=== iir_mux_scheduler_flat ===
Fig. 1: iir_mux_scheduler_flat, metal 1
The bar under the picture is 50 um long.
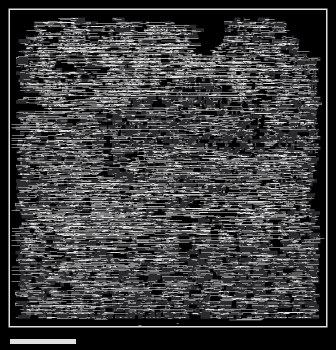
Fig. 2: iir_mux_scheduler_flat, M2 wires
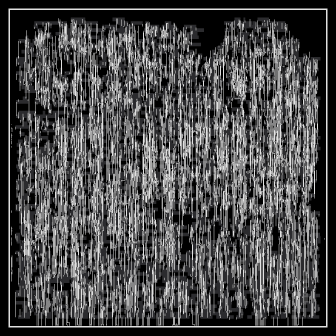
`config.mk`:
```
export PLATFORM = sky130hd
export DESIGN_NAME = iir_mux_scheduler_flat
export DESIGN_NICKNAME = d
export VERILOG_FILES = /design/src/rtl/iir_mux_scheduler_if.sv /design/src/rtl/iir_mux_scheduler.sv /design/src/flat_wrapper.sv
export SDC_FILE = /design/constraint.sdc
export NUM_CORES = 2
export LEC_CHECK = 0
export CAP_MARGIN = 20
export CORE_MARGIN = 4
export CORE_UTILIZATION = 57
export DETAILED_ROUTE_END_ITERATION = 8
export PLACE_DENSITY_LB_ADDON = 0.08
export SLEW_MARGIN = 20
export SYNTH_ARGS = -nofsm -noshare
export SYNTH_HDL_FRONTEND = slang
export SYNTH_SLANG_ARGS = --single-unit
```
`constraint.sdc`:
```
create_clock -name clk_i -period 11.8 [get_ports clk_i]
set_input_delay 1.77 -clock clk_i [delete_from_list [all_inputs] [get_ports clk_i]]
set_output_delay 1.77 -clock clk_i [all_outputs]
set_load 0.01 [all_outputs]
```
`src/rtl/iir_mux_scheduler_if.sv`:
```
// Channel intake, coefficient config and result bus of the time-multiplexed IIR scheduler.
// The master side drives samples and config; the slave side (the scheduler) returns results.
interface iir_mux_scheduler_if #(
    parameter int NUM_CH = 4
);
    localparam int CH_W = (NUM_CH > 1) ? $clog2(NUM_CH) : 1;

    logic [NUM_CH-1:0]    ch_valid_i;
    logic [NUM_CH*16-1:0] ch_data_i;
    logic [NUM_CH-1:0]    ch_ready_o;
    logic                 cfg_we_i;
    logic [1:0]           cfg_addr_i;
    logic [17:0]          cfg_data_i;
    logic                 clear_i;
    logic                 out_valid_o;
    logic [CH_W-1:0]      out_ch_o;
    logic [15:0]          data_o;
    logic                 busy_o;

    modport master (
        output ch_valid_i, ch_data_i, cfg_we_i, cfg_addr_i, cfg_data_i, clear_i,
        input  ch_ready_o, out_valid_o, out_ch_o, data_o, busy_o
    );

    modport slave (
        input  ch_valid_i, ch_data_i, cfg_we_i, cfg_addr_i, cfg_data_i, clear_i,
        output ch_ready_o, out_valid_o, out_ch_o, data_o, busy_o
    );
endinterface

```
`src/rtl/iir_mux_scheduler.sv`:
```
// First-order IIR engine shared round-robin across NUM_CH channels using one 18x18 multiplier.
// Each grant runs IDLE -> MUL_B0 -> MUL_B1 -> MUL_A1 -> SAT with a latched coefficient snapshot.
module iir_mux_scheduler #(
    parameter int                 NUM_CH      = 4,
    parameter logic signed [17:0] COEF_B0_RST = 18'sd32767,
    parameter logic signed [17:0] COEF_B1_RST = -18'sd32768,
    parameter logic signed [17:0] COEF_A1_RST = 18'sd0
) (
    input  logic                  clk_i,
    input  logic                  reset_i,
    iir_mux_scheduler_if.slave    bus
);
    localparam int CH_W = (NUM_CH > 1) ? $clog2(NUM_CH) : 1;
    localparam logic [CH_W-1:0] LAST_CH = CH_W'(NUM_CH - 1);

    typedef enum logic [2:0] {
        IDLE   = 3'd0,
        MUL_B0 = 3'd1,
        MUL_B1 = 3'd2,
        MUL_A1 = 3'd3,
        SAT    = 3'd4
    } state_e;

    state_e             state_q;
    logic [NUM_CH-1:0]  pending_q;
    logic signed [17:0] x_q     [NUM_CH];
    logic signed [17:0] xprev_q [NUM_CH];
    logic signed [17:0] yprev_q [NUM_CH];

    logic signed [17:0] b0_q, b1_q, a1_q;
    logic signed [17:0] b0_sh_q, b1_sh_q, a1_sh_q;

    logic [CH_W-1:0]    rr_q;
    logic [CH_W-1:0]    grant_q;
    logic [CH_W-1:0]    grant_d;
    logic               grant_found_d;
    logic [CH_W:0]      idx_s;
    logic [CH_W:0]      sel_s;

    logic signed [37:0] acc_q;
    logic signed [37:0] acc_d;
    logic signed [17:0] mul_a_s;
    logic signed [17:0] mul_b_s;
    logic signed [35:0] prod_s;
    logic signed [35:0] prod_sh_s;
    logic signed [37:0] term_s;
    logic signed [17:0] sat_s;
    logic               clear_req_s;

    logic               clr_pend_q;
    logic               out_valid_q;
    logic [CH_W-1:0]    out_ch_q;
    logic [15:0]        data_q;
    logic               busy_q;

    function automatic logic signed [17:0] sat18(input logic signed [37:0] v);
        logic signed [17:0] r;
        if (v > 38'sd131071) begin
            r = 18'sd131071;
        end else if (v < -38'sd131072) begin
            r = -18'sd131072;
        end else begin
            r = v[17:0];
        end
        return r;
    endfunction

    function automatic logic [CH_W-1:0] next_ch(input logic [CH_W-1:0] c);
        logic [CH_W-1:0] r;
        if (c == LAST_CH) begin
            r = '0;
        end else begin
            r = c + CH_W'(1);
        end
        return r;
    endfunction

    // Round-robin search: first pending channel at or after rr_q, wrapping.
    always_comb begin
        grant_found_d = 1'b0;
        grant_d       = rr_q;
        idx_s         = '0;
        sel_s         = '0;
        for (int i = 0; i < NUM_CH; i++) begin
            idx_s = {1'b0, rr_q} + (CH_W+1)'(i);
            if (idx_s >= (CH_W+1)'(NUM_CH)) begin
                sel_s = idx_s - (CH_W+1)'(NUM_CH);
            end else begin
                sel_s = idx_s;
            end
            if (!grant_found_d && pending_q[sel_s[CH_W-1:0]]) begin
                grant_found_d = 1'b1;
                grant_d       = sel_s[CH_W-1:0];
            end else begin
                grant_found_d = grant_found_d;
            end
        end
    end

    // Shared multiplier operand select and accumulator next state.
    always_comb begin
        mul_a_s = 18'sd0;
        mul_b_s = 18'sd0;
        acc_d   = acc_q;
        case (state_q)
            MUL_B0: begin
                mul_a_s = b0_sh_q;
                mul_b_s = x_q[grant_q];
                acc_d   = term_s;
            end
            MUL_B1: begin
                mul_a_s = b1_sh_q;
                mul_b_s = xprev_q[grant_q];
                acc_d   = acc_q + term_s;
            end
            MUL_A1: begin
                mul_a_s = a1_sh_q;
                mul_b_s = yprev_q[grant_q];
                acc_d   = acc_q - term_s;
            end
            default: begin
                mul_a_s = 18'sd0;
                mul_b_s = 18'sd0;
                acc_d   = acc_q;
            end
        endcase
    end

    assign prod_s      = mul_a_s * mul_b_s;
    assign prod_sh_s   = prod_s >>> 17;
    assign term_s      = {{2{prod_sh_s[35]}}, prod_sh_s};
    assign sat_s       = sat18(acc_q);
    assign clear_req_s = bus.clear_i | clr_pend_q;

    // Sample intake; a channel's pending flag drops at its own SAT write-back.
    always_ff @(posedge clk_i or posedge reset_i) begin
        if (reset_i) begin
            pending_q <= '0;
            for (int k = 0; k < NUM_CH; k++) begin
                x_q[k] <= 18'sd0;
            end
        end else begin
            for (int k = 0; k < NUM_CH; k++) begin
                if ((state_q == SAT) && (grant_q == CH_W'(k))) begin
                    pending_q[k] <= 1'b0;
                end else if (bus.ch_valid_i[k] && !pending_q[k]) begin
                    pending_q[k] <= 1'b1;
                    x_q[k]       <= {bus.ch_data_i[16*k +: 16], 2'b00};
                end
            end
        end
    end

    // Live coefficient registers, written straight from the config port.
    always_ff @(posedge clk_i or posedge reset_i) begin
        if (reset_i) begin
            b0_q <= COEF_B0_RST;
            b1_q <= COEF_B1_RST;
            a1_q <= COEF_A1_RST;
        end else if (bus.cfg_we_i) begin
            case (bus.cfg_addr_i)
                2'd0:    b0_q <= bus.cfg_data_i;
                2'd1:    b1_q <= bus.cfg_data_i;
                2'd2:    a1_q <= bus.cfg_data_i;
                default: b0_q <= b0_q;
            endcase
        end
    end

    // Scheduler FSM with history write-back and registered result outputs.
    always_ff @(posedge clk_i or posedge reset_i) begin
        if (reset_i) begin
            state_q     <= IDLE;
            rr_q        <= '0;
            grant_q     <= '0;
            acc_q       <= 38'sd0;
            b0_sh_q     <= COEF_B0_RST;
            b1_sh_q     <= COEF_B1_RST;
            a1_sh_q     <= COEF_A1_RST;
            clr_pend_q  <= 1'b0;
            out_valid_q <= 1'b0;
            out_ch_q    <= '0;
            data_q      <= 16'h0000;
            busy_q      <= 1'b0;
            for (int k = 0; k < NUM_CH; k++) begin
                xprev_q[k] <= 18'sd0;
                yprev_q[k] <= 18'sd0;
            end
        end else begin
            out_valid_q <= 1'b0;
            case (state_q)
                IDLE: begin
                    if (grant_found_d) begin
                        grant_q <= grant_d;
                        b0_sh_q <= b0_q;
                        b1_sh_q <= b1_q;
                        a1_sh_q <= a1_q;
                        state_q <= MUL_B0;
                        busy_q  <= 1'b1;
                    end
                    if (clear_req_s) begin
                        clr_pend_q <= 1'b0;
                        for (int k = 0; k < NUM_CH; k++) begin
                            xprev_q[k] <= 18'sd0;
                            yprev_q[k] <= 18'sd0;
                        end
                    end
                end
                MUL_B0, MUL_B1, MUL_A1: begin
                    acc_q      <= acc_d;
                    clr_pend_q <= clear_req_s;
                    if (state_q == MUL_B0) begin
                        state_q <= MUL_B1;
                    end else if (state_q == MUL_B1) begin
                        state_q <= MUL_A1;
                    end else begin
                        state_q <= SAT;
                    end
                end
                SAT: begin
                    // A clear seen during this computation overrides its own write-back.
                    if (clear_req_s) begin
                        for (int k = 0; k < NUM_CH; k++) begin
                            xprev_q[k] <= 18'sd0;
                            yprev_q[k] <= 18'sd0;
                        end
                    end else begin
                        xprev_q[grant_q] <= x_q[grant_q];
                        yprev_q[grant_q] <= sat_s;
                    end
                    clr_pend_q  <= 1'b0;
                    data_q      <= sat_s[17:2];
                    out_ch_q    <= grant_q;
                    out_valid_q <= 1'b1;
                    rr_q        <= next_ch(grant_q);
                    state_q     <= IDLE;
                    busy_q      <= 1'b0;
                end
                default: begin
                    state_q <= IDLE;
                    busy_q  <= 1'b0;
                end
            endcase
        end
    end

    assign bus.ch_ready_o  = ~pending_q;
    assign bus.out_valid_o = out_valid_q;
    assign bus.out_ch_o    = out_ch_q;
    assign bus.data_o      = data_q;
    assign bus.busy_o      = busy_q;
endmodule

```
`src/flat_wrapper.sv`:
```
// flat-port wrapper written by rule: the top's interface ports become plain ports
module iir_mux_scheduler_flat 
#(
    parameter int                 NUM_CH      = 4,
    parameter logic signed [17:0] COEF_B0_RST = 18'sd32767,
    parameter logic signed [17:0] COEF_B1_RST = -18'sd32768,
    parameter logic signed [17:0] COEF_A1_RST = 18'sd0
)
  (clk_i, reset_i, bus_ch_valid_i, bus_ch_data_i, bus_cfg_we_i, bus_cfg_addr_i, bus_cfg_data_i, bus_clear_i, bus_ch_ready_o, bus_out_valid_o, bus_out_ch_o, bus_data_o, bus_busy_o);
  iir_mux_scheduler_if #(.NUM_CH(NUM_CH)) bus_i ();
  input  logic clk_i;
  input  logic reset_i;
  input wire logic [$bits(bus_i.ch_valid_i)-1:0] bus_ch_valid_i;
  input wire logic [$bits(bus_i.ch_data_i)-1:0] bus_ch_data_i;
  input wire logic [$bits(bus_i.cfg_we_i)-1:0] bus_cfg_we_i;
  input wire logic [$bits(bus_i.cfg_addr_i)-1:0] bus_cfg_addr_i;
  input wire logic [$bits(bus_i.cfg_data_i)-1:0] bus_cfg_data_i;
  input wire logic [$bits(bus_i.clear_i)-1:0] bus_clear_i;
  output wire logic [$bits(bus_i.ch_ready_o)-1:0] bus_ch_ready_o;
  output wire logic [$bits(bus_i.out_valid_o)-1:0] bus_out_valid_o;
  output wire logic [$bits(bus_i.out_ch_o)-1:0] bus_out_ch_o;
  output wire logic [$bits(bus_i.data_o)-1:0] bus_data_o;
  output wire logic [$bits(bus_i.busy_o)-1:0] bus_busy_o;
  assign bus_i.ch_valid_i = bus_ch_valid_i;
  assign bus_i.ch_data_i = bus_ch_data_i;
  assign bus_i.cfg_we_i = bus_cfg_we_i;
  assign bus_i.cfg_addr_i = bus_cfg_addr_i;
  assign bus_i.cfg_data_i = bus_cfg_data_i;
  assign bus_i.clear_i = bus_clear_i;
  assign bus_ch_ready_o = bus_i.ch_ready_o;
  assign bus_out_valid_o = bus_i.out_valid_o;
  assign bus_out_ch_o = bus_i.out_ch_o;
  assign bus_data_o = bus_i.data_o;
  assign bus_busy_o = bus_i.busy_o;
  iir_mux_scheduler #(.NUM_CH(NUM_CH), .COEF_B0_RST(COEF_B0_RST), .COEF_B1_RST(COEF_B1_RST), .COEF_A1_RST(COEF_A1_RST)) u_core (.clk_i(clk_i), .reset_i(reset_i), .bus(bus_i));
endmodule
```
==> metrics.cfg <==
[outcome]
outcome=finished clean

[clock_tree]
postCtsHoldBufs=0
cts_tree=yes

[grt]
grt_pass1_wl_mm=134.7
met1_usage_pct=39.20

[final_layout]
clkbuf_count=52
seq_share_pct=27.49
drive_above_1_share_pct=17.04
diodes=0
layout_top_cell=inv_1

[drt]
via_per_inst=5.928
dr.pass1.iters=5
m1WireLength_mm=33.37

[yosys]
syn_area_sq_mm=0.03059

[final_timing]
setup_violations=0

[critical_path]
r2r.worst_path.cells=40

[placed_design]
portBuffers=115

Notes on Fig. 1 above:
main direction	horizontal
longest straight run	58.4 um
nets with wire on the layer	3437
wire length on this layer	33.4 mm

Notes on Fig. 2 above:
wire length on this layer	41.7 mm
nets with wire on the layer	3212
share of all routed wire	50%
main direction	vertical
longest straight run	72.4 um
via count: 22690
Total Routed Length: 83.17 mm
GR Layer Usage met2: 51.36%


=== pipeline_hazard_ctrl_flat ===
Fig. 3: pipeline_hazard_ctrl_flat, metal 1
The bar under the picture is 10 um long.
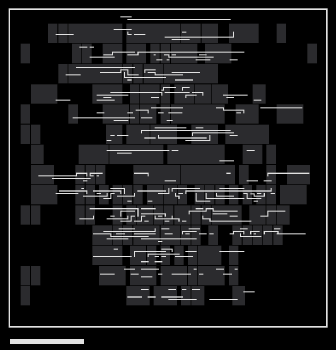
Fig. 4: pipeline_hazard_ctrl_flat, M2 wires
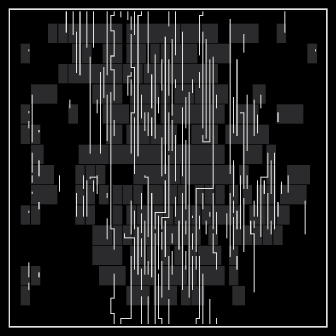
File: config.mk
export PLATFORM = sky130hd
export DESIGN_NAME = pipeline_hazard_ctrl_flat
export DESIGN_NICKNAME = d
export VERILOG_FILES = /design/src/rtl/pipeline_hazard_ctrl_if.sv /design/src/rtl/pipeline_hazard_ctrl.sv /design/src/flat_wrapper.sv
export SDC_FILE = /design/constraint.sdc
export NUM_CORES = 1
export LEC_CHECK = 0
export ABC_AREA = 1
export ABC_CLOCK_PERIOD_IN_PS = 1500
export CORE_UTILIZATION = 31
export CTS_CLUSTER_DIAMETER = 80
export DETAILED_ROUTE_END_ITERATION = 6
export PLACE_DENSITY = 0.8
export REMOVE_ABC_BUFFERS = 1
export SYNTH_ARGS = -nofsm -noshare
export SYNTH_HDL_FRONTEND = slang
export SYNTH_SLANG_ARGS = --single-unit
File: constraint.sdc
create_clock -name clock -period 1.5 [get_ports clock]
set_clock_uncertainty 0.1 [all_clocks]
set_input_delay 0.225 -clock clock [delete_from_list [all_inputs] [get_ports clock]]
set_output_delay 0.225 -clock clock [all_outputs]
set_load 0.05 [all_outputs]
File: src/rtl/pipeline_hazard_ctrl_if.sv
// Hazard-detection inputs and pipeline-register controls of the stall/flush controller.
// slave: the controller; master: the pipeline datapath that feeds it and obeys it.
interface pipeline_hazard_ctrl_if #(
  parameter int REG_ADDR_W  = 5,
  parameter int STALL_CNT_W = 16
);
  logic [REG_ADDR_W-1:0]  id_rs1;
  logic [REG_ADDR_W-1:0]  id_rs2;
  logic                   id_uses_rs1;
  logic                   id_uses_rs2;
  logic                   ex_mem_read;
  logic [REG_ADDR_W-1:0]  ex_rd;
  logic                   ex_branch_taken;
  logic                   mem_req;
  logic                   mem_ready;
  logic                   pc_write;
  logic                   if_id_write;
  logic                   if_id_flush;
  logic                   id_ex_write;
  logic                   id_ex_flush;
  logic                   ex_mem_write;
  logic [STALL_CNT_W-1:0] stall_count;

  modport slave (
    input  id_rs1, id_rs2, id_uses_rs1, id_uses_rs2, ex_mem_read, ex_rd,
           ex_branch_taken, mem_req, mem_ready,
    output pc_write, if_id_write, if_id_flush, id_ex_write, id_ex_flush,
           ex_mem_write, stall_count
  );

  modport master (
    output id_rs1, id_rs2, id_uses_rs1, id_uses_rs2, ex_mem_read, ex_rd,
           ex_branch_taken, mem_req, mem_ready,
    input  pc_write, if_id_write, if_id_flush, id_ex_write, id_ex_flush,
           ex_mem_write, stall_count
  );
endinterface

File: src/rtl/pipeline_hazard_ctrl.sv
// Stall/flush controller for the 5-stage RV32 pipeline: load-use bubble, branch flush, memory freeze.
// Optional macro HAZARD_STALL_COUNT_EN builds the saturating stall-cycle counter; otherwise stall_count is 0.
//
// state    | meaning
// RUN      | normal flow, all hazards evaluated
// BUBBLE   | one-cycle bubble after load-use; load has left EX so load-use is not re-checked
// MEM_WAIT | data memory busy; whole pipeline frozen until mem_ready
module pipeline_hazard_ctrl #(
  parameter int REG_ADDR_W  = 5,
  parameter int STALL_CNT_W = 16
) (
  input logic                  clock,
  input logic                  reset,
  pipeline_hazard_ctrl_if.slave hz
);

  typedef enum logic [1:0] {RUN, BUBBLE, MEM_WAIT} state_t;

  state_t state_q, state_d;
  logic   load_use;
  logic   frozen;
  logic   pc_write_c, if_id_write_c, if_id_flush_c;
  logic   id_ex_write_c, id_ex_flush_c, ex_mem_write_c;

  assign load_use = hz.ex_mem_read && (hz.ex_rd != '0) &&
                    ((hz.id_uses_rs1 && (hz.id_rs1 == hz.ex_rd)) ||
                     (hz.id_uses_rs2 && (hz.id_rs2 == hz.ex_rd)));

  // In MEM_WAIT only mem_ready matters; elsewhere a new unfinished request freezes.
  assign frozen = (state_q == MEM_WAIT) ? !hz.mem_ready : (hz.mem_req && !hz.mem_ready);

  always_ff @(posedge clock) begin
    if (reset) state_q <= RUN;
    else       state_q <= state_d;
  end

  always_comb begin
    state_d        = RUN;
    pc_write_c     = 1'b1;
    if_id_write_c  = 1'b1;
    id_ex_write_c  = 1'b1;
    ex_mem_write_c = 1'b1;
    if_id_flush_c  = 1'b0;
    id_ex_flush_c  = 1'b0;
    if (reset) begin
      pc_write_c     = 1'b0;
      if_id_write_c  = 1'b0;
      id_ex_write_c  = 1'b0;
      ex_mem_write_c = 1'b0;
      if_id_flush_c  = 1'b1;
      id_ex_flush_c  = 1'b1;
    end else if (frozen) begin
      pc_write_c     = 1'b0;
      if_id_write_c  = 1'b0;
      id_ex_write_c  = 1'b0;
      ex_mem_write_c = 1'b0;
      state_d        = MEM_WAIT;
    end else if (hz.ex_branch_taken) begin
      // Squashing ID also discards any load-use hazard it carried.
      if_id_flush_c = 1'b1;
      id_ex_flush_c = 1'b1;
    end else if (load_use && (state_q != BUBBLE)) begin
      pc_write_c    = 1'b0;
      if_id_write_c = 1'b0;
      id_ex_flush_c = 1'b1;
      state_d       = BUBBLE;
    end
  end

  assign hz.pc_write     = pc_write_c;
  assign hz.if_id_write  = if_id_write_c;
  assign hz.if_id_flush  = if_id_flush_c;
  assign hz.id_ex_write  = id_ex_write_c;
  assign hz.id_ex_flush  = id_ex_flush_c;
  assign hz.ex_mem_write = ex_mem_write_c;

`ifdef HAZARD_STALL_COUNT_EN
  logic [STALL_CNT_W-1:0] stall_cnt_q;

  always_ff @(posedge clock) begin
    if (reset)
      stall_cnt_q <= '0;
    else if (!pc_write_c && (stall_cnt_q != {STALL_CNT_W{1'b1}}))
      stall_cnt_q <= stall_cnt_q + 1'b1;
  end

  assign hz.stall_count = stall_cnt_q;
`else
  assign hz.stall_count = '0;
`endif

endmodule

File: src/flat_wrapper.sv
// flat-port wrapper written by rule: the top's interface ports become plain ports
module pipeline_hazard_ctrl_flat 
#(
  parameter int REG_ADDR_W  = 5,
  parameter int STALL_CNT_W = 16
)
  (clock, reset, hz_id_rs1, hz_id_rs2, hz_id_uses_rs1, hz_id_uses_rs2, hz_ex_mem_read, hz_ex_rd, hz_ex_branch_taken, hz_mem_req, hz_mem_ready, hz_pc_write, hz_if_id_write, hz_if_id_flush, hz_id_ex_write, hz_id_ex_flush, hz_ex_mem_write, hz_stall_count);
  pipeline_hazard_ctrl_if #(.REG_ADDR_W(REG_ADDR_W), .STALL_CNT_W(STALL_CNT_W)) hz_i ();
  input logic clock;
  input logic reset;
  input wire logic [$bits(hz_i.id_rs1)-1:0] hz_id_rs1;
  input wire logic [$bits(hz_i.id_rs2)-1:0] hz_id_rs2;
  input wire logic [$bits(hz_i.id_uses_rs1)-1:0] hz_id_uses_rs1;
  input wire logic [$bits(hz_i.id_uses_rs2)-1:0] hz_id_uses_rs2;
  input wire logic [$bits(hz_i.ex_mem_read)-1:0] hz_ex_mem_read;
  input wire logic [$bits(hz_i.ex_rd)-1:0] hz_ex_rd;
  input wire logic [$bits(hz_i.ex_branch_taken)-1:0] hz_ex_branch_taken;
  input wire logic [$bits(hz_i.mem_req)-1:0] hz_mem_req;
  input wire logic [$bits(hz_i.mem_ready)-1:0] hz_mem_ready;
  output wire logic [$bits(hz_i.pc_write)-1:0] hz_pc_write;
  output wire logic [$bits(hz_i.if_id_write)-1:0] hz_if_id_write;
  output wire logic [$bits(hz_i.if_id_flush)-1:0] hz_if_id_flush;
  output wire logic [$bits(hz_i.id_ex_write)-1:0] hz_id_ex_write;
  output wire logic [$bits(hz_i.id_ex_flush)-1:0] hz_id_ex_flush;
  output wire logic [$bits(hz_i.ex_mem_write)-1:0] hz_ex_mem_write;
  output wire logic [$bits(hz_i.stall_count)-1:0] hz_stall_count;
  assign hz_i.id_rs1 = hz_id_rs1;
  assign hz_i.id_rs2 = hz_id_rs2;
  assign hz_i.id_uses_rs1 = hz_id_uses_rs1;
  assign hz_i.id_uses_rs2 = hz_id_uses_rs2;
  assign hz_i.ex_mem_read = hz_ex_mem_read;
  assign hz_i.ex_rd = hz_ex_rd;
  assign hz_i.ex_branch_taken = hz_ex_branch_taken;
  assign hz_i.mem_req = hz_mem_req;
  assign hz_i.mem_ready = hz_mem_ready;
  assign hz_pc_write = hz_i.pc_write;
  assign hz_if_id_write = hz_i.if_id_write;
  assign hz_if_id_flush = hz_i.if_id_flush;
  assign hz_id_ex_write = hz_i.id_ex_write;
  assign hz_id_ex_flush = hz_i.id_ex_flush;
  assign hz_ex_mem_write = hz_i.ex_mem_write;
  assign hz_stall_count = hz_i.stall_count;
  pipeline_hazard_ctrl #(.REG_ADDR_W(REG_ADDR_W), .STALL_CNT_W(STALL_CNT_W)) u_core (.clock(clock), .reset(reset), .hz(hz_i));
endmodule
==> metrics.cfg <==
[outcome]
violations=negative setup slack
outcome=complete, but fails checks

[drt]
wire_per_inst_um=9.919
dr.pass1.iters=4

[power_and_ir_drop]
leakagePower_nw=0.5197

[final_layout]
drive_above_1_share_pct=37.59
lay_top_cells=nand2_1 (29), conb_1 (16), inv_1 (11), inv_2 (8)
logic_area_sq_um=345.3

[floorplan]
die_h_um=42.58

[yosys]
synth_stat.cells=97
yosysTopAreaCellShare_pct=26.47
aoi_share_pct=4.167

[critical_path]
startpoint_type=flop
r2r_slack_ns=0.13
slowest_stage=dfxtp_2

[final_timing]
setup_violations=6
timing.final.ws_setup_ns=-0.2091

[grt]
grt_pass1_wl_mm=2.256

## Picture notes: Fig. 3
main direction	horizontal
wire length on this layer	485 um

## Picture notes: Fig. 4
wire length on this layer	844 um
longest straight run	27.5 um
main direction	vertical
nets with wire on the layer	139
share of all routed wire	57%


=== sar_conv_sequencer ===
$ cat config.mk
export PLATFORM = sky130hd
export DESIGN_NAME = sar_conv_sequencer
export DESIGN_NICKNAME = d
export VERILOG_FILES = /design/src/rtl/sar_seq_pkg.sv /design/src/rtl/sar_tick_gen.sv /design/src/rtl/sar_conv_sequencer.sv
export SDC_FILE = /design/constraint.sdc
export NUM_CORES = 1
export LEC_CHECK = 0
export CORE_MARGIN = 5
export CORE_UTILIZATION = 45
export CTS_CLUSTER_SIZE = 8
export DETAILED_ROUTE_END_ITERATION = 8
export PLACE_DENSITY = 0.77
export SETUP_SLACK_MARGIN = 0.15
export SLEW_MARGIN = 20
export SYNTH_ARGS = -nofsm -noshare
export SYNTH_HDL_FRONTEND = slang
export SYNTH_SLANG_ARGS = --single-unit
$ cat constraint.sdc
create_clock -name clk -period 3.3 [get_ports clk]
set_input_delay 0.66 -clock clk [delete_from_list [all_inputs] [get_ports clk]]
set_output_delay 0.66 -clock clk [all_outputs]
set_load 0.1 [all_outputs]
$ cat src/rtl/sar_seq_pkg.sv
// Shared definitions for the SAR ADC conversion sequencer.
//   seq_state_e  : sequencer FSM states
//   SAR_W        : SAR core result width
//   ACC_W        : oversampling accumulator width (8 conversions of 8 bits)
//   RECOVER_CYC  : cycles adc_rst is held after a conversion timeout
//   next_set_ch(): round-robin search for the next enabled channel
package sar_seq_pkg;

    localparam int unsigned SAR_W       = 8;
    localparam int unsigned ACC_W       = 11;
    localparam int unsigned RECOVER_CYC = 2;

    typedef enum logic [2:0] {
        StIdle,
        StSettle,
        StStart,
        StConvert,
        StAccum,
        StEmit,
        StRecover,
        StWaitTick
    } seq_state_e;

    // First set bit of mask at or after start, wrapping at n_ch. Returns start if mask is empty.
    // The descending offset loop lets the smallest offset win.
    function automatic logic [2:0] next_set_ch(input logic [7:0] mask, input logic [2:0] start,
                                               input int n_ch);
        logic [2:0] ch;
        int         idx;
        ch = start;
        for (int off = 7; off >= 0; off--) begin
            idx = (int'(start) + off) % n_ch;
            if (off < n_ch && mask[idx[2:0]]) begin
                ch = idx[2:0];
            end
        end
        return ch;
    endfunction

endpackage

$ cat src/rtl/sar_tick_gen.sv
// Sample-period tick generator.
//   clk, rst   : clock, synchronous active-high reset
//   i_enable   : run; counter is held at 0 while low
//   i_period   : tick every i_period+1 clocks
//   o_tick     : one-cycle pulse in the cycle the counter wraps
module sar_tick_gen #(
    parameter int unsigned DIV_W = 16
) (
    input  logic             clk,
    input  logic             rst,
    input  logic             i_enable,
    input  logic [DIV_W-1:0] i_period,
    output logic             o_tick
);

    logic [DIV_W-1:0] r_cnt;
    logic             w_wrap;

    // >= rather than == so a period lowered mid-count still wraps promptly
    assign w_wrap = (r_cnt >= i_period);
    assign o_tick = i_enable && w_wrap;

    always_ff @(posedge clk) begin
        if (rst) begin
            r_cnt <= '0;
        end else if (!i_enable || w_wrap) begin
            r_cnt <= '0;
        end else begin
            r_cnt <= r_cnt + 1'b1;
        end
    end

endmodule

$ cat src/rtl/sar_conv_sequencer.sv
// Sequencer for the 8-bit SAR ADC core: periodic trigger, round-robin channel scan, settle delay,
// cnvst pulse, eoc capture, 2^k oversampling average, timeout recovery, valid/ready result port.
//   clk, rst          : clock, synchronous active-high reset
//   i_enable          : run scan (low: finish current conversion, then idle)
//   i_period          : sample tick every i_period+1 clocks
//   i_ch_mask         : enabled channels
//   i_osr_log2        : conversions per result = 2^i_osr_log2
//   i_clear_err       : clear sticky error flags
//   o_mux_sel         : analog mux select
//   o_cnvst           : one-cycle conversion start to SAR core
//   o_adc_rst         : SAR core reset during timeout recovery
//   i_eoc, i_sar      : end of conversion and result from SAR core
//   o_res_valid/i_res_ready/o_res_data/o_res_ch : result port
//   o_err_timeout/o_err_overrun/o_err_late      : sticky error flags
module sar_conv_sequencer
    import sar_seq_pkg::*;
#(
    parameter  int unsigned N_CH    = 4,
    parameter  int unsigned DIV_W   = 16,
    parameter  int unsigned SETTLE  = 2,
    parameter  int unsigned TIMEOUT = 64,
    localparam int unsigned CH_W    = (N_CH > 1) ? $clog2(N_CH) : 1
) (
    input  logic             clk,
    input  logic             rst,
    input  logic             i_enable,
    input  logic [DIV_W-1:0] i_period,
    input  logic [N_CH-1:0]  i_ch_mask,
    input  logic [1:0]       i_osr_log2,
    input  logic             i_clear_err,
    output logic [CH_W-1:0]  o_mux_sel,
    output logic             o_cnvst,
    output logic             o_adc_rst,
    input  logic             i_eoc,
    input  logic [SAR_W-1:0] i_sar,
    output logic             o_res_valid,
    input  logic             i_res_ready,
    output logic [SAR_W-1:0] o_res_data,
    output logic [CH_W-1:0]  o_res_ch,
    output logic             o_err_timeout,
    output logic             o_err_overrun,
    output logic             o_err_late
);

    localparam int unsigned       TMR_W       = 16;
    localparam logic [TMR_W-1:0] SETTLE_LAST  = TMR_W'(SETTLE - 1);
    localparam logic [TMR_W-1:0] TIMEOUT_LAST = TMR_W'(TIMEOUT - 1);
    localparam logic [TMR_W-1:0] RECOVER_LAST = TMR_W'(RECOVER_CYC - 1);

    seq_state_e       r_state, w_state_nxt;
    logic [TMR_W-1:0] r_tmr, w_tmr_nxt;
    logic [CH_W-1:0]  r_ptr, w_ptr_nxt;
    logic [CH_W-1:0]  r_mux_sel, w_mux_sel_nxt;
    logic [1:0]       r_osr, w_osr_nxt;
    logic [ACC_W-1:0] r_acc, w_acc_nxt;
    logic [3:0]       r_ns, w_ns_nxt;
    logic             r_abort, w_abort_nxt;
    logic             r_res_valid, w_res_valid_nxt;
    logic [SAR_W-1:0] r_res_data, w_res_data_nxt;
    logic [CH_W-1:0]  r_res_ch, w_res_ch_nxt;
    logic             r_err_timeout, w_err_timeout_nxt;
    logic             r_err_overrun, w_err_overrun_nxt;
    logic             r_err_late, w_err_late_nxt;

    logic             w_tick;
    logic             w_mask_nz;
    logic [7:0]       w_mask_ext;
    logic [CH_W-1:0]  w_next_ch;
    logic [CH_W-1:0]  w_ptr_after;
    logic             w_enter_settle;
    logic             w_emit;
    logic             w_set_timeout;
    logic             w_set_overrun;
    logic             w_set_late;

    sar_tick_gen #(
        .DIV_W (DIV_W)
    ) u_tick_gen (
        .clk      (clk),
        .rst      (rst),
        .i_enable (i_enable),
        .i_period (i_period),
        .o_tick   (w_tick)
    );

    // r_ptr is the first candidate for the next group; the chosen channel is the first enabled
    // one at or after it, so the scan starts at channel 0 after reset.
    always_comb begin
        w_mask_ext             = '0;
        w_mask_ext[N_CH-1:0]   = i_ch_mask;
        w_mask_nz              = |i_ch_mask;
        w_next_ch              = CH_W'(next_set_ch(w_mask_ext, 3'(r_ptr), int'(N_CH)));
        w_ptr_after            = (int'(w_next_ch) == int'(N_CH) - 1) ? '0 : w_next_ch + 1'b1;
    end

    // Next-state and datapath control
    always_comb begin
        w_state_nxt    = r_state;
        w_tmr_nxt      = r_tmr;
        w_ptr_nxt      = r_ptr;
        w_mux_sel_nxt  = r_mux_sel;
        w_osr_nxt      = r_osr;
        w_acc_nxt      = r_acc;
        w_ns_nxt       = r_ns;
        w_abort_nxt    = r_abort;
        w_enter_settle = 1'b0;
        w_emit         = 1'b0;
        w_set_timeout  = 1'b0;

        unique case (r_state)
            StIdle: begin
                if (i_enable && w_mask_nz && w_tick) begin
                    w_enter_settle = 1'b1;
                end
            end
            StSettle: begin
                if (!i_enable) begin
                    w_state_nxt = StIdle;
                end else if (r_tmr == SETTLE_LAST) begin
                    w_state_nxt = StStart;
                end else begin
                    w_tmr_nxt = r_tmr + 1'b1;
                end
            end
            StStart: begin
                // Timer counts cycles since cnvst
                w_state_nxt = StConvert;
                w_tmr_nxt   = TMR_W'(1);
                if (!i_enable) begin
                    w_abort_nxt = 1'b1;
                end
            end
            StConvert: begin
                // Once cnvst is out the core is never aborted; a disable only discards the group
                if (!i_enable) begin
                    w_abort_nxt = 1'b1;
                end
                if (i_eoc) begin
                    w_acc_nxt   = r_acc + ACC_W'(i_sar);
                    w_ns_nxt    = r_ns + 1'b1;
                    w_state_nxt = StAccum;
                end else if (r_tmr == TIMEOUT_LAST) begin
                    w_state_nxt   = StRecover;
                    w_tmr_nxt     = '0;
                    w_set_timeout = 1'b1;
                end else begin
                    w_tmr_nxt = r_tmr + 1'b1;
                end
            end
            StAccum: begin
                if (r_abort || !i_enable) begin
                    w_state_nxt = StIdle;
                end else if (r_ns == (4'd1 << r_osr)) begin
                    // Result register loads here so res_valid is up during EMIT
                    w_emit      = 1'b1;
                    w_state_nxt = StEmit;
                end else begin
                    w_state_nxt = StStart;
                end
            end
            StEmit: begin
                w_state_nxt = i_enable ? StWaitTick : StIdle;
            end
            StRecover: begin
                if (r_tmr == RECOVER_LAST) begin
                    w_state_nxt = i_enable ? StWaitTick : StIdle;
                end else begin
                    w_tmr_nxt = r_tmr + 1'b1;
                end
            end
            StWaitTick: begin
                if (!i_enable) begin
                    w_state_nxt = StIdle;
                end else if (w_tick) begin
                    if (w_mask_nz) begin
                        w_enter_settle = 1'b1;
                    end else begin
                        w_state_nxt = StIdle;
                    end
                end
            end
            default: begin
                w_state_nxt = StIdle;
            end
        endcase

        // Entry into SETTLE samples channel, mask and osr and starts a fresh group
        if (w_enter_settle) begin
            w_state_nxt   = StSettle;
            w_tmr_nxt     = '0;
            w_mux_sel_nxt = w_next_ch;
            w_ptr_nxt     = w_ptr_after;
            w_osr_nxt     = i_osr_log2;
            w_acc_nxt     = '0;
            w_ns_nxt      = '0;
            w_abort_nxt   = 1'b0;
        end
    end

    // Result holding register and sticky errors
    always_comb begin
        w_res_valid_nxt = r_res_valid;
        w_res_data_nxt  = r_res_data;
        w_res_ch_nxt    = r_res_ch;
        w_set_overrun   = 1'b0;
        w_set_late      = w_tick && (r_state != StIdle) && (r_state != StWaitTick);

        if (r_res_valid && i_res_ready) begin
            w_res_valid_nxt = 1'b0;
        end
        if (w_emit) begin
            // A result accepted this very cycle frees the register for the new one
            if (r_res_valid && !i_res_ready) begin
                w_set_overrun = 1'b1;
            end else begin
                w_res_valid_nxt = 1'b1;
                w_res_data_nxt  = SAR_W'(r_acc >> r_osr);
                w_res_ch_nxt    = r_mux_sel;
            end
        end

        // Set wins over clear
        w_err_timeout_nxt = w_set_timeout ? 1'b1 : (i_clear_err ? 1'b0 : r_err_timeout);
        w_err_overrun_nxt = w_set_overrun ? 1'b1 : (i_clear_err ? 1'b0 : r_err_overrun);
        w_err_late_nxt    = w_set_late    ? 1'b1 : (i_clear_err ? 1'b0 : r_err_late);
    end

    always_ff @(posedge clk) begin
        if (rst) begin
            r_state       <= StIdle;
            r_tmr         <= '0;
            r_ptr         <= '0;
            r_mux_sel     <= '0;
            r_osr         <= '0;
            r_acc         <= '0;
            r_ns          <= '0;
            r_abort       <= 1'b0;
            r_res_valid   <= 1'b0;
            r_res_data    <= '0;
            r_res_ch      <= '0;
            r_err_timeout <= 1'b0;
            r_err_overrun <= 1'b0;
            r_err_late    <= 1'b0;
        end else begin
            r_state       <= w_state_nxt;
            r_tmr         <= w_tmr_nxt;
            r_ptr         <= w_ptr_nxt;
            r_mux_sel     <= w_mux_sel_nxt;
            r_osr         <= w_osr_nxt;
            r_acc         <= w_acc_nxt;
            r_ns          <= w_ns_nxt;
            r_abort       <= w_abort_nxt;
            r_res_valid   <= w_res_valid_nxt;
            r_res_data    <= w_res_data_nxt;
            r_res_ch      <= w_res_ch_nxt;
            r_err_timeout <= w_err_timeout_nxt;
            r_err_overrun <= w_err_overrun_nxt;
            r_err_late    <= w_err_late_nxt;
        end
    end

    assign o_mux_sel     = r_mux_sel;
    assign o_cnvst       = (r_state == StStart);
    assign o_adc_rst     = (r_state == StRecover);
    assign o_res_valid   = r_res_valid;
    assign o_res_data    = r_res_data;
    assign o_res_ch      = r_res_ch;
    assign o_err_timeout = r_err_timeout;
    assign o_err_overrun = r_err_overrun;
    assign o_err_late    = r_err_late;

endmodule

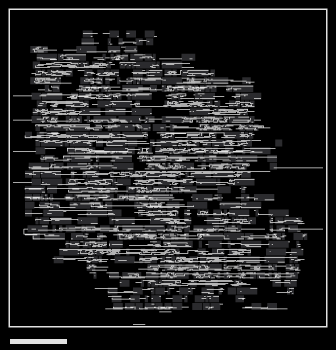
Fig. 5. Metal 1 (sar_conv_sequencer).
The bar under the picture is 20 um long.
nets with wire on the layer	615
main direction	horizontal
share of all routed wire	46%
via count: 4108
Total Routed Length: 10.75 mm

==> metrics.cfg <==
[outcome]
outcome=finished clean

[yosys]
adder_share_pct=9.826
synth_stat.cells=544
async_flop_share_pct=0
ys_ff=71

[power_and_ir_drop]
leakagePower_nw=2.077
power_frac_clock_pct=27.2

[grt]
busiest_layer=met2

[critical_path]
worstSetupPathDepth=9
cp-end-kind=flop
r2r_start=r_tmr[0]
endpoint=r_state[2]

[clock_tree]
cts_sinks=71
path_clk_slew_ns=0.07
postCtsHoldBufs=0
cts_setup_buffers=0

[final_layout]
clkbuf_count=11
seq_share_pct=26.86
dominant_cells=logic gates
reg.largest.list=r_tmr (16), u_tick_gen.r_cnt (16), r_acc (11)
seq_area_sq_mm=0.001421
final-clk-cell-share_pct=2.861
final_area_sq_mm=0.005291

[floorplan]
die_h_um=110.4

[placed_design]
place_inst=715

[final_timing]
setup_violations=0
fin_crit_sh_pct=85.99

[min_path]
hold_class=reg -> reg


=== cabin_reg_bank ===
Fig. 6: cabin_reg_bank, metal 1
The bar under the picture is 20 um long.
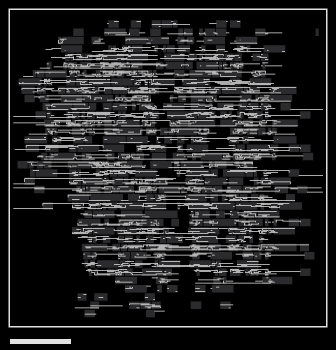
Fig. 7: cabin_reg_bank, M2 wires
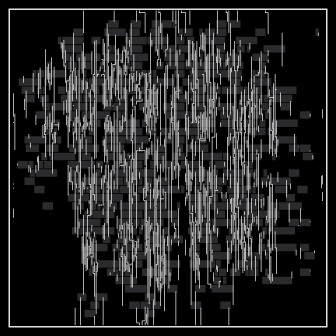
Fig. 8: cabin_reg_bank, metal 3
The bar under the picture is 20 um long.
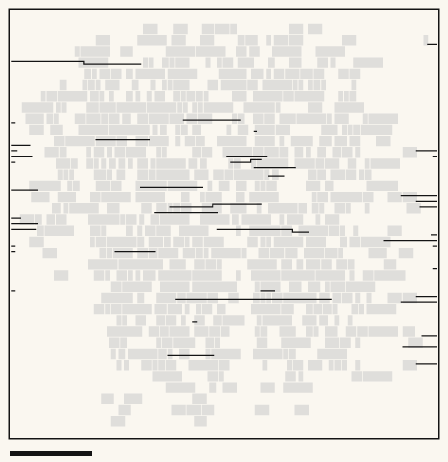
[config.mk]
export PLATFORM = sky130hd
export DESIGN_NAME = cabin_reg_bank
export DESIGN_NICKNAME = d
export VERILOG_FILES = /design/src/rtl/cabin_reg_bank.sv
export SDC_FILE = /design/constraint.sdc
export NUM_CORES = 1
export LEC_CHECK = 0
export CAP_MARGIN = 20
export CORE_MARGIN = 2
export CORE_UTILIZATION = 35
export DETAILED_ROUTE_END_ITERATION = 8
export MAX_ROUTING_LAYER = met4
export PLACE_DENSITY = 0.64
export SLEW_MARGIN = 20
export SYNTH_ARGS = -nofsm -noshare
export SYNTH_HDL_FRONTEND = slang
export SYNTH_SLANG_ARGS = --single-unit
export TNS_END_PERCENT = 1
[constraint.sdc]
create_clock -name clk -period 1.72 [get_ports clk]
set_input_delay 0.344 -clock clk [delete_from_list [all_inputs] [get_ports clk]]
set_output_delay 0.344 -clock clk [all_outputs]
set_load 0.01 [all_outputs]
[src/rtl/cabin_reg_bank.sv]
// cabin_reg_bank: multi-channel register bank with staged writes and atomic commit.
// Writes land in per-channel shadow registers; a commit pulse moves every pending
// shadow to the live outputs on one edge, and an abort restores shadows from live.
// Optional readback port block enabled by defining CABIN_REG_READBACK_EN.
module cabin_reg_bank #(
  parameter int               WIDTH     = 8,
  parameter int               CHANNELS  = 4,
  parameter logic [WIDTH-1:0] RESET_VAL = '0
) (
  input  logic                          clk,
  input  logic                          reset,
  input  logic                          wr_en,
  input  logic [$clog2(CHANNELS)-1:0]   wr_sel,
  input  logic [WIDTH-1:0]              wr_data,
  input  logic                          commit,
  input  logic                          abort,
  output logic [CHANNELS*WIDTH-1:0]     q,
  output logic [CHANNELS-1:0]           pending,
  output logic                          staged,
  output logic [CHANNELS-1:0]           changed,
  output logic                          sel_err
`ifdef CABIN_REG_READBACK_EN
  ,
  input  logic [$clog2(CHANNELS)-1:0]   rd_sel,
  input  logic                          rd_shadow,
  output logic [WIDTH-1:0]              rd_data
`endif
);

  typedef enum logic {IDLE, STAGED} state_e;

  state_e                           state_q, state_d;
  logic [CHANNELS-1:0][WIDTH-1:0]   live_q, live_d;
  logic [CHANNELS-1:0][WIDTH-1:0]   shadow_q, shadow_d;
  logic [CHANNELS-1:0]              pending_q, pending_d;
  logic [CHANNELS-1:0]              changed_q, changed_d;
  logic                             selErr_q, selErr_d;
  logic                             validWr;
  logic [CHANNELS-1:0]              wrHit;

  // Decode the write target into a one-hot hit vector; out-of-range selects hit nothing.
  always_comb begin
    validWr = wr_en && (int'(wr_sel) < CHANNELS);
    wrHit   = '0;
    for (int n = 0; n < CHANNELS; n++) begin
      wrHit[n] = validWr && (int'(wr_sel) == n);
    end
  end

  // Datapath next state: abort beats commit, and a same-cycle write joins a commit
  // but is dropped by an abort. Shadows of non-pending channels always mirror live.
  always_comb begin
    live_d    = live_q;
    shadow_d  = shadow_q;
    pending_d = pending_q;
    changed_d = '0;
    selErr_d  = wr_en && !validWr;
    if (abort) begin
      pending_d = '0;
      shadow_d  = live_q;
    end else begin
      for (int n = 0; n < CHANNELS; n++) begin
        if (wrHit[n]) begin
          shadow_d[n]  = wr_data;
          pending_d[n] = 1'b1;
        end
      end
      if (commit) begin
        for (int n = 0; n < CHANNELS; n++) begin
          if (pending_d[n]) begin
            live_d[n]    = shadow_d[n];
            changed_d[n] = (shadow_d[n] != live_q[n]);
          end
        end
        pending_d = '0;
      end
    end
  end

  // FSM next state: a lone valid write opens a transaction, commit or abort closes it.
  always_comb begin
    state_d = state_q;
    case (state_q)
      IDLE:    if (validWr && !commit && !abort) state_d = STAGED;
      STAGED:  if (commit || abort)               state_d = IDLE;
      default: state_d = IDLE;
    endcase
  end

  // State registers with synchronous reset taking priority over every other input.
  always_ff @(posedge clk) begin
    if (reset) begin
      state_q   <= IDLE;
      live_q    <= {CHANNELS{RESET_VAL}};
      shadow_q  <= {CHANNELS{RESET_VAL}};
      pending_q <= '0;
      changed_q <= '0;
      selErr_q  <= 1'b0;
    end else begin
      state_q   <= state_d;
      live_q    <= live_d;
      shadow_q  <= shadow_d;
      pending_q <= pending_d;
      changed_q <= changed_d;
      selErr_q  <= selErr_d;
    end
  end

  assign q       = live_q;
  assign pending = pending_q;
  assign staged  = (state_q == STAGED);
  assign changed = changed_q;
  assign sel_err = selErr_q;

`ifdef CABIN_REG_READBACK_EN
  logic [WIDTH-1:0] rdData_q, rdData_d;

  // Readback mux: shadow or live copy of the selected channel, zero when out of range.
  always_comb begin
    rdData_d = '0;
    for (int n = 0; n < CHANNELS; n++) begin
      if (int'(rd_sel) == n) rdData_d = rd_shadow ? shadow_q[n] : live_q[n];
    end
  end

  // Readback register gives the one-cycle read latency.
  always_ff @(posedge clk) begin
    if (reset) rdData_q <= '0;
    else       rdData_q <= rdData_d;
  end

  assign rd_data = rdData_q;
`endif

endmodule
==> metrics.cfg <==
[outcome]
outcome=complete, but fails checks
violations=negative setup slack

[final_timing]
timing.final.ws_setup_ns=-0.04241
max_freq_mhz=567.4
setup_violations=1

[placed_design]
routabilityCongestion=0.8690
place_inst=653
hpwlAfterDp_mm=6.751

[clock_tree]
clock_path_buffers=2
path_clk_slew_ns=0.08
insertion_delay_ns=0.34

[yosys]
topCellsByArea=dfxtp_1 (42%), nor2_1 (12%), mux2i_1 (9.2%), a21oi_1 (6.4%), a211oi_1 (5.2%)
top_cells_by_count=nor2_1 (115), dfxtp_1 (73), a21oi_1 (45)
ys_warn_count=0
adder_share_pct=0
synthFlopType=dfxtp_1
ys_top_logic_family=simple AND/OR/NAND/NOR gates
synth_seq_share_pct=41.83

[final_layout]
fin_nets=552

[drt]
top_layer_used=met4
m1WireLength_mm=4.575

[critical_path]
startpoint_type=input port

[min_path]
holdPathEnd=q[28]

[power_and_ir_drop]
combPwrFrac_pct=13.8
comb_power_w=0.000529
p_int_w=0.002917
powerSeq_w=0.00175

[floorplan]
tap_cells=133

## Picture notes: Fig. 6
nets with wire on the layer	507
share of all routed wire	46%
via count: 3342
Total Routed Length: 9.891 mm

## Picture notes: Fig. 7
share of all routed wire	50%
wire length on this layer	4930 um
longest straight run	39.8 um
main direction	vertical

## Picture notes: Fig. 8
longest straight run	37.7 um
wire length on this layer	332 um
main direction	horizontal
nets with wire on the layer	38
share of all routed wire	3.4%
met3 global-route usage: 4.261%


=== wiegand_tx_ctrl ===
Fig. 9: wiegand_tx_ctrl, cell outlines without signal wires
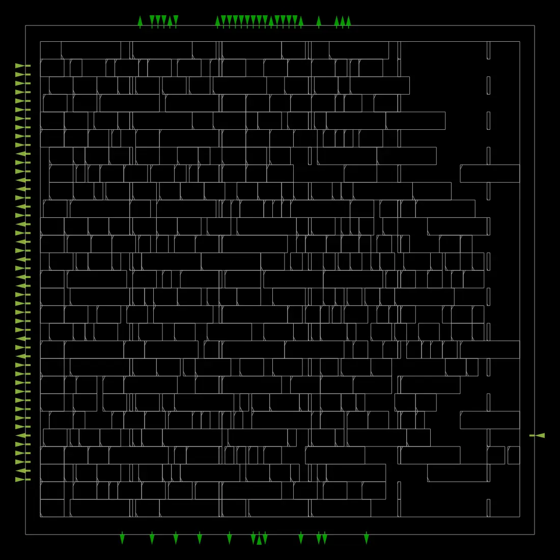
Fig. 10: wiegand_tx_ctrl, M2 wires
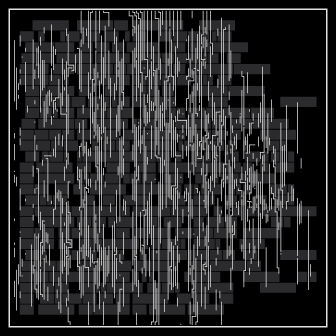
## config.mk

```make
export PLATFORM = sky130hd
export DESIGN_NAME = wiegand_tx_ctrl
export DESIGN_NICKNAME = d
export VERILOG_FILES = /design/src/rtl/wiegand_tx_ctrl.sv
export SDC_FILE = /design/constraint.sdc
export NUM_CORES = 1
export LEC_CHECK = 0
export CAP_MARGIN = 20
export CORE_MARGIN = 2
export CORE_UTILIZATION = 53
export CTS_BUF_LIST = sky130_fd_sc_hd__clkbuf_4 sky130_fd_sc_hd__clkbuf_8
export DETAILED_ROUTE_END_ITERATION = 7
export MAX_ROUTING_LAYER = met4
export PLACE_DENSITY = 0.88
export SLEW_MARGIN = 30
export SYNTH_ARGS = -nofsm -noshare
export SYNTH_HDL_FRONTEND = slang
export SYNTH_SLANG_ARGS = --single-unit
```

## constraint.sdc

```tcl
create_clock -name clk -period 5.05 [get_ports clk]
set_input_delay 1.01 -clock clk [delete_from_list [all_inputs] [get_ports clk]]
set_output_delay 1.01 -clock clk [all_outputs]
set_load 0.03 [all_outputs]
```

## src/rtl/wiegand_tx_ctrl.sv

```systemverilog
// Wiegand-26 frame scheduler for two requesters: round-robin grant, frame/parity
// build, transmitter enable/data drive, completion/timeout handling, inter-frame gap.
// Latency: ack one cycle after req seen in IDLE; done/err one cycle after completion/timeout.
// Backpressure: requests are held (level) and only granted in IDLE; SEND/GAP stall them.
//
// Ports:
//   clk, rst       clock (rising edge), asynchronous active-low reset
//   req[1:0]       level request per requester (0: host MCU, 1: local reader path)
//   payload0/1     24-bit {facility[7:0], card[15:0]}, sampled at grant
//   ack[1:0]       one-cycle grant pulse (payload latched)
//   done[1:0]      one-cycle frame-complete pulse for the granted requester
//   err            one-cycle SEND timeout pulse (frame aborted)
//   busy           state != IDLE
//   tx_en          transmitter enable, high for the whole SEND phase
//   tx_data[25:0]  frame, tx_data[0] sent first
//   tx_int_n       transmitter completion window, active-low, sampled only in SEND
module wiegand_tx_ctrl #(
  parameter int unsigned GAP_CYCLES = 1000,
  parameter int unsigned TIMEOUT    = 3000
) (
  input  logic        clk,
  input  logic        rst,
  input  logic [1:0]  req,
  input  logic [23:0] payload0,
  input  logic [23:0] payload1,
  output logic [1:0]  ack,
  output logic [1:0]  done,
  output logic        err,
  output logic        busy,
  output logic        tx_en,
  output logic [25:0] tx_data,
  input  logic        tx_int_n
);

  typedef enum logic [1:0] {
    S_IDLE = 2'b00,
    S_SEND = 2'b01,
    S_GAP  = 2'b10
  } state_t;

  localparam logic [15:0] TO_LAST  = 16'(TIMEOUT - 1);
  localparam logic [15:0] GAP_LAST = 16'(GAP_CYCLES - 1);

  state_t      state_q, state_d;
  logic [15:0] timer_q, timer_d;
  logic        last_grant_q, last_grant_d;
  logic        cur_q, cur_d;
  logic [1:0]  ack_q, ack_d;
  logic [1:0]  done_q, done_d;
  logic        err_q, err_d;
  logic        tx_en_q, tx_en_d;
  logic [25:0] tx_data_q, tx_data_d;
  logic        grant;

  // Payload is sent MSB first after a leading even-parity bit over the upper
  // 12 data bits; a trailing odd-parity bit covers the lower 12 data bits.
  function automatic logic [25:0] build_frame(input logic [23:0] p);
    logic [25:0] f;
    f[0] = ^p[23:12];
    for (int k = 0; k < 24; k++) begin
      f[k+1] = p[23-k];
    end
    f[25] = ~^p[11:0];
    return f;
  endfunction

  // A lone requester always wins; on a tie the one not served last wins.
  always_comb begin
    grant = 1'b0;
    if (req == 2'b11) begin
      grant = ~last_grant_q;
    end else begin
      grant = req[1];
    end
  end

  always_comb begin
    state_d      = state_q;
    timer_d      = timer_q;
    last_grant_d = last_grant_q;
    cur_d        = cur_q;
    ack_d        = 2'b00;
    done_d       = 2'b00;
    err_d        = 1'b0;
    tx_en_d      = tx_en_q;
    tx_data_d    = tx_data_q;

    case (state_q)
      S_IDLE: begin
        tx_en_d = 1'b0;
        if (|req) begin
          cur_d        = grant;
          last_grant_d = grant;
          ack_d[grant] = 1'b1;
          tx_data_d    = build_frame(grant ? payload1 : payload0);
          tx_en_d      = 1'b1;
          timer_d      = 16'd0;
          state_d      = S_SEND;
        end
      end
      S_SEND: begin
        timer_d = timer_q + 16'd1;
        // Completion takes priority over a coincident timeout.
        if (!tx_int_n) begin
          tx_en_d       = 1'b0;
          done_d[cur_q] = 1'b1;
          timer_d       = 16'd0;
          state_d       = S_GAP;
        end else if (timer_q == TO_LAST) begin
          tx_en_d = 1'b0;
          err_d   = 1'b1;
          timer_d = 16'd0;
          state_d = S_GAP;
        end
      end
      S_GAP: begin
        tx_en_d = 1'b0;
        timer_d = timer_q + 16'd1;
        if (timer_q == GAP_LAST) begin
          timer_d = 16'd0;
          state_d = S_IDLE;
        end
      end
      default: begin
        tx_en_d = 1'b0;
        timer_d = 16'd0;
        state_d = S_IDLE;
      end
    endcase
  end

  always_ff @(posedge clk or negedge rst) begin
    if (!rst) begin
      state_q      <= S_IDLE;
      timer_q      <= 16'd0;
      last_grant_q <= 1'b1;
      cur_q        <= 1'b0;
      ack_q        <= 2'b00;
      done_q       <= 2'b00;
      err_q        <= 1'b0;
      tx_en_q      <= 1'b0;
      tx_data_q    <= 26'd0;
    end else begin
      state_q      <= state_d;
      timer_q      <= timer_d;
      last_grant_q <= last_grant_d;
      cur_q        <= cur_d;
      ack_q        <= ack_d;
      done_q       <= done_d;
      err_q        <= err_d;
      tx_en_q      <= tx_en_d;
      tx_data_q    <= tx_data_d;
    end
  end

  assign ack     = ack_q;
  assign done    = done_q;
  assign err     = err_q;
  assign busy    = (state_q != S_IDLE);
  assign tx_en   = tx_en_q;
  assign tx_data = tx_data_q;

endmodule

```

==> metrics.cfg <==
[floorplan]
core_sq_mm=0.005439

[power_and_ir_drop]
comb_power_w=0.00108
powerSeq_w=0.000640
pwr-share-seq_pct=32.4

[yosys]
aoi_share_pct=11.14
fp_nets=350
topCellsByArea=dfrtp_1 (43%), xnor2_1 (10%), mux2i_1 (9.8%), o21ai_0 (5.3%), nand2_1 (5.2%)

[placed_design]
portBuffers=85
hpwlAfterDp_mm=5.585

[critical_path]
path_delay_family=buffers and inverters
cp-end-kind=output pin

[final_layout]
area_growth_pct=36.57
area_share_nonclk_buffers_pct=23.46
largest_reg_flops=26
seq_area_sq_mm=0.001303
clkbuf_count=5

[clock_tree]
cts_resized=0
cts-root-buf=clkbuf_8

[final_timing]
max_freq_mhz=343.5
final.setup.tns_ns=0
holdWs_ns=0.4615
setup_violations=0

[drt]
m1WireLength_mm=3.030

[outcome]
outcome=finished clean

Notes on Fig. 9 above:
seq_cells: 52
Core Rows: 27
Non-Filler Instances: 448
Tap Cells: 72

Notes on Fig. 10 above:
main direction	vertical
nets with wire on the layer	388


=== beam_threshold_loader ===
Fig. 11: beam_threshold_loader, metal 1
The bar under the picture is 100 um long.
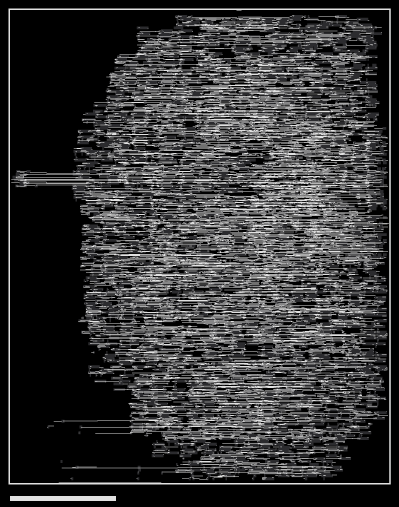
Fig. 12: beam_threshold_loader, M2 wires
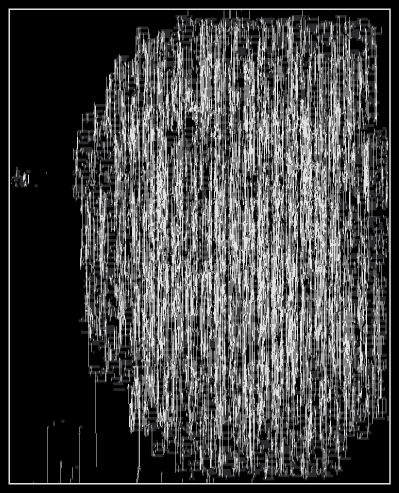
### config.mk
export PLATFORM = sky130hd
export DESIGN_NAME = beam_threshold_loader
export DESIGN_NICKNAME = d
export VERILOG_FILES = /design/src/rtl/beam_threshold_loader.sv
export SDC_FILE = /design/constraint.sdc
export NUM_CORES = 2
export LEC_CHECK = 0
export ABC_AREA = 0
export CORE_ASPECT_RATIO = 1.25
export CORE_MARGIN = 2
export CORE_UTILIZATION = 35
export CTS_CLUSTER_SIZE = 12
export DETAILED_ROUTE_END_ITERATION = 8
export MAX_ROUTING_LAYER = met4
export PLACE_DENSITY = 0.52
export SLEW_MARGIN = 20
export SYNTH_ARGS = -nofsm -noshare
export SYNTH_HDL_FRONTEND = slang
export SYNTH_SLANG_ARGS = --single-unit
### constraint.sdc
create_clock -name clk_i -period 4.3 [get_ports clk_i]
set_input_delay 0.43 -clock clk_i [delete_from_list [all_inputs] [get_ports clk_i]]
set_output_delay 0.43 -clock clk_i [all_outputs]
set_load 0.01 [all_outputs]
### src/rtl/beam_threshold_loader.sv
`default_nettype none
// ============================================================================
// Module      : beam_threshold_loader
// Description : Source end of the beamformer threshold interface. Keeps a
//               shadow threshold per beam, writable at any time. On commit it
//               scans every beam once and presents each dirty threshold with
//               a one-hot CE. It then pulses update so all beams switch to
//               their new thresholds together.
//               Optional feature macro: THRESH_READBACK_EN (adds a registered
//               shadow readback port rd_beam_i / rd_thresh_o).
// Revision    : 1.0 - initial release
// ============================================================================
module beam_threshold_loader #(
    parameter int                  NBEAMS       = 46,
    parameter int                  THRESH_W     = 18,
    parameter logic [THRESH_W-1:0] THRESH_RESET = THRESH_W'(4000),
    localparam int                 BEAM_IDX_W   = $clog2(NBEAMS)
) (
    input  logic                  clk_i,
    input  logic                  rst_i,
    input  logic                  wr_i,
    input  logic [BEAM_IDX_W-1:0] wr_beam_i,
    input  logic [THRESH_W-1:0]   wr_thresh_i,
    input  logic                  commit_i,
    output logic [THRESH_W-1:0]   thresh_o,
    output logic [NBEAMS-1:0]     thresh_ce_o,
    output logic                  update_o,
    output logic                  busy_o,
    output logic                  wr_err_o
`ifdef THRESH_READBACK_EN
    ,
    input  logic [BEAM_IDX_W-1:0] rd_beam_i,
    output logic [THRESH_W-1:0]   rd_thresh_o
`endif
);

    typedef enum logic [1:0] {
        S_IDLE   = 2'd0,
        S_LOAD   = 2'd1,
        S_UPDATE = 2'd2
    } state_t;

    localparam logic [BEAM_IDX_W-1:0] c_LAST_BEAM = BEAM_IDX_W'(NBEAMS - 1);
    localparam logic [BEAM_IDX_W-1:0] c_PTR_ONE   = BEAM_IDX_W'(1);
    localparam logic [NBEAMS-1:0]     c_CE_ONE    = NBEAMS'(1);

    state_t                r_state;
    logic [BEAM_IDX_W-1:0] r_ptr;
    logic                  r_commit_pend;
    logic [THRESH_W-1:0]   r_shadow [NBEAMS];
    logic [NBEAMS-1:0]     r_dirty;
    logic [THRESH_W-1:0]   r_thresh;
    logic [NBEAMS-1:0]     r_ce;
    logic                  r_update;
    logic                  r_busy;
    logic                  r_wr_err;

    logic                  w_start;
    logic                  w_scan;
    logic [BEAM_IDX_W-1:0] w_scan_idx;
    logic                  w_wr_in_range;
    logic                  w_wr_ok;

    // Scan selection: the commit edge itself scans beam 0, later LOAD edges scan r_ptr
    always_comb begin
        w_start       = (r_state == S_IDLE) && (commit_i || r_commit_pend);
        w_scan        = w_start || (r_state == S_LOAD);
        w_scan_idx    = w_start ? '0 : r_ptr;
        w_wr_in_range = (32'(wr_beam_i) < 32'(NBEAMS));
        w_wr_ok       = wr_i && w_wr_in_range;
    end

    // Sequencer, shadow/dirty bookkeeping and registered interface outputs
    always_ff @(posedge clk_i) begin
        if (rst_i) begin
            r_state       <= S_IDLE;
            r_ptr         <= '0;
            r_commit_pend <= 1'b0;
            r_dirty       <= '1;
            r_thresh      <= '0;
            r_ce          <= '0;
            r_update      <= 1'b0;
            r_busy        <= 1'b0;
            r_wr_err      <= 1'b0;
            for (int i = 0; i < NBEAMS; i++) begin
                r_shadow[i] <= THRESH_RESET;
            end
        end else begin
            r_ce     <= '0;
            r_update <= 1'b0;
            r_wr_err <= wr_i && !w_wr_in_range;

            case (r_state)
                S_IDLE: begin
                    // The update cycle is spent here, so a pending commit
                    // restarts without an idle gap
                    if (w_start) begin
                        r_state       <= S_LOAD;
                        r_ptr         <= c_PTR_ONE;
                        r_commit_pend <= 1'b0;
                        r_busy        <= 1'b1;
                    end else begin
                        r_busy <= 1'b0;
                    end
                end
                S_LOAD: begin
                    if (commit_i) begin
                        r_commit_pend <= 1'b1;
                    end
                    if (r_ptr == c_LAST_BEAM) begin
                        r_state <= S_UPDATE;
                    end else begin
                        r_ptr <= r_ptr + c_PTR_ONE;
                    end
                end
                S_UPDATE: begin
                    if (commit_i) begin
                        r_commit_pend <= 1'b1;
                    end
                    r_update <= 1'b1;
                    r_state  <= S_IDLE;
                end
                default: begin
                    r_state <= S_IDLE;
                end
            endcase

            // Scanned beam uses the shadow value from before this edge
            if (w_scan && r_dirty[w_scan_idx]) begin
                r_thresh             <= r_shadow[w_scan_idx];
                r_ce                 <= c_CE_ONE << w_scan_idx;
                r_dirty[w_scan_idx]  <= 1'b0;
            end

            // A write always wins over the scan's dirty clear, so a value
            // written while its beam is scanned goes out on the next commit
            if (w_wr_ok) begin
                r_shadow[wr_beam_i] <= wr_thresh_i;
                r_dirty[wr_beam_i]  <= 1'b1;
            end
        end
    end

`ifdef THRESH_READBACK_EN
    logic [THRESH_W-1:0] r_rd_thresh;

    // Registered shadow readback; out-of-range beams read as zero
    always_ff @(posedge clk_i) begin
        if (rst_i) begin
            r_rd_thresh <= '0;
        end else if (32'(rd_beam_i) < 32'(NBEAMS)) begin
            r_rd_thresh <= r_shadow[rd_beam_i];
        end else begin
            r_rd_thresh <= '0;
        end
    end

    assign rd_thresh_o = r_rd_thresh;
`endif

    assign thresh_o    = r_thresh;
    assign thresh_ce_o = r_ce;
    assign update_o    = r_update;
    assign busy_o      = r_busy;
    assign wr_err_o    = r_wr_err;

endmodule
`default_nettype wire
==> metrics.cfg <==
[run]
max_cap_viol_count=0

[yosys]
ys_top_logic_family=simple AND/OR/NAND/NOR gates
top_cells_by_count=edfxtp_1 (1136), and2_1 (554), or3_1 (279)
synth_cell_type_count=79
avgSynthCellArea_sq_um=13.91
synth_seq_share_pct=66.20

[final_layout]
area_growth_pct=16.06
layout_top_cell=edfxtp_1
drive_above_1_share_pct=16.63
final-clk-cell-share_pct=6.426

[critical_path]
cp_num_buf_inv=1
r2r_slack_ns=0.40
cp-end-kind=flop
startpoint_type=flop

[outcome]
outcome=finished clean

[final_timing]
worstMarginPinSlew_ns=0.9954
max_freq_mhz=256.5
fin_crit_sh_pct=90.68
holdWs_ns=0.09058

[floorplan]
die-width_um=359.3

[power_and_ir_drop]
pwr.group.clock_w=0.0112
netSwitchingPower_w=0.01038

[clock_tree]
cts_setup_buffers=0

[drt]
via_per_inst=5.516

[min_path]
holdPathEnd=r_shadow[49][16]

Notes on Fig. 11 above:
share of all routed wire	39%
longest straight run	135 um
Total Routed Length: 188.3 mm
GRT met1 Usage: 28.89%
via count: 35680

Notes on Fig. 12 above:
main direction	vertical
wire length on this layer	93.0 mm
nets with wire on the layer	3591
GR Layer Usage met2: 39.87%


=== ws2812_rx ===
==> config.mk <==
export PLATFORM = sky130hd
export DESIGN_NAME = ws2812_rx
export DESIGN_NICKNAME = d
export VERILOG_FILES = /design/src/rtl/ws2812_rx.sv
export SDC_FILE = /design/constraint.sdc
export NUM_CORES = 1
export LEC_CHECK = 0
export ABC_CLOCK_PERIOD_IN_PS = 3050
export CAP_MARGIN = 20
export CORE_AREA = 2 2 115 117
export DETAILED_ROUTE_END_ITERATION = 8
export DIE_AREA = 0 0 117 119
export MAX_ROUTING_LAYER = met4
export PLACE_DENSITY = 0.74
export SETUP_SLACK_MARGIN = 0.05
export SLEW_MARGIN = 20
export SYNTH_ARGS = -nofsm -noshare
export SYNTH_HDL_FRONTEND = slang
export SYNTH_SLANG_ARGS = --single-unit
==> constraint.sdc <==
create_clock -name clk_25mhz -period 3.05 [get_ports clk_25mhz]
set_input_delay 0.61 -clock clk_25mhz [delete_from_list [all_inputs] [get_ports clk_25mhz]]
set_output_delay 0.61 -clock clk_25mhz [all_outputs]
set_load 0.02 [all_outputs]
==> src/rtl/ws2812_rx.sv <==
// WS2812 NRZ line decoder: recovers 24-bit GRB words into a small FWFT FIFO
// and reports frame boundaries from the latch (reset-low) gap.
module ws2812_rx #(
    parameter int THRESH     = 15,
    parameter int MIN_HIGH   = 4,
    parameter int MAX_HIGH   = 40,
    parameter int RESET_LOW  = 1250,
    parameter int FIFO_DEPTH = 4
) (
    input  logic        clk_25mhz,
    input  logic        reset,
    input  logic        din,
    output logic [23:0] data,
    output logic        valid,
    input  logic        ready,
    output logic        frame_done,
    output logic [9:0]  frame_pixels,
    output logic        err_glitch,
    output logic        err_overflow,
    input  logic        err_clr
);

    localparam int CW = $clog2(RESET_LOW + 1);
    localparam int AW = $clog2(FIFO_DEPTH);

    localparam logic [CW-1:0] THRESH_C    = CW'(THRESH);
    localparam logic [CW-1:0] MIN_HIGH_C  = CW'(MIN_HIGH);
    localparam logic [CW-1:0] MAX_HIGH_C  = CW'(MAX_HIGH);
    localparam logic [CW-1:0] RESET_LOW_C = CW'(RESET_LOW);

    typedef enum logic [1:0] {
        SYNC,
        IDLE,
        HIGH,
        LOW
    } state_t;

    state_t        state;
    state_t        state_next;
    logic          din_s1;
    logic          din_s2;
    logic          din_d;
    logic          rise;
    logic          fall;
    logic [CW-1:0] cnt;
    logic [22:0]   shreg;
    logic [4:0]    bit_cnt;
    logic [9:0]    pix_cnt;

    logic          bit_val;
    logic          shift_en;
    logic          discard;
    logic          glitch_set;
    logic          frame_end;
    logic          word_done;
    logic [23:0]   push_word;

    logic [23:0]   mem [FIFO_DEPTH];
    logic [AW:0]   wr_ptr;
    logic [AW:0]   rd_ptr;
    logic          empty;
    logic          full;
    logic          pop;
    logic          wr_en;
    logic          overflow;

    // NOTE: sequential state uses non-blocking assignments so every flop samples pre-edge values.
    always_ff @(posedge clk_25mhz) begin
        if (reset) begin
            din_s1 <= 1'b0;
            din_s2 <= 1'b0;
            din_d  <= 1'b0;
        end else begin
            din_s1 <= din;
            din_s2 <= din_s1;
            din_d  <= din_s2;
        end
    end

    assign rise = din_s2 & ~din_d;
    assign fall = ~din_s2 & din_d;

    // Level-duration counter, restarted on every line transition.
    always_ff @(posedge clk_25mhz) begin
        if (reset || rise || fall) begin
            cnt <= '0;
        end else if (cnt != RESET_LOW_C) begin
            cnt <= cnt + 1'b1;
        end
    end

    always_ff @(posedge clk_25mhz) begin
        if (reset) begin
            state <= SYNC;
        end else begin
            state <= state_next;
        end
    end

    // NOTE: every always_comb output gets a default first so no path infers a latch.
    always_comb begin
        state_next = state;
        shift_en   = 1'b0;
        discard    = 1'b0;
        glitch_set = 1'b0;
        frame_end  = 1'b0;
        bit_val    = (cnt >= THRESH_C);
        case (state)
            SYNC: begin
                if (cnt >= RESET_LOW_C && (!din_s2 || rise)) begin
                    state_next = rise ? HIGH : IDLE;
                end
            end
            IDLE: begin
                if (rise) begin
                    state_next = HIGH;
                end
            end
            HIGH: begin
                if (fall) begin
                    if (cnt < MIN_HIGH_C) begin
                        glitch_set = 1'b1;
                        discard    = 1'b1;
                        state_next = SYNC;
                    end else begin
                        shift_en   = 1'b1;
                        state_next = LOW;
                    end
                end else if (cnt >= MAX_HIGH_C) begin
                    glitch_set = 1'b1;
                    discard    = 1'b1;
                    state_next = SYNC;
                end
            end
            LOW: begin
                if (cnt >= RESET_LOW_C) begin
                    frame_end  = 1'b1;
                    glitch_set = (bit_cnt != 5'd0);
                    state_next = rise ? HIGH : IDLE;
                end else if (rise) begin
                    state_next = HIGH;
                end
            end
            default: state_next = SYNC;
        endcase
    end

    assign word_done = shift_en && (bit_cnt == 5'd23);
    assign push_word = {shreg, bit_val};

    always_ff @(posedge clk_25mhz) begin
        if (reset) begin
            shreg        <= '0;
            bit_cnt      <= '0;
            pix_cnt      <= '0;
            frame_done   <= 1'b0;
            frame_pixels <= '0;
            err_glitch   <= 1'b0;
            err_overflow <= 1'b0;
        end else begin
            frame_done <= frame_end && (pix_cnt != 10'd0);
            if (shift_en) begin
                shreg   <= {shreg[21:0], bit_val};
                bit_cnt <= word_done ? 5'd0 : bit_cnt + 5'd1;
            end
            if (discard) begin
                bit_cnt <= 5'd0;
            end
            if (word_done && pix_cnt != 10'h3ff) begin
                pix_cnt <= pix_cnt + 10'd1;
            end
            if (frame_end) begin
                bit_cnt <= 5'd0;
                pix_cnt <= 10'd0;
                if (pix_cnt != 10'd0) begin
                    frame_pixels <= pix_cnt;
                end
            end
            // A new error in the same cycle as err_clr keeps the flag set.
            err_glitch   <= glitch_set | (err_glitch & ~err_clr);
            err_overflow <= overflow | (err_overflow & ~err_clr);
        end
    end

    assign empty    = (wr_ptr == rd_ptr);
    assign full     = (wr_ptr[AW] != rd_ptr[AW]) && (wr_ptr[AW-1:0] == rd_ptr[AW-1:0]);
    assign valid    = ~empty;
    assign pop      = valid & ready;
    assign wr_en    = word_done && (!full || pop);
    assign overflow = word_done && full && !pop;
    assign data     = valid ? mem[rd_ptr[AW-1:0]] : 24'd0;

    always_ff @(posedge clk_25mhz) begin
        if (reset) begin
            wr_ptr <= '0;
            rd_ptr <= '0;
        end else begin
            if (wr_en) begin
                wr_ptr <= wr_ptr + 1'b1;
            end
            if (pop) begin
                rd_ptr <= rd_ptr + 1'b1;
            end
        end
    end

    // NOTE: the storage array has no reset; valid and the data mux hide stale entries.
    always_ff @(posedge clk_25mhz) begin
        if (wr_en) begin
            mem[wr_ptr[AW-1:0]] <= push_word;
        end
    end

endmodule

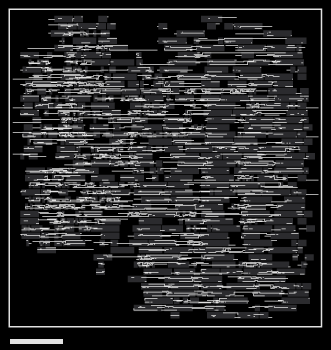
Fig. 13. Metal 1 (ws2812_rx).
The bar under the picture is 20 um long.
wire length on this layer	5620 um
share of all routed wire	45%
via count: 4204
Total Routed Length: 12.55 mm

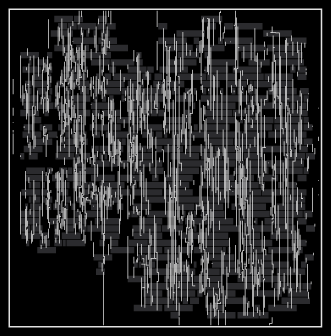
Fig. 14. M2 wires (ws2812_rx).
main direction	vertical
longest straight run	75.5 um
nets with wire on the layer	506
GR Layer Usage met2: 32.73%

==> metrics.cfg <==
[grt]
gr-total-overflow=0
grt_start_max_net_pins=39

[final_layout]
final_area_sq_mm=0.008095
buffers=56
inverters_excl_clock=13
comb_share_pct=28.70
ff_count=171

[critical_path]
cp.required_ns=2.44
r2r_slack_ns=0.81
path_delay_family=simple AND/OR/NAND/NOR gates
slowest_delay_ns=0.54

[power_and_ir_drop]
p_int_w=0.003618

[yosys]
fp_nets=544
topCellsByArea=edfxtp_1 (42%), dfxtp_1 (22%), mux4_2 (7.9%), nand2_1 (3.6%), and2_1 (2.6%)
ys_area_sq_mm=0.006863
synthFlopType=edfxtp_1
ys_ff=171
top_area_cell=edfxtp_1

[final_timing]
max_freq_mhz=350.3

[floorplan]
tap_cells=176
ioPinCount=43
rows=42

[clock_tree]
cts_setup_buffers=0
cts_tree=yes

[outcome]
outcome=finished clean


=== traffic_phase_sched_flat ===
Fig. 15: traffic_phase_sched_flat, metal 1
The bar under the picture is 20 um long.
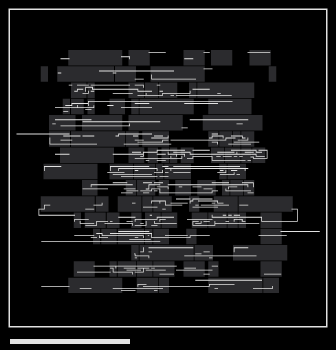
Fig. 16: traffic_phase_sched_flat, M2 wires
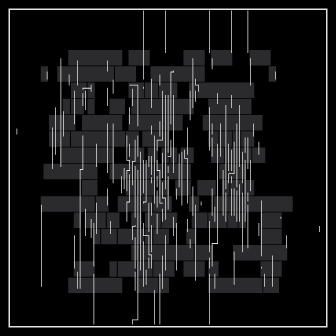
===== config.mk =====
export PLATFORM = sky130hd
export DESIGN_NAME = traffic_phase_sched_flat
export DESIGN_NICKNAME = d
export VERILOG_FILES = /design/src/rtl/traffic_phase_sched_pkg.sv /design/src/rtl/traffic_phase_sched_if.sv /design/src/rtl/traffic_phase_sched_timer.sv /design/src/rtl/traffic_phase_sched.sv /design/src/flat_wrapper.sv
export SDC_FILE = /design/constraint.sdc
export NUM_CORES = 1
export LEC_CHECK = 0
export CAP_MARGIN = 15
export CORE_MARGIN = 5
export CORE_UTILIZATION = 45
export DETAILED_ROUTE_END_ITERATION = 10
export HOLD_SLACK_MARGIN = 0.05
export PLACE_DENSITY_LB_ADDON = 0.2
export SLEW_MARGIN = 20
export SYNTH_ARGS = -nofsm -noshare
export SYNTH_HDL_FRONTEND = slang
export SYNTH_SLANG_ARGS = --single-unit
export TNS_END_PERCENT = 5

===== constraint.sdc =====
create_clock -name clk -period 1.95 [get_ports clk]
set_input_delay 0.39 -clock clk [delete_from_list [all_inputs] [get_ports clk]]
set_output_delay 0.39 -clock clk [all_outputs]
set_load 0.01 [all_outputs]

===== src/rtl/traffic_phase_sched_pkg.sv =====
// traffic_pkg: shared state encoding, signal-head constants and decode helpers
// for the two-road phase scheduler.
package traffic_pkg;

  typedef enum logic [2:0] {
    ST_IDLE = 3'd0,
    ST_G1   = 3'd1,
    ST_Y1   = 3'd2,
    ST_AR1  = 3'd3,
    ST_G2   = 3'd4,
    ST_Y2   = 3'd5,
    ST_AR2  = 3'd6
  } state_t;

  localparam logic [2:0] LIGHT_RED = 3'b100;
  localparam logic [2:0] LIGHT_YEL = 3'b010;
  localparam logic [2:0] LIGHT_GRN = 3'b001;

  // Road 1 head for a given state; red everywhere road 1 does not own the junction.
  function automatic logic [2:0] head1(state_t s);
    case (s)
      ST_G1:   head1 = LIGHT_GRN;
      ST_Y1:   head1 = LIGHT_YEL;
      default: head1 = LIGHT_RED;
    endcase
  endfunction

  // Road 2 head for a given state.
  function automatic logic [2:0] head2(state_t s);
    case (s)
      ST_G2:   head2 = LIGHT_GRN;
      ST_Y2:   head2 = LIGHT_YEL;
      default: head2 = LIGHT_RED;
    endcase
  endfunction

endpackage


===== src/rtl/traffic_phase_sched_if.sv =====
// traffic_phase_sched_if: control inputs and signal-head/status outputs of the
// phase scheduler. The master side drives start/requests; the slave is the block.
interface traffic_phase_sched_if #(
  parameter int CW = 6
) ();
  logic          start;
  logic          req1;
  logic          req2;
  logic [2:0]    signal1;
  logic [2:0]    signal2;
  logic [CW-1:0] remain;
  logic          wait1;
  logic          wait2;

  modport master (
    output start, req1, req2,
    input  signal1, signal2, remain, wait1, wait2
  );

  modport slave (
    input  start, req1, req2,
    output signal1, signal2, remain, wait1, wait2
  );
endinterface


===== src/rtl/traffic_phase_sched_timer.sv =====
// phase_timer: CW-bit down-counter. A load overrides counting; otherwise the
// count decrements and parks at zero. o_zero flags the final cycle of a phase.
module phase_timer #(
  parameter int CW = 6
) (
  input  logic          clk,
  input  logic          rst,
  input  logic          i_load,
  input  logic [CW-1:0] i_value,
  output logic [CW-1:0] o_count,
  output logic          o_zero
);

  logic [CW-1:0] r_count;

  // Load on phase entry, otherwise count down towards zero and hold there.
  always_ff @(posedge clk or negedge rst) begin
    if (!rst) begin
      r_count <= '0;
    end else if (i_load) begin
      r_count <= i_value;
    end else if (r_count != '0) begin
      r_count <= r_count - 1'b1;
    end
  end

  assign o_count = r_count;
  assign o_zero  = (r_count == '0);

endmodule


===== src/rtl/traffic_phase_sched.sv =====
// traffic_phase_sched: self-timed two-road phase scheduler.
// Build option: define TRAFFIC_DEMAND_EN to hold each green at its end until
// the crossing road has a pending request (wait bits latched from req1/req2).
// Without it the block runs a fixed-time cycle and the wait outputs read 0.
//
//  state  | meaning
//  IDLE   | waiting for start, all heads red
//  G1     | road 1 green
//  Y1     | road 1 yellow
//  AR1    | all-red clearance after road 1
//  G2     | road 2 green
//  Y2     | road 2 yellow
//  AR2    | all-red clearance after road 2
module traffic_phase_sched
  import traffic_pkg::*;
#(
  parameter int GREEN_T  = 25,
  parameter int YELLOW_T = 3,
  parameter int ALLRED_T = 1,
  parameter int CW       = 6
) (
  input  logic                  clk,
  input  logic                  rst,
  traffic_phase_sched_if.slave  bus
);

  localparam logic [CW-1:0] GREEN_LD  = CW'(GREEN_T - 1);
  localparam logic [CW-1:0] YELLOW_LD = CW'(YELLOW_T - 1);
  localparam logic [CW-1:0] ALLRED_LD = CW'(ALLRED_T - 1);

  state_t        r_state;
  state_t        w_state_nxt;
  logic          w_load;
  logic [CW-1:0] w_load_val;
  logic [CW-1:0] w_count;
  logic          w_zero;
  logic          w_g1_release;
  logic          w_g2_release;
  logic [2:0]    r_sig1;
  logic [2:0]    r_sig2;

  phase_timer #(.CW(CW)) u_timer (
    .clk     (clk),
    .rst     (rst),
    .i_load  (w_load),
    .i_value (w_load_val),
    .o_count (w_count),
    .o_zero  (w_zero)
  );

`ifdef TRAFFIC_DEMAND_EN
  logic r_wait1;
  logic r_wait2;
  logic w_enter_g1;
  logic w_enter_g2;

  // A green may only end once the crossing road is actually waiting.
  assign w_g1_release = r_wait2;
  assign w_g2_release = r_wait1;
  assign w_enter_g1   = w_load && (w_state_nxt == ST_G1);
  assign w_enter_g2   = w_load && (w_state_nxt == ST_G2);

  // Request latches: cleared as the road gets its green, but a request on the
  // same edge is ORed in afterwards so it is never lost.
  always_ff @(posedge clk or negedge rst) begin
    if (!rst) begin
      r_wait1 <= 1'b0;
      r_wait2 <= 1'b0;
    end else begin
      r_wait1 <= (r_wait1 & ~w_enter_g1) | bus.req1;
      r_wait2 <= (r_wait2 & ~w_enter_g2) | bus.req2;
    end
  end

  assign bus.wait1 = r_wait1;
  assign bus.wait2 = r_wait2;
`else
  assign w_g1_release = 1'b1;
  assign w_g2_release = 1'b1;
  assign bus.wait1    = 1'b0;
  assign bus.wait2    = 1'b0;
`endif

  // State register.
  always_ff @(posedge clk or negedge rst) begin
    if (!rst) begin
      r_state <= ST_IDLE;
    end else begin
      r_state <= w_state_nxt;
    end
  end

  // Next-state: start leaves IDLE, otherwise a phase ends when the timer is zero.
  always_comb begin
    w_state_nxt = r_state;
    case (r_state)
      ST_IDLE: if (bus.start)              w_state_nxt = ST_G1;
      ST_G1:   if (w_zero && w_g1_release) w_state_nxt = ST_Y1;
      ST_Y1:   if (w_zero)                 w_state_nxt = ST_AR1;
      ST_AR1:  if (w_zero)                 w_state_nxt = ST_G2;
      ST_G2:   if (w_zero && w_g2_release) w_state_nxt = ST_Y2;
      ST_Y2:   if (w_zero)                 w_state_nxt = ST_AR2;
      ST_AR2:  if (w_zero)                 w_state_nxt = ST_G1;
      default:                             w_state_nxt = ST_IDLE;
    endcase
  end

  // Every state change reloads the timer with the new phase length minus one.
  always_comb begin
    w_load     = (w_state_nxt != r_state);
    w_load_val = '0;
    case (w_state_nxt)
      ST_G1, ST_G2:   w_load_val = GREEN_LD;
      ST_Y1, ST_Y2:   w_load_val = YELLOW_LD;
      ST_AR1, ST_AR2: w_load_val = ALLRED_LD;
      default:        w_load_val = '0;
    endcase
  end

  // Registered heads, decoded from the state being entered so they align with r_state.
  always_ff @(posedge clk or negedge rst) begin
    if (!rst) begin
      r_sig1 <= LIGHT_RED;
      r_sig2 <= LIGHT_RED;
    end else begin
      r_sig1 <= head1(w_state_nxt);
      r_sig2 <= head2(w_state_nxt);
    end
  end

  assign bus.signal1 = r_sig1;
  assign bus.signal2 = r_sig2;
  assign bus.remain  = w_count;

endmodule


===== src/flat_wrapper.sv =====
// flat-port wrapper written by rule: the top's interface ports become plain ports
module traffic_phase_sched_flat import traffic_pkg::*;
#(
  parameter int GREEN_T  = 25,
  parameter int YELLOW_T = 3,
  parameter int ALLRED_T = 1,
  parameter int CW       = 6
)
  (clk, rst, bus_start, bus_req1, bus_req2, bus_signal1, bus_signal2, bus_remain, bus_wait1, bus_wait2);
  traffic_phase_sched_if #(.CW(CW)) bus_i ();
  input  logic clk;
  input  logic rst;
  input wire logic [$bits(bus_i.start)-1:0] bus_start;
  input wire logic [$bits(bus_i.req1)-1:0] bus_req1;
  input wire logic [$bits(bus_i.req2)-1:0] bus_req2;
  output wire logic [$bits(bus_i.signal1)-1:0] bus_signal1;
  output wire logic [$bits(bus_i.signal2)-1:0] bus_signal2;
  output wire logic [$bits(bus_i.remain)-1:0] bus_remain;
  output wire logic [$bits(bus_i.wait1)-1:0] bus_wait1;
  output wire logic [$bits(bus_i.wait2)-1:0] bus_wait2;
  assign bus_i.start = bus_start;
  assign bus_i.req1 = bus_req1;
  assign bus_i.req2 = bus_req2;
  assign bus_signal1 = bus_i.signal1;
  assign bus_signal2 = bus_i.signal2;
  assign bus_remain = bus_i.remain;
  assign bus_wait1 = bus_i.wait1;
  assign bus_wait2 = bus_i.wait2;
  traffic_phase_sched #(.GREEN_T(GREEN_T), .YELLOW_T(YELLOW_T), .ALLRED_T(ALLRED_T), .CW(CW)) u_core (.clk(clk), .rst(rst), .bus(bus_i));
endmodule

==> metrics.cfg <==
[floorplan]
rows=15
ioPinCount=19
tap_cells=25

[power_and_ir_drop]
power_density_mw_per_mm2=1790
pwr-share-seq_pct=30.9

[final_layout]
dominant_cells=logic gates
inverters_excl_clock=4
ff_count=15
final-clk-cell-share_pct=2.526
final_core_util_pct=62.44
fin_nets=112
clkbuf_count=3

[final_timing]
max_freq_mhz=534.2
rsz0062_at_grt=yes
fin_worst_skew_ns=0.007260

[critical_path]
cp_num_buf_inv=2

[drt]
top_layer_used=met4
wl_mm=1.754
via_per_inst=5.338

[clock_tree]
insertion_delay_ns=0.29
cts_setup_buffers=0
cts_made_buffers=3

[outcome]
outcome=finished clean

[yosys]
topCellsByArea=dfrtp_1 (39%), dfstp_2 (6.4%), nor2_1 (3.6%), xnor2_1 (3.2%), a21oi_1 (3.0%)
syn_area_sq_um=827.0
avgSynthCellArea_sq_um=9.730

[grt]
antenna_found_initial=0

Notes on Fig. 15 above:
share of all routed wire	47%
main direction	horizontal
wire length on this layer	818 um
longest straight run	24.0 um
nets with wire on the layer	98

Notes on Fig. 16 above:
main direction	vertical
nets with wire on the layer	95
wire length on this layer	830 um
longest straight run	25.0 um


=== mage_cfg_loader ===
$ cat config.mk
export PLATFORM = sky130hd
export DESIGN_NAME = mage_cfg_loader
export DESIGN_NICKNAME = d
export VERILOG_FILES = /design/src/rtl/mage_cfg_loader_pkg.sv /design/src/rtl/reg_pkg.sv /design/src/rtl/mage_cfg_loader.sv
export SDC_FILE = /design/constraint.sdc
export NUM_CORES = 1
export LEC_CHECK = 0
export CAP_MARGIN = 20
export CORE_UTILIZATION = 55
export DETAILED_ROUTE_END_ITERATION = 6
export GPL_TIMING_DRIVEN = 1
export MAX_ROUTING_LAYER = met4
export PLACE_DENSITY = 0.86
export SETUP_SLACK_MARGIN = 0.1
export SYNTH_ARGS = -nofsm -noshare
export SYNTH_HDL_FRONTEND = slang
export SYNTH_SLANG_ARGS = --single-unit
$ cat constraint.sdc
create_clock -name clk_i -period 19.15 [get_ports clk_i]
set_input_delay 1.915 -clock clk_i [delete_from_list [all_inputs] [get_ports clk_i]]
set_output_delay 1.915 -clock clk_i [all_outputs]
set_load 0.02 [all_outputs]
$ cat src/rtl/mage_cfg_loader_pkg.sv
// rtl/mage_cfg_loader_pkg.sv - config loader error codes, FSM states, register file map
package mage_cfg_loader_pkg;

  typedef enum logic [1:0] {
    CFG_ERR_NONE     = 2'd0,
    CFG_ERR_BUS      = 2'd1,
    CFG_ERR_MISMATCH = 2'd2,
    CFG_ERR_ABORT    = 2'd3
  } cfg_err_e;

  typedef enum logic [2:0] {
    CFG_IDLE,
    CFG_FETCH,
    CFG_WRITE,
    CFG_READ,
    CFG_CHECK,
    CFG_FINISH
  } cfg_state_e;

  // Mage register file regions that software uses to build base_addr_i
  localparam logic [31:0] MAGE_PE_CFG_BASE    = 32'h0000_0000;
  localparam logic [31:0] MAGE_PEA_CONST_BASE = 32'h0000_1000;
  localparam logic [31:0] MAGE_ACC_BASE       = 32'h0000_2000;
  localparam logic [31:0] MAGE_XBAR_SEL_BASE  = 32'h0000_3000;

  function automatic logic [31:0] cfg_addr_step(input logic [31:0] addr,
                                                input logic [31:0] stride);
    return addr + stride;
  endfunction

endpackage

$ cat src/rtl/reg_pkg.sv
// rtl/reg_pkg.sv - register bus request/response types
package reg_pkg;

  typedef struct packed {
    logic [31:0] addr;
    logic        write;
    logic [31:0] wdata;
    logic [3:0]  wstrb;
    logic        valid;
  } reg_req_t;

  typedef struct packed {
    logic [31:0] rdata;
    logic        error;
    logic        ready;
  } reg_rsp_t;

endpackage

$ cat src/rtl/mage_cfg_loader.sv
// rtl/mage_cfg_loader.sv - streams a configuration image into the Mage register file
module mage_cfg_loader
  import reg_pkg::*;
  import mage_cfg_loader_pkg::*;
#(
  parameter int CNT_W       = 16,
  parameter int ADDR_STRIDE = 4
) (
  input  logic             clk_i,
  input  logic             rst_i,
  input  logic             start_i,
  input  logic             abort_i,
  input  logic             verify_i,
  input  logic [31:0]      base_addr_i,
  input  logic [CNT_W-1:0] num_words_i,
  input  logic [31:0]      cfg_data_i,
  input  logic             cfg_valid_i,
  output logic             cfg_ready_o,
  output reg_req_t         reg_req_o,
  input  reg_rsp_t         reg_rsp_i,
  output logic             busy_o,
  output logic             done_o,
  output logic             err_o,
  output logic [1:0]       err_code_o,
  output logic [31:0]      err_addr_o,
  output logic [CNT_W-1:0] words_done_o
);

  cfg_state_e       state;
  logic [31:0]      cur_addr;
  logic [31:0]      word_q;
  logic [31:0]      rdata_q;
  logic [CNT_W-1:0] num_words_q;
  logic             verify_q;
  logic             abort_q;

  logic [CNT_W-1:0] words_next;
  logic [31:0]      addr_next;
  logic             last_word;
  logic             abort_seen;
  logic             xfer_done;

  always_comb begin
    words_next = words_done_o + CNT_W'(1);
    addr_next  = cfg_addr_step(cur_addr, 32'(ADDR_STRIDE));
    last_word  = (words_next == num_words_q);
    abort_seen = abort_q | abort_i;
    xfer_done  = reg_req_o.valid & reg_rsp_i.ready;
  end

  always_ff @(posedge clk_i or posedge rst_i) begin
    if (rst_i) begin
      state        <= CFG_IDLE;
      cur_addr     <= '0;
      word_q       <= '0;
      rdata_q      <= '0;
      num_words_q  <= '0;
      verify_q     <= 1'b0;
      abort_q      <= 1'b0;
      cfg_ready_o  <= 1'b0;
      reg_req_o    <= '0;
      busy_o       <= 1'b0;
      done_o       <= 1'b0;
      err_o        <= 1'b0;
      err_code_o   <= CFG_ERR_NONE;
      err_addr_o   <= '0;
      words_done_o <= '0;
    end else begin
      done_o <= 1'b0;
      unique case (state)
        CFG_IDLE: begin
          if (start_i) begin
            cur_addr     <= base_addr_i;
            num_words_q  <= num_words_i;
            verify_q     <= verify_i;
            abort_q      <= 1'b0;
            err_o        <= 1'b0;
            err_code_o   <= CFG_ERR_NONE;
            err_addr_o   <= '0;
            words_done_o <= '0;
            busy_o       <= 1'b1;
            if (num_words_i == '0) begin
              state <= CFG_FINISH;
            end else begin
              state       <= CFG_FETCH;
              cfg_ready_o <= 1'b1;
            end
          end
        end
        CFG_FETCH: begin
          if (abort_i) begin
            cfg_ready_o <= 1'b0;
            err_o       <= 1'b1;
            err_code_o  <= CFG_ERR_ABORT;
            err_addr_o  <= cur_addr;
            state       <= CFG_FINISH;
          end else if (cfg_valid_i) begin
            cfg_ready_o <= 1'b0;
            word_q      <= cfg_data_i;
            reg_req_o   <= '{addr: cur_addr, write: 1'b1, wdata: cfg_data_i,
                             wstrb: 4'hF, valid: 1'b1};
            state       <= CFG_WRITE;
          end
        end
        CFG_WRITE: begin
          if (abort_i) abort_q <= 1'b1;
          if (xfer_done) begin
            if (reg_rsp_i.error) begin
              reg_req_o  <= '0;
              err_o      <= 1'b1;
              err_code_o <= CFG_ERR_BUS;
              err_addr_o <= cur_addr;
              state      <= CFG_FINISH;
            end else if (verify_q && !abort_seen) begin
              // keep valid asserted straight into the readback of the same address
              reg_req_o.write <= 1'b0;
              reg_req_o.wstrb <= '0;
              reg_req_o.wdata <= '0;
              state           <= CFG_READ;
            end else begin
              reg_req_o <= '0;
              if (!verify_q) begin
                words_done_o <= words_next;
                cur_addr     <= addr_next;
              end
              if (abort_seen) begin
                err_o      <= 1'b1;
                err_code_o <= CFG_ERR_ABORT;
                err_addr_o <= cur_addr;
                state      <= CFG_FINISH;
              end else if (last_word) begin
                state <= CFG_FINISH;
              end else begin
                state       <= CFG_FETCH;
                cfg_ready_o <= 1'b1;
              end
            end
          end
        end
        CFG_READ: begin
          if (abort_i) abort_q <= 1'b1;
          if (xfer_done) begin
            reg_req_o <= '0;
            if (reg_rsp_i.error) begin
              err_o      <= 1'b1;
              err_code_o <= CFG_ERR_BUS;
              err_addr_o <= cur_addr;
              state      <= CFG_FINISH;
            end else if (abort_seen) begin
              err_o      <= 1'b1;
              err_code_o <= CFG_ERR_ABORT;
              err_addr_o <= cur_addr;
              state      <= CFG_FINISH;
            end else begin
              rdata_q <= reg_rsp_i.rdata;
              state   <= CFG_CHECK;
            end
          end
        end
        CFG_CHECK: begin
          if (rdata_q != word_q) begin
            err_o      <= 1'b1;
            err_code_o <= CFG_ERR_MISMATCH;
            err_addr_o <= cur_addr;
            state      <= CFG_FINISH;
          end else if (abort_i) begin
            err_o      <= 1'b1;
            err_code_o <= CFG_ERR_ABORT;
            err_addr_o <= cur_addr;
            state      <= CFG_FINISH;
          end else begin
            words_done_o <= words_next;
            cur_addr     <= addr_next;
            if (last_word) begin
              state <= CFG_FINISH;
            end else begin
              state       <= CFG_FETCH;
              cfg_ready_o <= 1'b1;
            end
          end
        end
        CFG_FINISH: begin
          done_o  <= 1'b1;
          busy_o  <= 1'b0;
          abort_q <= 1'b0;
          state   <= CFG_IDLE;
        end
        default: state <= CFG_IDLE;
      endcase
    end
  end

endmodule
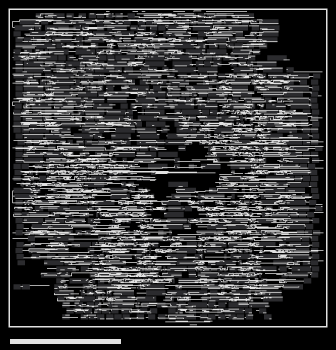
Fig. 17. Metal 1 (mage_cfg_loader).
The bar under the picture is 50 um long.
nets with wire on the layer	1153
main direction	horizontal
wire length on this layer	12200 um

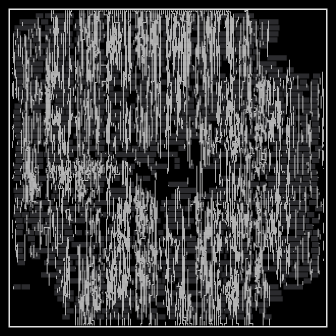
Fig. 18. M2 wires (mage_cfg_loader).
wire length on this layer	13700 um
main direction	vertical

==> metrics.cfg <==
[outcome]
outcome=finished clean

[final_timing]
min_period_ns=4.685
fin_crit_sh_pct=24.46
worstMarginPinSlew_ns=1.041

[critical_path]
cp_num_buf_inv=2
slowest_delay_ns=0.67
path_delay_family=simple AND/OR/NAND/NOR gates

[power_and_ir_drop]
p_int_w=0.001470
peakVddDrop_mv=0.1224

[final_layout]
logic_area_sq_mm=0.004653
seq_share_pct=41.46
largest_reg_flops=66

[floorplan]
die_h_um=142.7

[run]
max_cap_viol_count=0

[drt]
drc=0

[clock_tree]
clock_path_buffers=3


=== game_ctrl ===
$ cat src/rtl/game_ctrl.sv
// game_ctrl: frame tick, IDLE/RUN/OVER sequencer, collision latch and 4-digit BCD score.
// Define GAME_CTRL_PAUSE_EN to add a PAUSE state toggled by START while running.
module game_ctrl #(
  parameter int unsigned ACTIVE_ROWS = 480,
  parameter int unsigned SCORE_DIV   = 6
) (
  input  logic        clk,
  input  logic        RESET_N,
  input  logic        START,
  input  logic [8:0]  row_addr,
  input  logic [9:0]  col_addr,
  input  logic        dino_px,
  input  logic        obst_px,
  output logic        fresh,
  output logic        game_status,
  output logic        game_over,
  output logic [15:0] score
);

  localparam logic [9:0] ROW_LIMIT = 10'(ACTIVE_ROWS);
  localparam logic [9:0] COL_LIMIT = 10'd640;
  localparam logic [7:0] DIV_LAST  = 8'(SCORE_DIV - 1);

  typedef enum logic [1:0] {
    S_IDLE  = 2'd0,
    S_RUN   = 2'd1,
    S_OVER  = 2'd2,
    S_PAUSE = 2'd3
  } state_t;

  state_t      r_state;
  logic        r_sync1;
  logic        r_sync2;
  logic        r_sync3;
  logic        r_start_p;
  logic        r_fresh;
  logic        r_fresh_d;
  logic        r_frame_end;
  logic        r_hit;
  logic [7:0]  r_frame_cnt;
  logic [15:0] r_score;
  logic        r_game_status;
  logic        r_game_over;
  logic        w_row_active;
  logic        w_hit_now;

  // Saturating BCD increment; a 9 rolls to 0 and carries into the next digit.
  function automatic logic [15:0] bcd_inc(input logic [15:0] val);
    logic [15:0] res;
    logic        carry;
    res   = val;
    carry = 1'b1;
    if (val == 16'h9999) begin
      carry = 1'b0;
    end else begin
      for (int d = 0; d < 4; d++) begin
        if (carry) begin
          if (res[d*4 +: 4] == 4'd9) begin
            res[d*4 +: 4] = 4'd0;
          end else begin
            res[d*4 +: 4] = res[d*4 +: 4] + 4'd1;
            carry         = 1'b0;
          end
        end
      end
    end
    return res;
  endfunction

  assign w_row_active = ({1'b0, row_addr} < ROW_LIMIT);
  assign w_hit_now    = dino_px & obst_px & (col_addr < COL_LIMIT) & w_row_active;

  // START synchroniser and registered rising-edge pulse
  always_ff @(posedge clk or negedge RESET_N) begin
    if (!RESET_N) begin
      r_sync1   <= 1'b0;
      r_sync2   <= 1'b0;
      r_sync3   <= 1'b0;
      r_start_p <= 1'b0;
    end else begin
      r_sync1   <= START;
      r_sync2   <= r_sync1;
      r_sync3   <= r_sync2;
      r_start_p <= r_sync2 & ~r_sync3;
    end
  end

  // Frame tick and the one-cycle end-of-frame strobe that trails its fall
  always_ff @(posedge clk or negedge RESET_N) begin
    if (!RESET_N) begin
      r_fresh     <= 1'b0;
      r_fresh_d   <= 1'b0;
      r_frame_end <= 1'b0;
    end else begin
      r_fresh     <= w_row_active;
      r_fresh_d   <= r_fresh;
      r_frame_end <= r_fresh_d & ~r_fresh;
    end
  end

  // Game sequencer: state, collision latch, frame divider, score and status outputs
  always_ff @(posedge clk or negedge RESET_N) begin
    if (!RESET_N) begin
      r_state       <= S_IDLE;
      r_hit         <= 1'b0;
      r_frame_cnt   <= 8'd0;
      r_score       <= 16'h0000;
      r_game_status <= 1'b0;
      r_game_over   <= 1'b0;
    end else begin
      case (r_state)
        S_IDLE, S_OVER: begin
          if (r_start_p) begin
            r_state       <= S_RUN;
            r_hit         <= 1'b0;
            r_frame_cnt   <= 8'd0;
            r_score       <= 16'h0000;
            r_game_status <= 1'b1;
            r_game_over   <= 1'b0;
          end else begin
            r_hit <= w_hit_now | (r_hit & ~r_frame_end);
          end
        end
        S_RUN: begin
          // The latch is judged on frame_end before that same strobe clears it.
          if (r_frame_end && r_hit) begin
            r_state       <= S_OVER;
            r_hit         <= w_hit_now;
            r_game_status <= 1'b0;
            r_game_over   <= 1'b1;
          end
`ifdef GAME_CTRL_PAUSE_EN
          else if (r_start_p) begin
            r_state       <= S_PAUSE;
            r_hit         <= 1'b0;
            r_game_status <= 1'b0;
            r_game_over   <= 1'b0;
          end
`endif
          else begin
            r_hit <= w_hit_now | (r_hit & ~r_frame_end);
            if (r_frame_end) begin
              if (r_frame_cnt == DIV_LAST) begin
                r_frame_cnt <= 8'd0;
                r_score     <= bcd_inc(r_score);
              end else begin
                r_frame_cnt <= r_frame_cnt + 8'd1;
              end
            end
          end
        end
`ifdef GAME_CTRL_PAUSE_EN
        S_PAUSE: begin
          r_hit <= 1'b0;
          if (r_start_p) begin
            r_state       <= S_RUN;
            r_game_status <= 1'b1;
            r_game_over   <= 1'b0;
          end
        end
`endif
        default: begin
          r_state       <= S_IDLE;
          r_hit         <= 1'b0;
          r_game_status <= 1'b0;
          r_game_over   <= 1'b0;
        end
      endcase
    end
  end

  assign fresh       = r_fresh;
  assign game_status = r_game_status;
  assign game_over   = r_game_over;
  assign score       = r_score;

endmodule

$ cat config.mk
export PLATFORM = sky130hd
export DESIGN_NAME = game_ctrl
export DESIGN_NICKNAME = d
export VERILOG_FILES = /design/src/rtl/game_ctrl.sv
export SDC_FILE = /design/constraint.sdc
export NUM_CORES = 1
export LEC_CHECK = 0
export CAP_MARGIN = 10
export CORE_ASPECT_RATIO = 1.2
export CORE_MARGIN = 1
export CORE_UTILIZATION = 45
export DETAILED_ROUTE_END_ITERATION = 10
export PLACE_DENSITY_LB_ADDON = 0.2
export SKIP_LAST_GASP = 1
export SLEW_MARGIN = 20
export SYNTH_ARGS = -nofsm -noshare
export SYNTH_HDL_FRONTEND = slang
export SYNTH_SLANG_ARGS = --single-unit
$ cat constraint.sdc
create_clock -name clk -period 1.88 [get_ports clk]
set_input_delay 0.376 -clock clk [delete_from_list [all_inputs] [get_ports clk]]
set_output_delay 0.376 -clock clk [all_outputs]
set_load 0.02 [all_outputs]
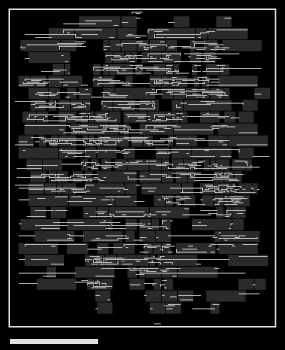
Fig. 19. Metal 1 (game_ctrl).
The bar under the picture is 20 um long.
share of all routed wire	44%
main direction	horizontal
nets with wire on the layer	251

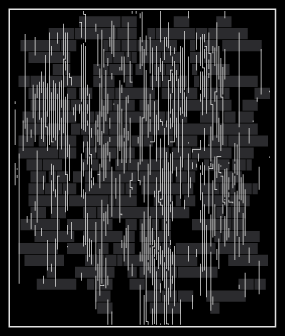
Fig. 20. M2 wires (game_ctrl).
wire length on this layer	2340 um
nets with wire on the layer	241
via count: 1627
Total Routed Length: 4.520 mm
GR Layer Usage met2: 36.87%

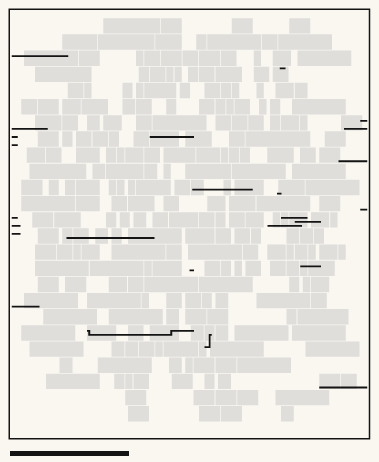
Fig. 21. Metal 3 (game_ctrl).
The bar under the picture is 20 um long.
share of all routed wire	2.5%
wire length on this layer	113 um
main direction	horizontal
longest straight run	14.5 um
nets with wire on the layer	19

==> metrics.cfg <==
[clock_tree]
clock_path_buffers=2

[final_timing]
timing.final.ws_setup_ns=-0.02189
rsz0062_at_grt=yes
fin_worst_skew_ns=0.003935
fin_crit_sh_pct=101.2
hold_violations=0
setup_violations=3

[power_and_ir_drop]
switching_share_pct=36.56
maxPowerGroup=combinational cells
power_density_mw_per_mm2=1157
comb_power_w=0.00141

[grt]
gr-total-overflow=0
grt_pass1_vias=1647

[outcome]
outcome=complete, but fails checks
violations=negative setup slack

[floorplan]
ioPinCount=43
rows=25
core_sq_mm=0.003941

[drt]
via_per_inst=5.334
routed-wl-met2_mm=2.341

[yosys]
ys_area_sq_mm=0.001839
edf_count=0
top_area_cell=dfrtp_1

[run]
max_cap_viol_count=0

[placed_design]
portBuffers=30

[final_layout]
area_growth_pct=46.12


=== axi_traffic_gen ===
<file path="config.mk">
export PLATFORM = sky130hd
export DESIGN_NAME = axi_traffic_gen
export DESIGN_NICKNAME = d
export VERILOG_FILES = /design/src/rtl/axi_traffic_gen.sv
export SDC_FILE = /design/constraint.sdc
export NUM_CORES = 1
export LEC_CHECK = 0
export CORE_MARGIN = 2
export CORE_UTILIZATION = 50
export CTS_CLUSTER_SIZE = 24
export DETAILED_ROUTE_END_ITERATION = 10
export PLACE_DENSITY = 0.81
export SYNTH_ARGS = -nofsm -noshare
export SYNTH_HDL_FRONTEND = slang
export SYNTH_SLANG_ARGS = --single-unit
</file>
<file path="constraint.sdc">
create_clock -name clk -period 3.15 [get_ports clk]
set_input_delay 0.4725 -clock clk [delete_from_list [all_inputs] [get_ports clk]]
set_output_delay 0.4725 -clock clk [all_outputs]
set_load 0.005 [all_outputs]
</file>
<file path="src/rtl/axi_traffic_gen.sv">
// axi_traffic_gen: AXI4 master that writes NUM_BURSTS incrementing bursts of
// an address-derived pattern, then reads the region back and counts mismatches.
// Channel handshake: a valid rises independently of its ready and holds, with a
// stable payload, until the clock edge where valid and ready are both high.
// Only one channel is active at a time and no transaction is ever outstanding.
module axi_traffic_gen #(
   parameter int ADDR_W     = 32,
   parameter int DATA_W     = 32,
   parameter int BURST_LEN  = 4,
   parameter int NUM_BURSTS = 4
) (
   input  logic                  clk,
   input  logic                  rst_n,
   input  logic                  start,
   input  logic [ADDR_W-1:0]     base_addr,
   output logic [ADDR_W-1:0]     awaddr,
   output logic [7:0]            awlen,
   output logic                  awvalid,
   input  logic                  awready,
   output logic [DATA_W-1:0]     wdata,
   output logic [DATA_W/8-1:0]   wstrb,
   output logic                  wlast,
   output logic                  wvalid,
   input  logic                  wready,
   input  logic [1:0]            bresp,
   input  logic                  bvalid,
   output logic                  bready,
   output logic [ADDR_W-1:0]     araddr,
   output logic [7:0]            arlen,
   output logic                  arvalid,
   input  logic                  arready,
   input  logic [DATA_W-1:0]     rdata,
   input  logic [1:0]            rresp,
   input  logic                  rlast,
   input  logic                  rvalid,
   output logic                  rready,
   output logic                  busy,
   output logic                  done,
   output logic [15:0]           err_count
);

   localparam int              LANES      = DATA_W / 32;
   localparam logic [ADDR_W-1:0] BEAT_INC  = ADDR_W'(DATA_W / 8);
   localparam logic [ADDR_W-1:0] BURST_INC = ADDR_W'(BURST_LEN * (DATA_W / 8));
   localparam logic [7:0]      LAST_BEAT  = 8'(BURST_LEN - 1);
   localparam logic [15:0]     LAST_BURST = 16'(NUM_BURSTS - 1);

   typedef enum logic [2:0] {
      S_IDLE, S_WR_ADDR, S_WR_DATA, S_WR_RESP, S_RD_ADDR, S_RD_DATA, S_DONE
   } state_e;

   state_e              state_q, state_d;
   logic [ADDR_W-1:0]   base_q;        // run start address
   logic [ADDR_W-1:0]   burst_addr_q;  // address of the current burst
   logic [ADDR_W-1:0]   beat_addr_q;   // byte address of the current beat
   logic [15:0]         burst_q;
   logic [7:0]          beat_q;
   logic [15:0]         err_q;
   logic [DATA_W-1:0]   pattern;
   logic                last_beat, last_burst, err_inc;

   assign last_beat  = (beat_q == LAST_BEAT);
   assign last_burst = (burst_q == LAST_BURST);

   // Expected data for the current beat: every 32-bit lane carries the address pattern
   always_comb begin
      pattern = '0;
      for (int l = 0; l < LANES; l++) begin
         pattern[l*32 +: 32] = 32'(beat_addr_q) ^ 32'hA5A5_5A5A;
      end
   end

   // One error per bad write response or per bad read beat
   always_comb begin
      err_inc = 1'b0;
      if (state_q == S_WR_RESP && bvalid && bresp != 2'b00) begin
         err_inc = 1'b1;
      end
      if (state_q == S_RD_DATA && rvalid &&
          (rresp != 2'b00 || rdata != pattern || rlast != last_beat)) begin
         err_inc = 1'b1;
      end
   end

   // State register
   always_ff @(posedge clk or negedge rst_n) begin
      if (!rst_n) state_q <= S_IDLE;
      else        state_q <= state_d;
   end

   // Next-state logic: advance on each channel's handshake
   always_comb begin
      state_d = state_q;
      unique case (state_q)
         S_IDLE:    if (start)               state_d = S_WR_ADDR;
         S_WR_ADDR: if (awready)             state_d = S_WR_DATA;
         S_WR_DATA: if (wready && last_beat) state_d = S_WR_RESP;
         S_WR_RESP: if (bvalid)              state_d = last_burst ? S_RD_ADDR : S_WR_ADDR;
         S_RD_ADDR: if (arready)             state_d = S_RD_DATA;
         S_RD_DATA: if (rvalid && last_beat) state_d = last_burst ? S_DONE : S_RD_ADDR;
         S_DONE:                             state_d = S_IDLE;
         default:                            state_d = S_IDLE;
      endcase
   end

   // Outputs decoded from the current state
   always_comb begin
      awvalid = (state_q == S_WR_ADDR);
      wvalid  = (state_q == S_WR_DATA);
      wlast   = (state_q == S_WR_DATA) && last_beat;
      wdata   = (state_q == S_WR_DATA) ? pattern : '0;
      bready  = (state_q == S_WR_RESP);
      arvalid = (state_q == S_RD_ADDR);
      rready  = (state_q == S_RD_DATA);
      busy    = (state_q != S_IDLE);
      done    = (state_q == S_DONE);
   end

   assign awaddr    = burst_addr_q;
   assign araddr    = burst_addr_q;
   assign awlen     = LAST_BEAT;
   assign arlen     = LAST_BEAT;
   assign wstrb     = '1;
   assign err_count = err_q;

   // Address/beat/burst counters and the saturating error counter
   always_ff @(posedge clk or negedge rst_n) begin
      if (!rst_n) begin
         base_q       <= '0;
         burst_addr_q <= '0;
         beat_addr_q  <= '0;
         burst_q      <= '0;
         beat_q       <= '0;
         err_q        <= '0;
      end else begin
         unique case (state_q)
            S_IDLE: if (start) begin
               base_q       <= base_addr;
               burst_addr_q <= base_addr;
               burst_q      <= '0;
               err_q        <= '0;
            end
            S_WR_ADDR, S_RD_ADDR: if ((state_q == S_WR_ADDR) ? awready : arready) begin
               beat_q      <= '0;
               beat_addr_q <= burst_addr_q;
            end
            S_WR_DATA: if (wready) begin
               beat_q      <= beat_q + 8'd1;
               beat_addr_q <= beat_addr_q + BEAT_INC;
            end
            S_WR_RESP: if (bvalid) begin
               // After the last write burst, rewind to the base for the read pass
               if (last_burst) begin
                  burst_q      <= '0;
                  burst_addr_q <= base_q;
               end else begin
                  burst_q      <= burst_q + 16'd1;
                  burst_addr_q <= burst_addr_q + BURST_INC;
               end
            end
            S_RD_DATA: if (rvalid) begin
               beat_q      <= beat_q + 8'd1;
               beat_addr_q <= beat_addr_q + BEAT_INC;
               if (last_beat && !last_burst) begin
                  burst_q      <= burst_q + 16'd1;
                  burst_addr_q <= burst_addr_q + BURST_INC;
               end
            end
            default: ;
         endcase
         if (err_inc && err_q != 16'hFFFF) begin
            err_q <= err_q + 16'd1;
         end
      end
   end

endmodule
</file>
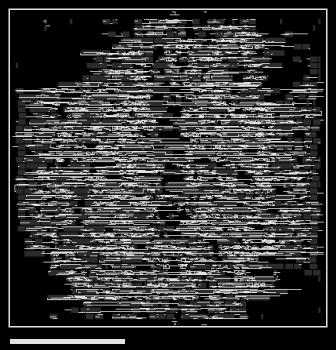
Fig. 22. Metal 1 (axi_traffic_gen).
The bar under the picture is 50 um long.
longest straight run	57.5 um
wire length on this layer	11400 um
via count: 8674
GRT met1 Usage: 39.96%

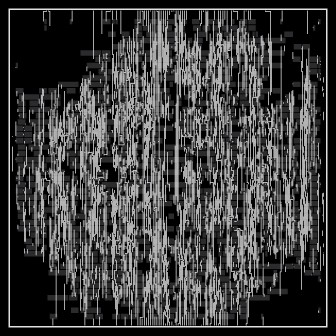
Fig. 23. M2 wires (axi_traffic_gen).
wire length on this layer	13100 um
longest straight run	64.9 um
nets with wire on the layer	1064
share of all routed wire	47%
GR Layer Usage met2: 46.63%
Total Routed Length: 28.01 mm

==> metrics.cfg <==
[outcome]
outcome=finished clean

[final_layout]
final-clk-cell-share_pct=5.461
seq_area_sq_mm=0.003478
drive_above_1_share_pct=11.34

[clock_tree]
cts_made_buffers=17

[yosys]
most_common_cell=dfrtp_1
avgSynthCellArea_sq_um=8.812

[critical_path]
endpoint=wdata[19]
arrival_ns=2.43
path_cells=inv_1 > buf_4 > nand3_1 > inv_1 > buf_4 > and2_1 > clkdlybuf4s50_1

[placed_design]
dpl-instance-area_sq_mm=0.01077
hpwlAfterDp_mm=19.90

[drt]
top_layer_used=met5
wire_per_inst_um=20.04

[final_timing]
timing.final.ws_setup_ns=0.2431

[grt]
use_met3_pct=7.926

[min_path]
hold_class=in -> async

[power_and_ir_drop]
pwr-share-seq_pct=35.1

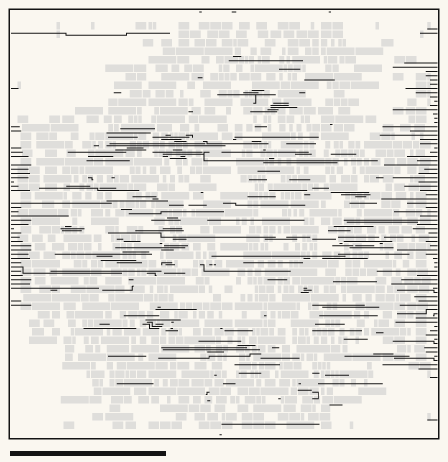
Fig. 24. Metal 3 (axi_traffic_gen).
The bar under the picture is 50 um long.
nets with wire on the layer	234
longest straight run	55.4 um
share of all routed wire	9.4%
main direction	horizontal


=== hazard_ctrl ===
Fig. 25: hazard_ctrl, metal 1
The bar under the picture is 10 um long.
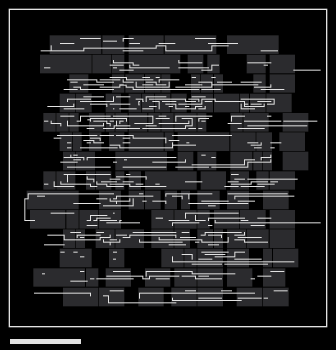
### src/rtl/hazard_pkg.sv
//------------------------------------------------------------------------------
// hazard_pkg : shared state encoding and constants for the hazard sequencer
// Revision   : 1.0
//------------------------------------------------------------------------------
`default_nettype none

package hazard_pkg;

  typedef enum logic [1:0] {
    RUN      = 2'd0,
    MEM_WAIT = 2'd1,
    ERROR    = 2'd2
  } state_t;

  localparam logic [4:0] REG_ZERO = 5'd0;

endpackage

`default_nettype wire

### src/rtl/hazard_perf_cnt.sv
//------------------------------------------------------------------------------
// hazard_perf_cnt : bank of three saturating 32-bit event counters
// Revision        : 1.0
//------------------------------------------------------------------------------
`default_nettype none

module hazard_perf_cnt (
  input  logic        clk_i,
  input  logic        rst_i,
  input  logic        stall_evt_i,
  input  logic        flush_evt_i,
  input  logic        frz_evt_i,
  output logic [31:0] stall_cnt_o,
  output logic [31:0] flush_cnt_o,
  output logic [31:0] wait_cnt_o
);

  logic [2:0]  w_evt;
  logic [31:0] w_cnt [3];

  assign w_evt = {frz_evt_i, flush_evt_i, stall_evt_i};

  for (genvar gi = 0; gi < 3; gi++) begin : g_cnt
    logic [31:0] r_val;

    always_ff @(posedge clk_i) begin
      if (rst_i) begin
        r_val <= '0;
      end else if (w_evt[gi] && (r_val != 32'hFFFF_FFFF)) begin
        r_val <= r_val + 32'd1;
      end
    end

    assign w_cnt[gi] = r_val;
  end

  assign stall_cnt_o = w_cnt[0];
  assign flush_cnt_o = w_cnt[1];
  assign wait_cnt_o  = w_cnt[2];

endmodule

`default_nettype wire

### src/rtl/hazard_ctrl.sv
//------------------------------------------------------------------------------
// hazard_ctrl : pipeline register sequencer (load-use, branch flush, memory
//               wait freeze, timeout trap). HAZARD_PERF_EN adds event counters.
// Revision    : 1.0
//------------------------------------------------------------------------------
`default_nettype none

import hazard_pkg::*;

module hazard_ctrl #(
  parameter int MEM_TIMEOUT = 16,
  parameter int CNT_W       = 8
) (
  input  logic        clk_i,
  input  logic        rst_i,
  input  logic [4:0]  ifid_rs1_i,
  input  logic [4:0]  ifid_rs2_i,
  input  logic        idex_memread_i,
  input  logic [4:0]  idex_rd_i,
  input  logic        branch_taken_i,
  input  logic        dmem_req_i,
  input  logic        dmem_ready_i,
  output logic        pc_write_o,
  output logic        ifid_stall_o,
  output logic        ifid_flush_o,
  output logic        idex_bubble_o,
  output logic        idex_hold_o,
  output logic        exmem_hold_o,
  output logic        memwb_bubble_o,
  output logic        err_o
`ifdef HAZARD_PERF_EN
  ,
  output logic [31:0] stall_cnt_o,
  output logic [31:0] flush_cnt_o,
  output logic [31:0] wait_cnt_o
`endif
);

  localparam logic [CNT_W-1:0] c_timeout = CNT_W'(MEM_TIMEOUT);
  localparam logic [CNT_W-1:0] c_one     = CNT_W'(1);

  state_t           r_state, w_next_state;
  logic [CNT_W-1:0] r_wait_cnt, w_next_cnt, w_cnt_inc;
  logic             w_freeze, w_load_use;

  assign w_load_use = idex_memread_i && (idex_rd_i != REG_ZERO) &&
                      ((idex_rd_i == ifid_rs1_i) || (idex_rd_i == ifid_rs2_i));
  assign w_freeze   = (dmem_req_i && !dmem_ready_i) || (r_state == ERROR);
  assign w_cnt_inc  = (r_wait_cnt == '1) ? r_wait_cnt : r_wait_cnt + c_one;

  always_ff @(posedge clk_i) begin
    if (rst_i) begin
      r_state    <= RUN;
      r_wait_cnt <= '0;
    end else begin
      r_state    <= w_next_state;
      r_wait_cnt <= w_next_cnt;
    end
  end

  // The counter holds the number of frozen cycles seen so far; the trap fires
  // on the edge where that number reaches MEM_TIMEOUT.
  always_comb begin
    w_next_state = r_state;
    w_next_cnt   = r_wait_cnt;
    case (r_state)
      RUN: begin
        if (dmem_req_i && !dmem_ready_i) begin
          w_next_cnt   = c_one;
          w_next_state = (c_one >= c_timeout) ? ERROR : MEM_WAIT;
        end
      end
      MEM_WAIT: begin
        if (!dmem_req_i || dmem_ready_i) begin
          w_next_state = RUN;
          w_next_cnt   = '0;
        end else begin
          w_next_cnt = w_cnt_inc;
          if (w_cnt_inc >= c_timeout) begin
            w_next_state = ERROR;
          end
        end
      end
      ERROR: begin
        w_next_state = ERROR;
      end
      default: begin
        w_next_state = RUN;
        w_next_cnt   = '0;
      end
    endcase
  end

  always_comb begin
    pc_write_o     = 1'b1;
    ifid_stall_o   = 1'b0;
    ifid_flush_o   = 1'b0;
    idex_bubble_o  = 1'b0;
    idex_hold_o    = 1'b0;
    exmem_hold_o   = 1'b0;
    memwb_bubble_o = 1'b0;
    if (rst_i) begin
      pc_write_o     = 1'b0;
      ifid_flush_o   = 1'b1;
      idex_bubble_o  = 1'b1;
      memwb_bubble_o = 1'b1;
    end else if (w_freeze) begin
      pc_write_o     = 1'b0;
      ifid_stall_o   = 1'b1;
      idex_hold_o    = 1'b1;
      exmem_hold_o   = 1'b1;
      memwb_bubble_o = 1'b1;
    end else if (w_load_use) begin
      // Branch is ignored here; it re-resolves once the load is forwarded.
      pc_write_o    = 1'b0;
      ifid_stall_o  = 1'b1;
      idex_bubble_o = 1'b1;
    end else if (branch_taken_i) begin
      ifid_flush_o = 1'b1;
    end
  end

  assign err_o = (r_state == ERROR) && !rst_i;

`ifdef HAZARD_PERF_EN
  logic w_stall_evt, w_flush_evt, w_frz_evt;

  assign w_stall_evt = !rst_i && !w_freeze && w_load_use;
  assign w_flush_evt = !rst_i && !w_freeze && !w_load_use && branch_taken_i;
  assign w_frz_evt   = !rst_i && w_freeze;

  hazard_perf_cnt u_perf (
    .clk_i       (clk_i),
    .rst_i       (rst_i),
    .stall_evt_i (w_stall_evt),
    .flush_evt_i (w_flush_evt),
    .frz_evt_i   (w_frz_evt),
    .stall_cnt_o (stall_cnt_o),
    .flush_cnt_o (flush_cnt_o),
    .wait_cnt_o  (wait_cnt_o)
  );
`else
  // Event counters are not built in this configuration.
`endif

endmodule

`default_nettype wire

### config.mk
export PLATFORM = sky130hd
export DESIGN_NAME = hazard_ctrl
export DESIGN_NICKNAME = d
export VERILOG_FILES = /design/src/rtl/hazard_pkg.sv /design/src/rtl/hazard_perf_cnt.sv /design/src/rtl/hazard_ctrl.sv
export SDC_FILE = /design/constraint.sdc
export NUM_CORES = 1
export LEC_CHECK = 0
export CORE_MARGIN = 2
export CORE_UTILIZATION = 48
export CTS_BUF_LIST = sky130_fd_sc_hd__clkbuf_8
export DETAILED_ROUTE_END_ITERATION = 10
export PLACE_DENSITY = 0.94
export RECOVER_POWER = 100
export SYNTH_ARGS = -nofsm -noshare
export SYNTH_HDL_FRONTEND = slang
export SYNTH_SLANG_ARGS = --single-unit
export TNS_END_PERCENT = 30
### constraint.sdc
create_clock -name clk_i -period 4.2 [get_ports clk_i]
set_input_delay 0.42 -clock clk_i [delete_from_list [all_inputs] [get_ports clk_i]]
set_output_delay 0.42 -clock clk_i [all_outputs]
set_load 0.05 [all_outputs]
==> metrics.cfg <==
[grt]
gr-total-overflow=0

[outcome]
outcome=finished clean

[power_and_ir_drop]
peakVddDrop_mv=0.2400
switching_share_pct=27.80
pwr.group.clock_w=0.000124
p_int_w=0.0002149

[min_path]
hold_start=r_wait_cnt[0]

[critical_path]
startpoint_type=input port
r2r.worst_path.cells=3
r2r_start=r_state[0]
slowest_stage=dlygate4sd3_1

[final_layout]
fillers=122
final_core_util_pct=73.75
fin_nets=155

[drt]
routed-wl-met2_mm=1.040

[yosys]
synth_cell_type_count=39

Notes on Fig. 25 above:
longest straight run	17.0 um
nets with wire on the layer	137
main direction	horizontal
wire length on this layer	930 um
share of all routed wire	42%
Total Routed Length: 2.226 mm
GRT met1 Usage: 29.19%



==> layout pictures side by side <==
Metal 3.
shot_01.png
The bar under the picture is 20 um long.
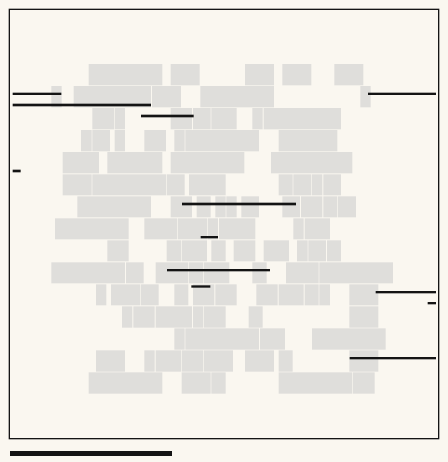
shot_02.png
The bar under the picture is 20 um long.
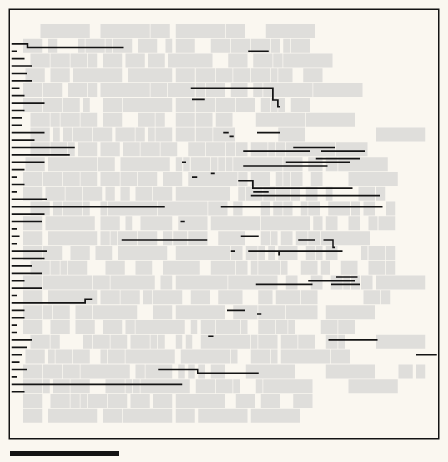
shot_03.png
The bar under the picture is 20 um long.
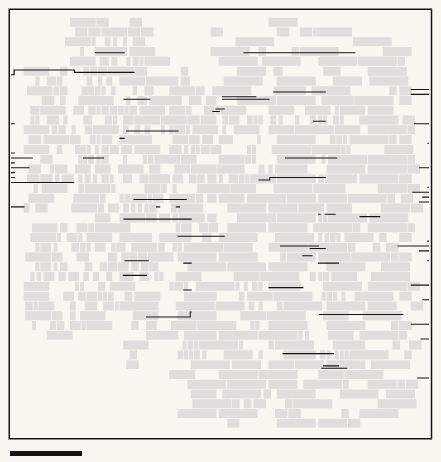
shot_04.png
The bar under the picture is 10 um long.
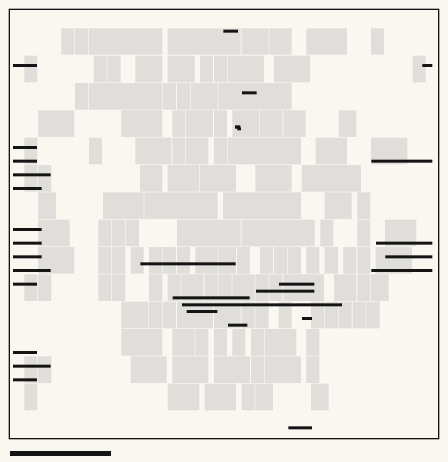
shot_05.png
The bar under the picture is 100 um long.
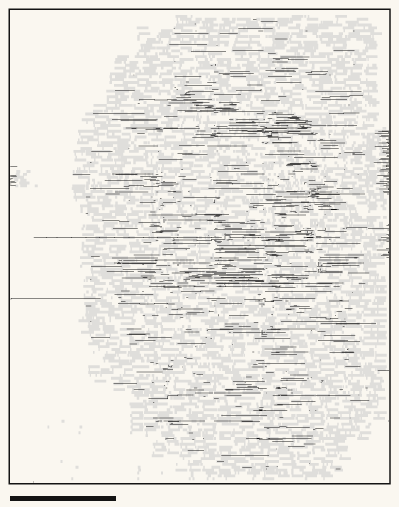
shot_06.png
The bar under the picture is 50 um long.
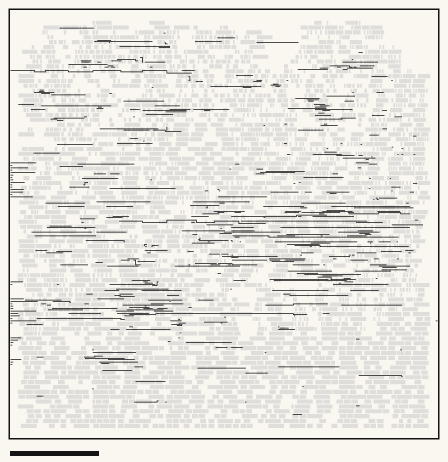
- shot_04.png = pipeline_hazard_ctrl_flat
- shot_06.png = iir_mux_scheduler_flat
- shot_05.png = beam_threshold_loader
- shot_03.png = ws2812_rx
- shot_01.png = traffic_phase_sched_flat
- shot_02.png = wiegand_tx_ctrl


==> notes/layouts.md <==
Pictures saved along the way, in no particular order.

Cell outlines without signal wires.
Plate I
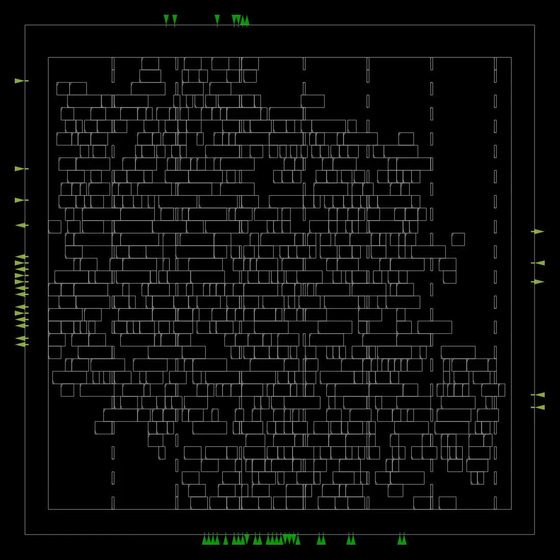
Plate II
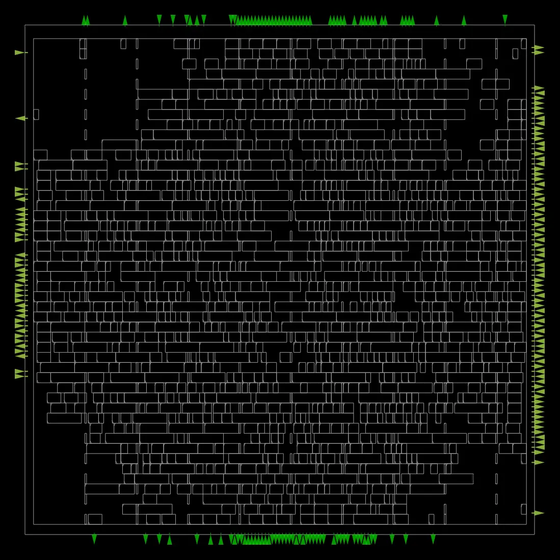
Plate III
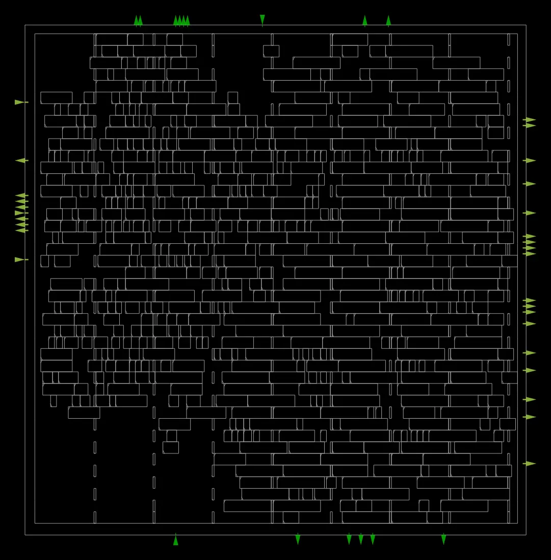
Plate IV
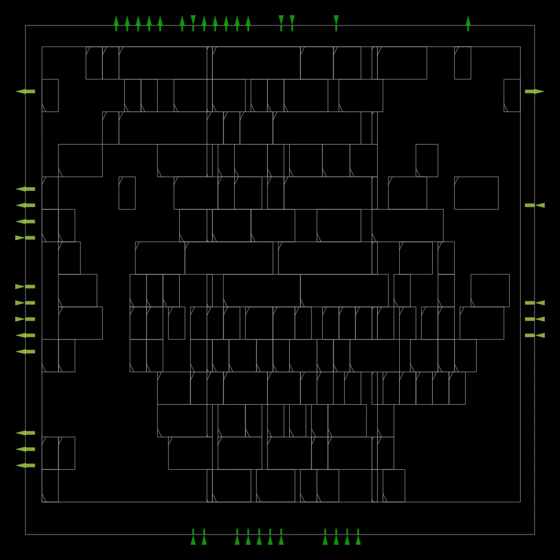
Plate V
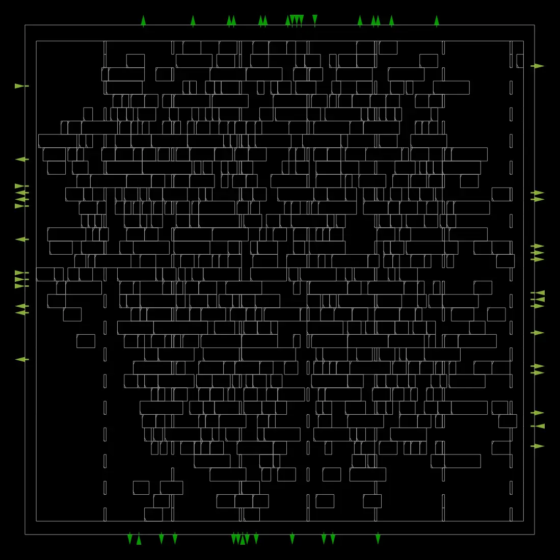
Plate VI
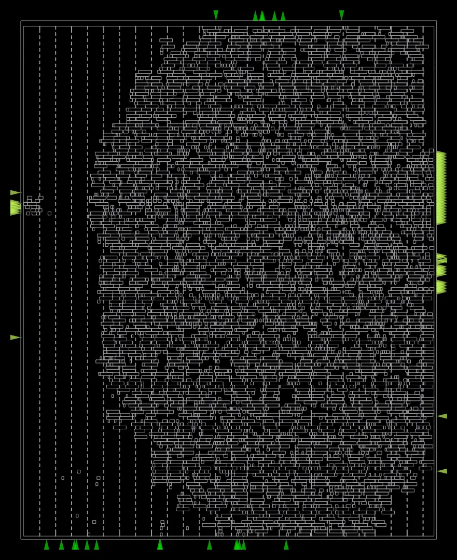
The one with the fewest cells is Plate IV.
Plate IV is pipeline_hazard_ctrl_flat.
Plate I is sar_conv_sequencer.
Plate VI is beam_threshold_loader.
Plate V is cabin_reg_bank.
Plate III is ws2812_rx.
Plate II is axi_traffic_gen.

No activity file was given, so power comes from the tool's default toggle rates.
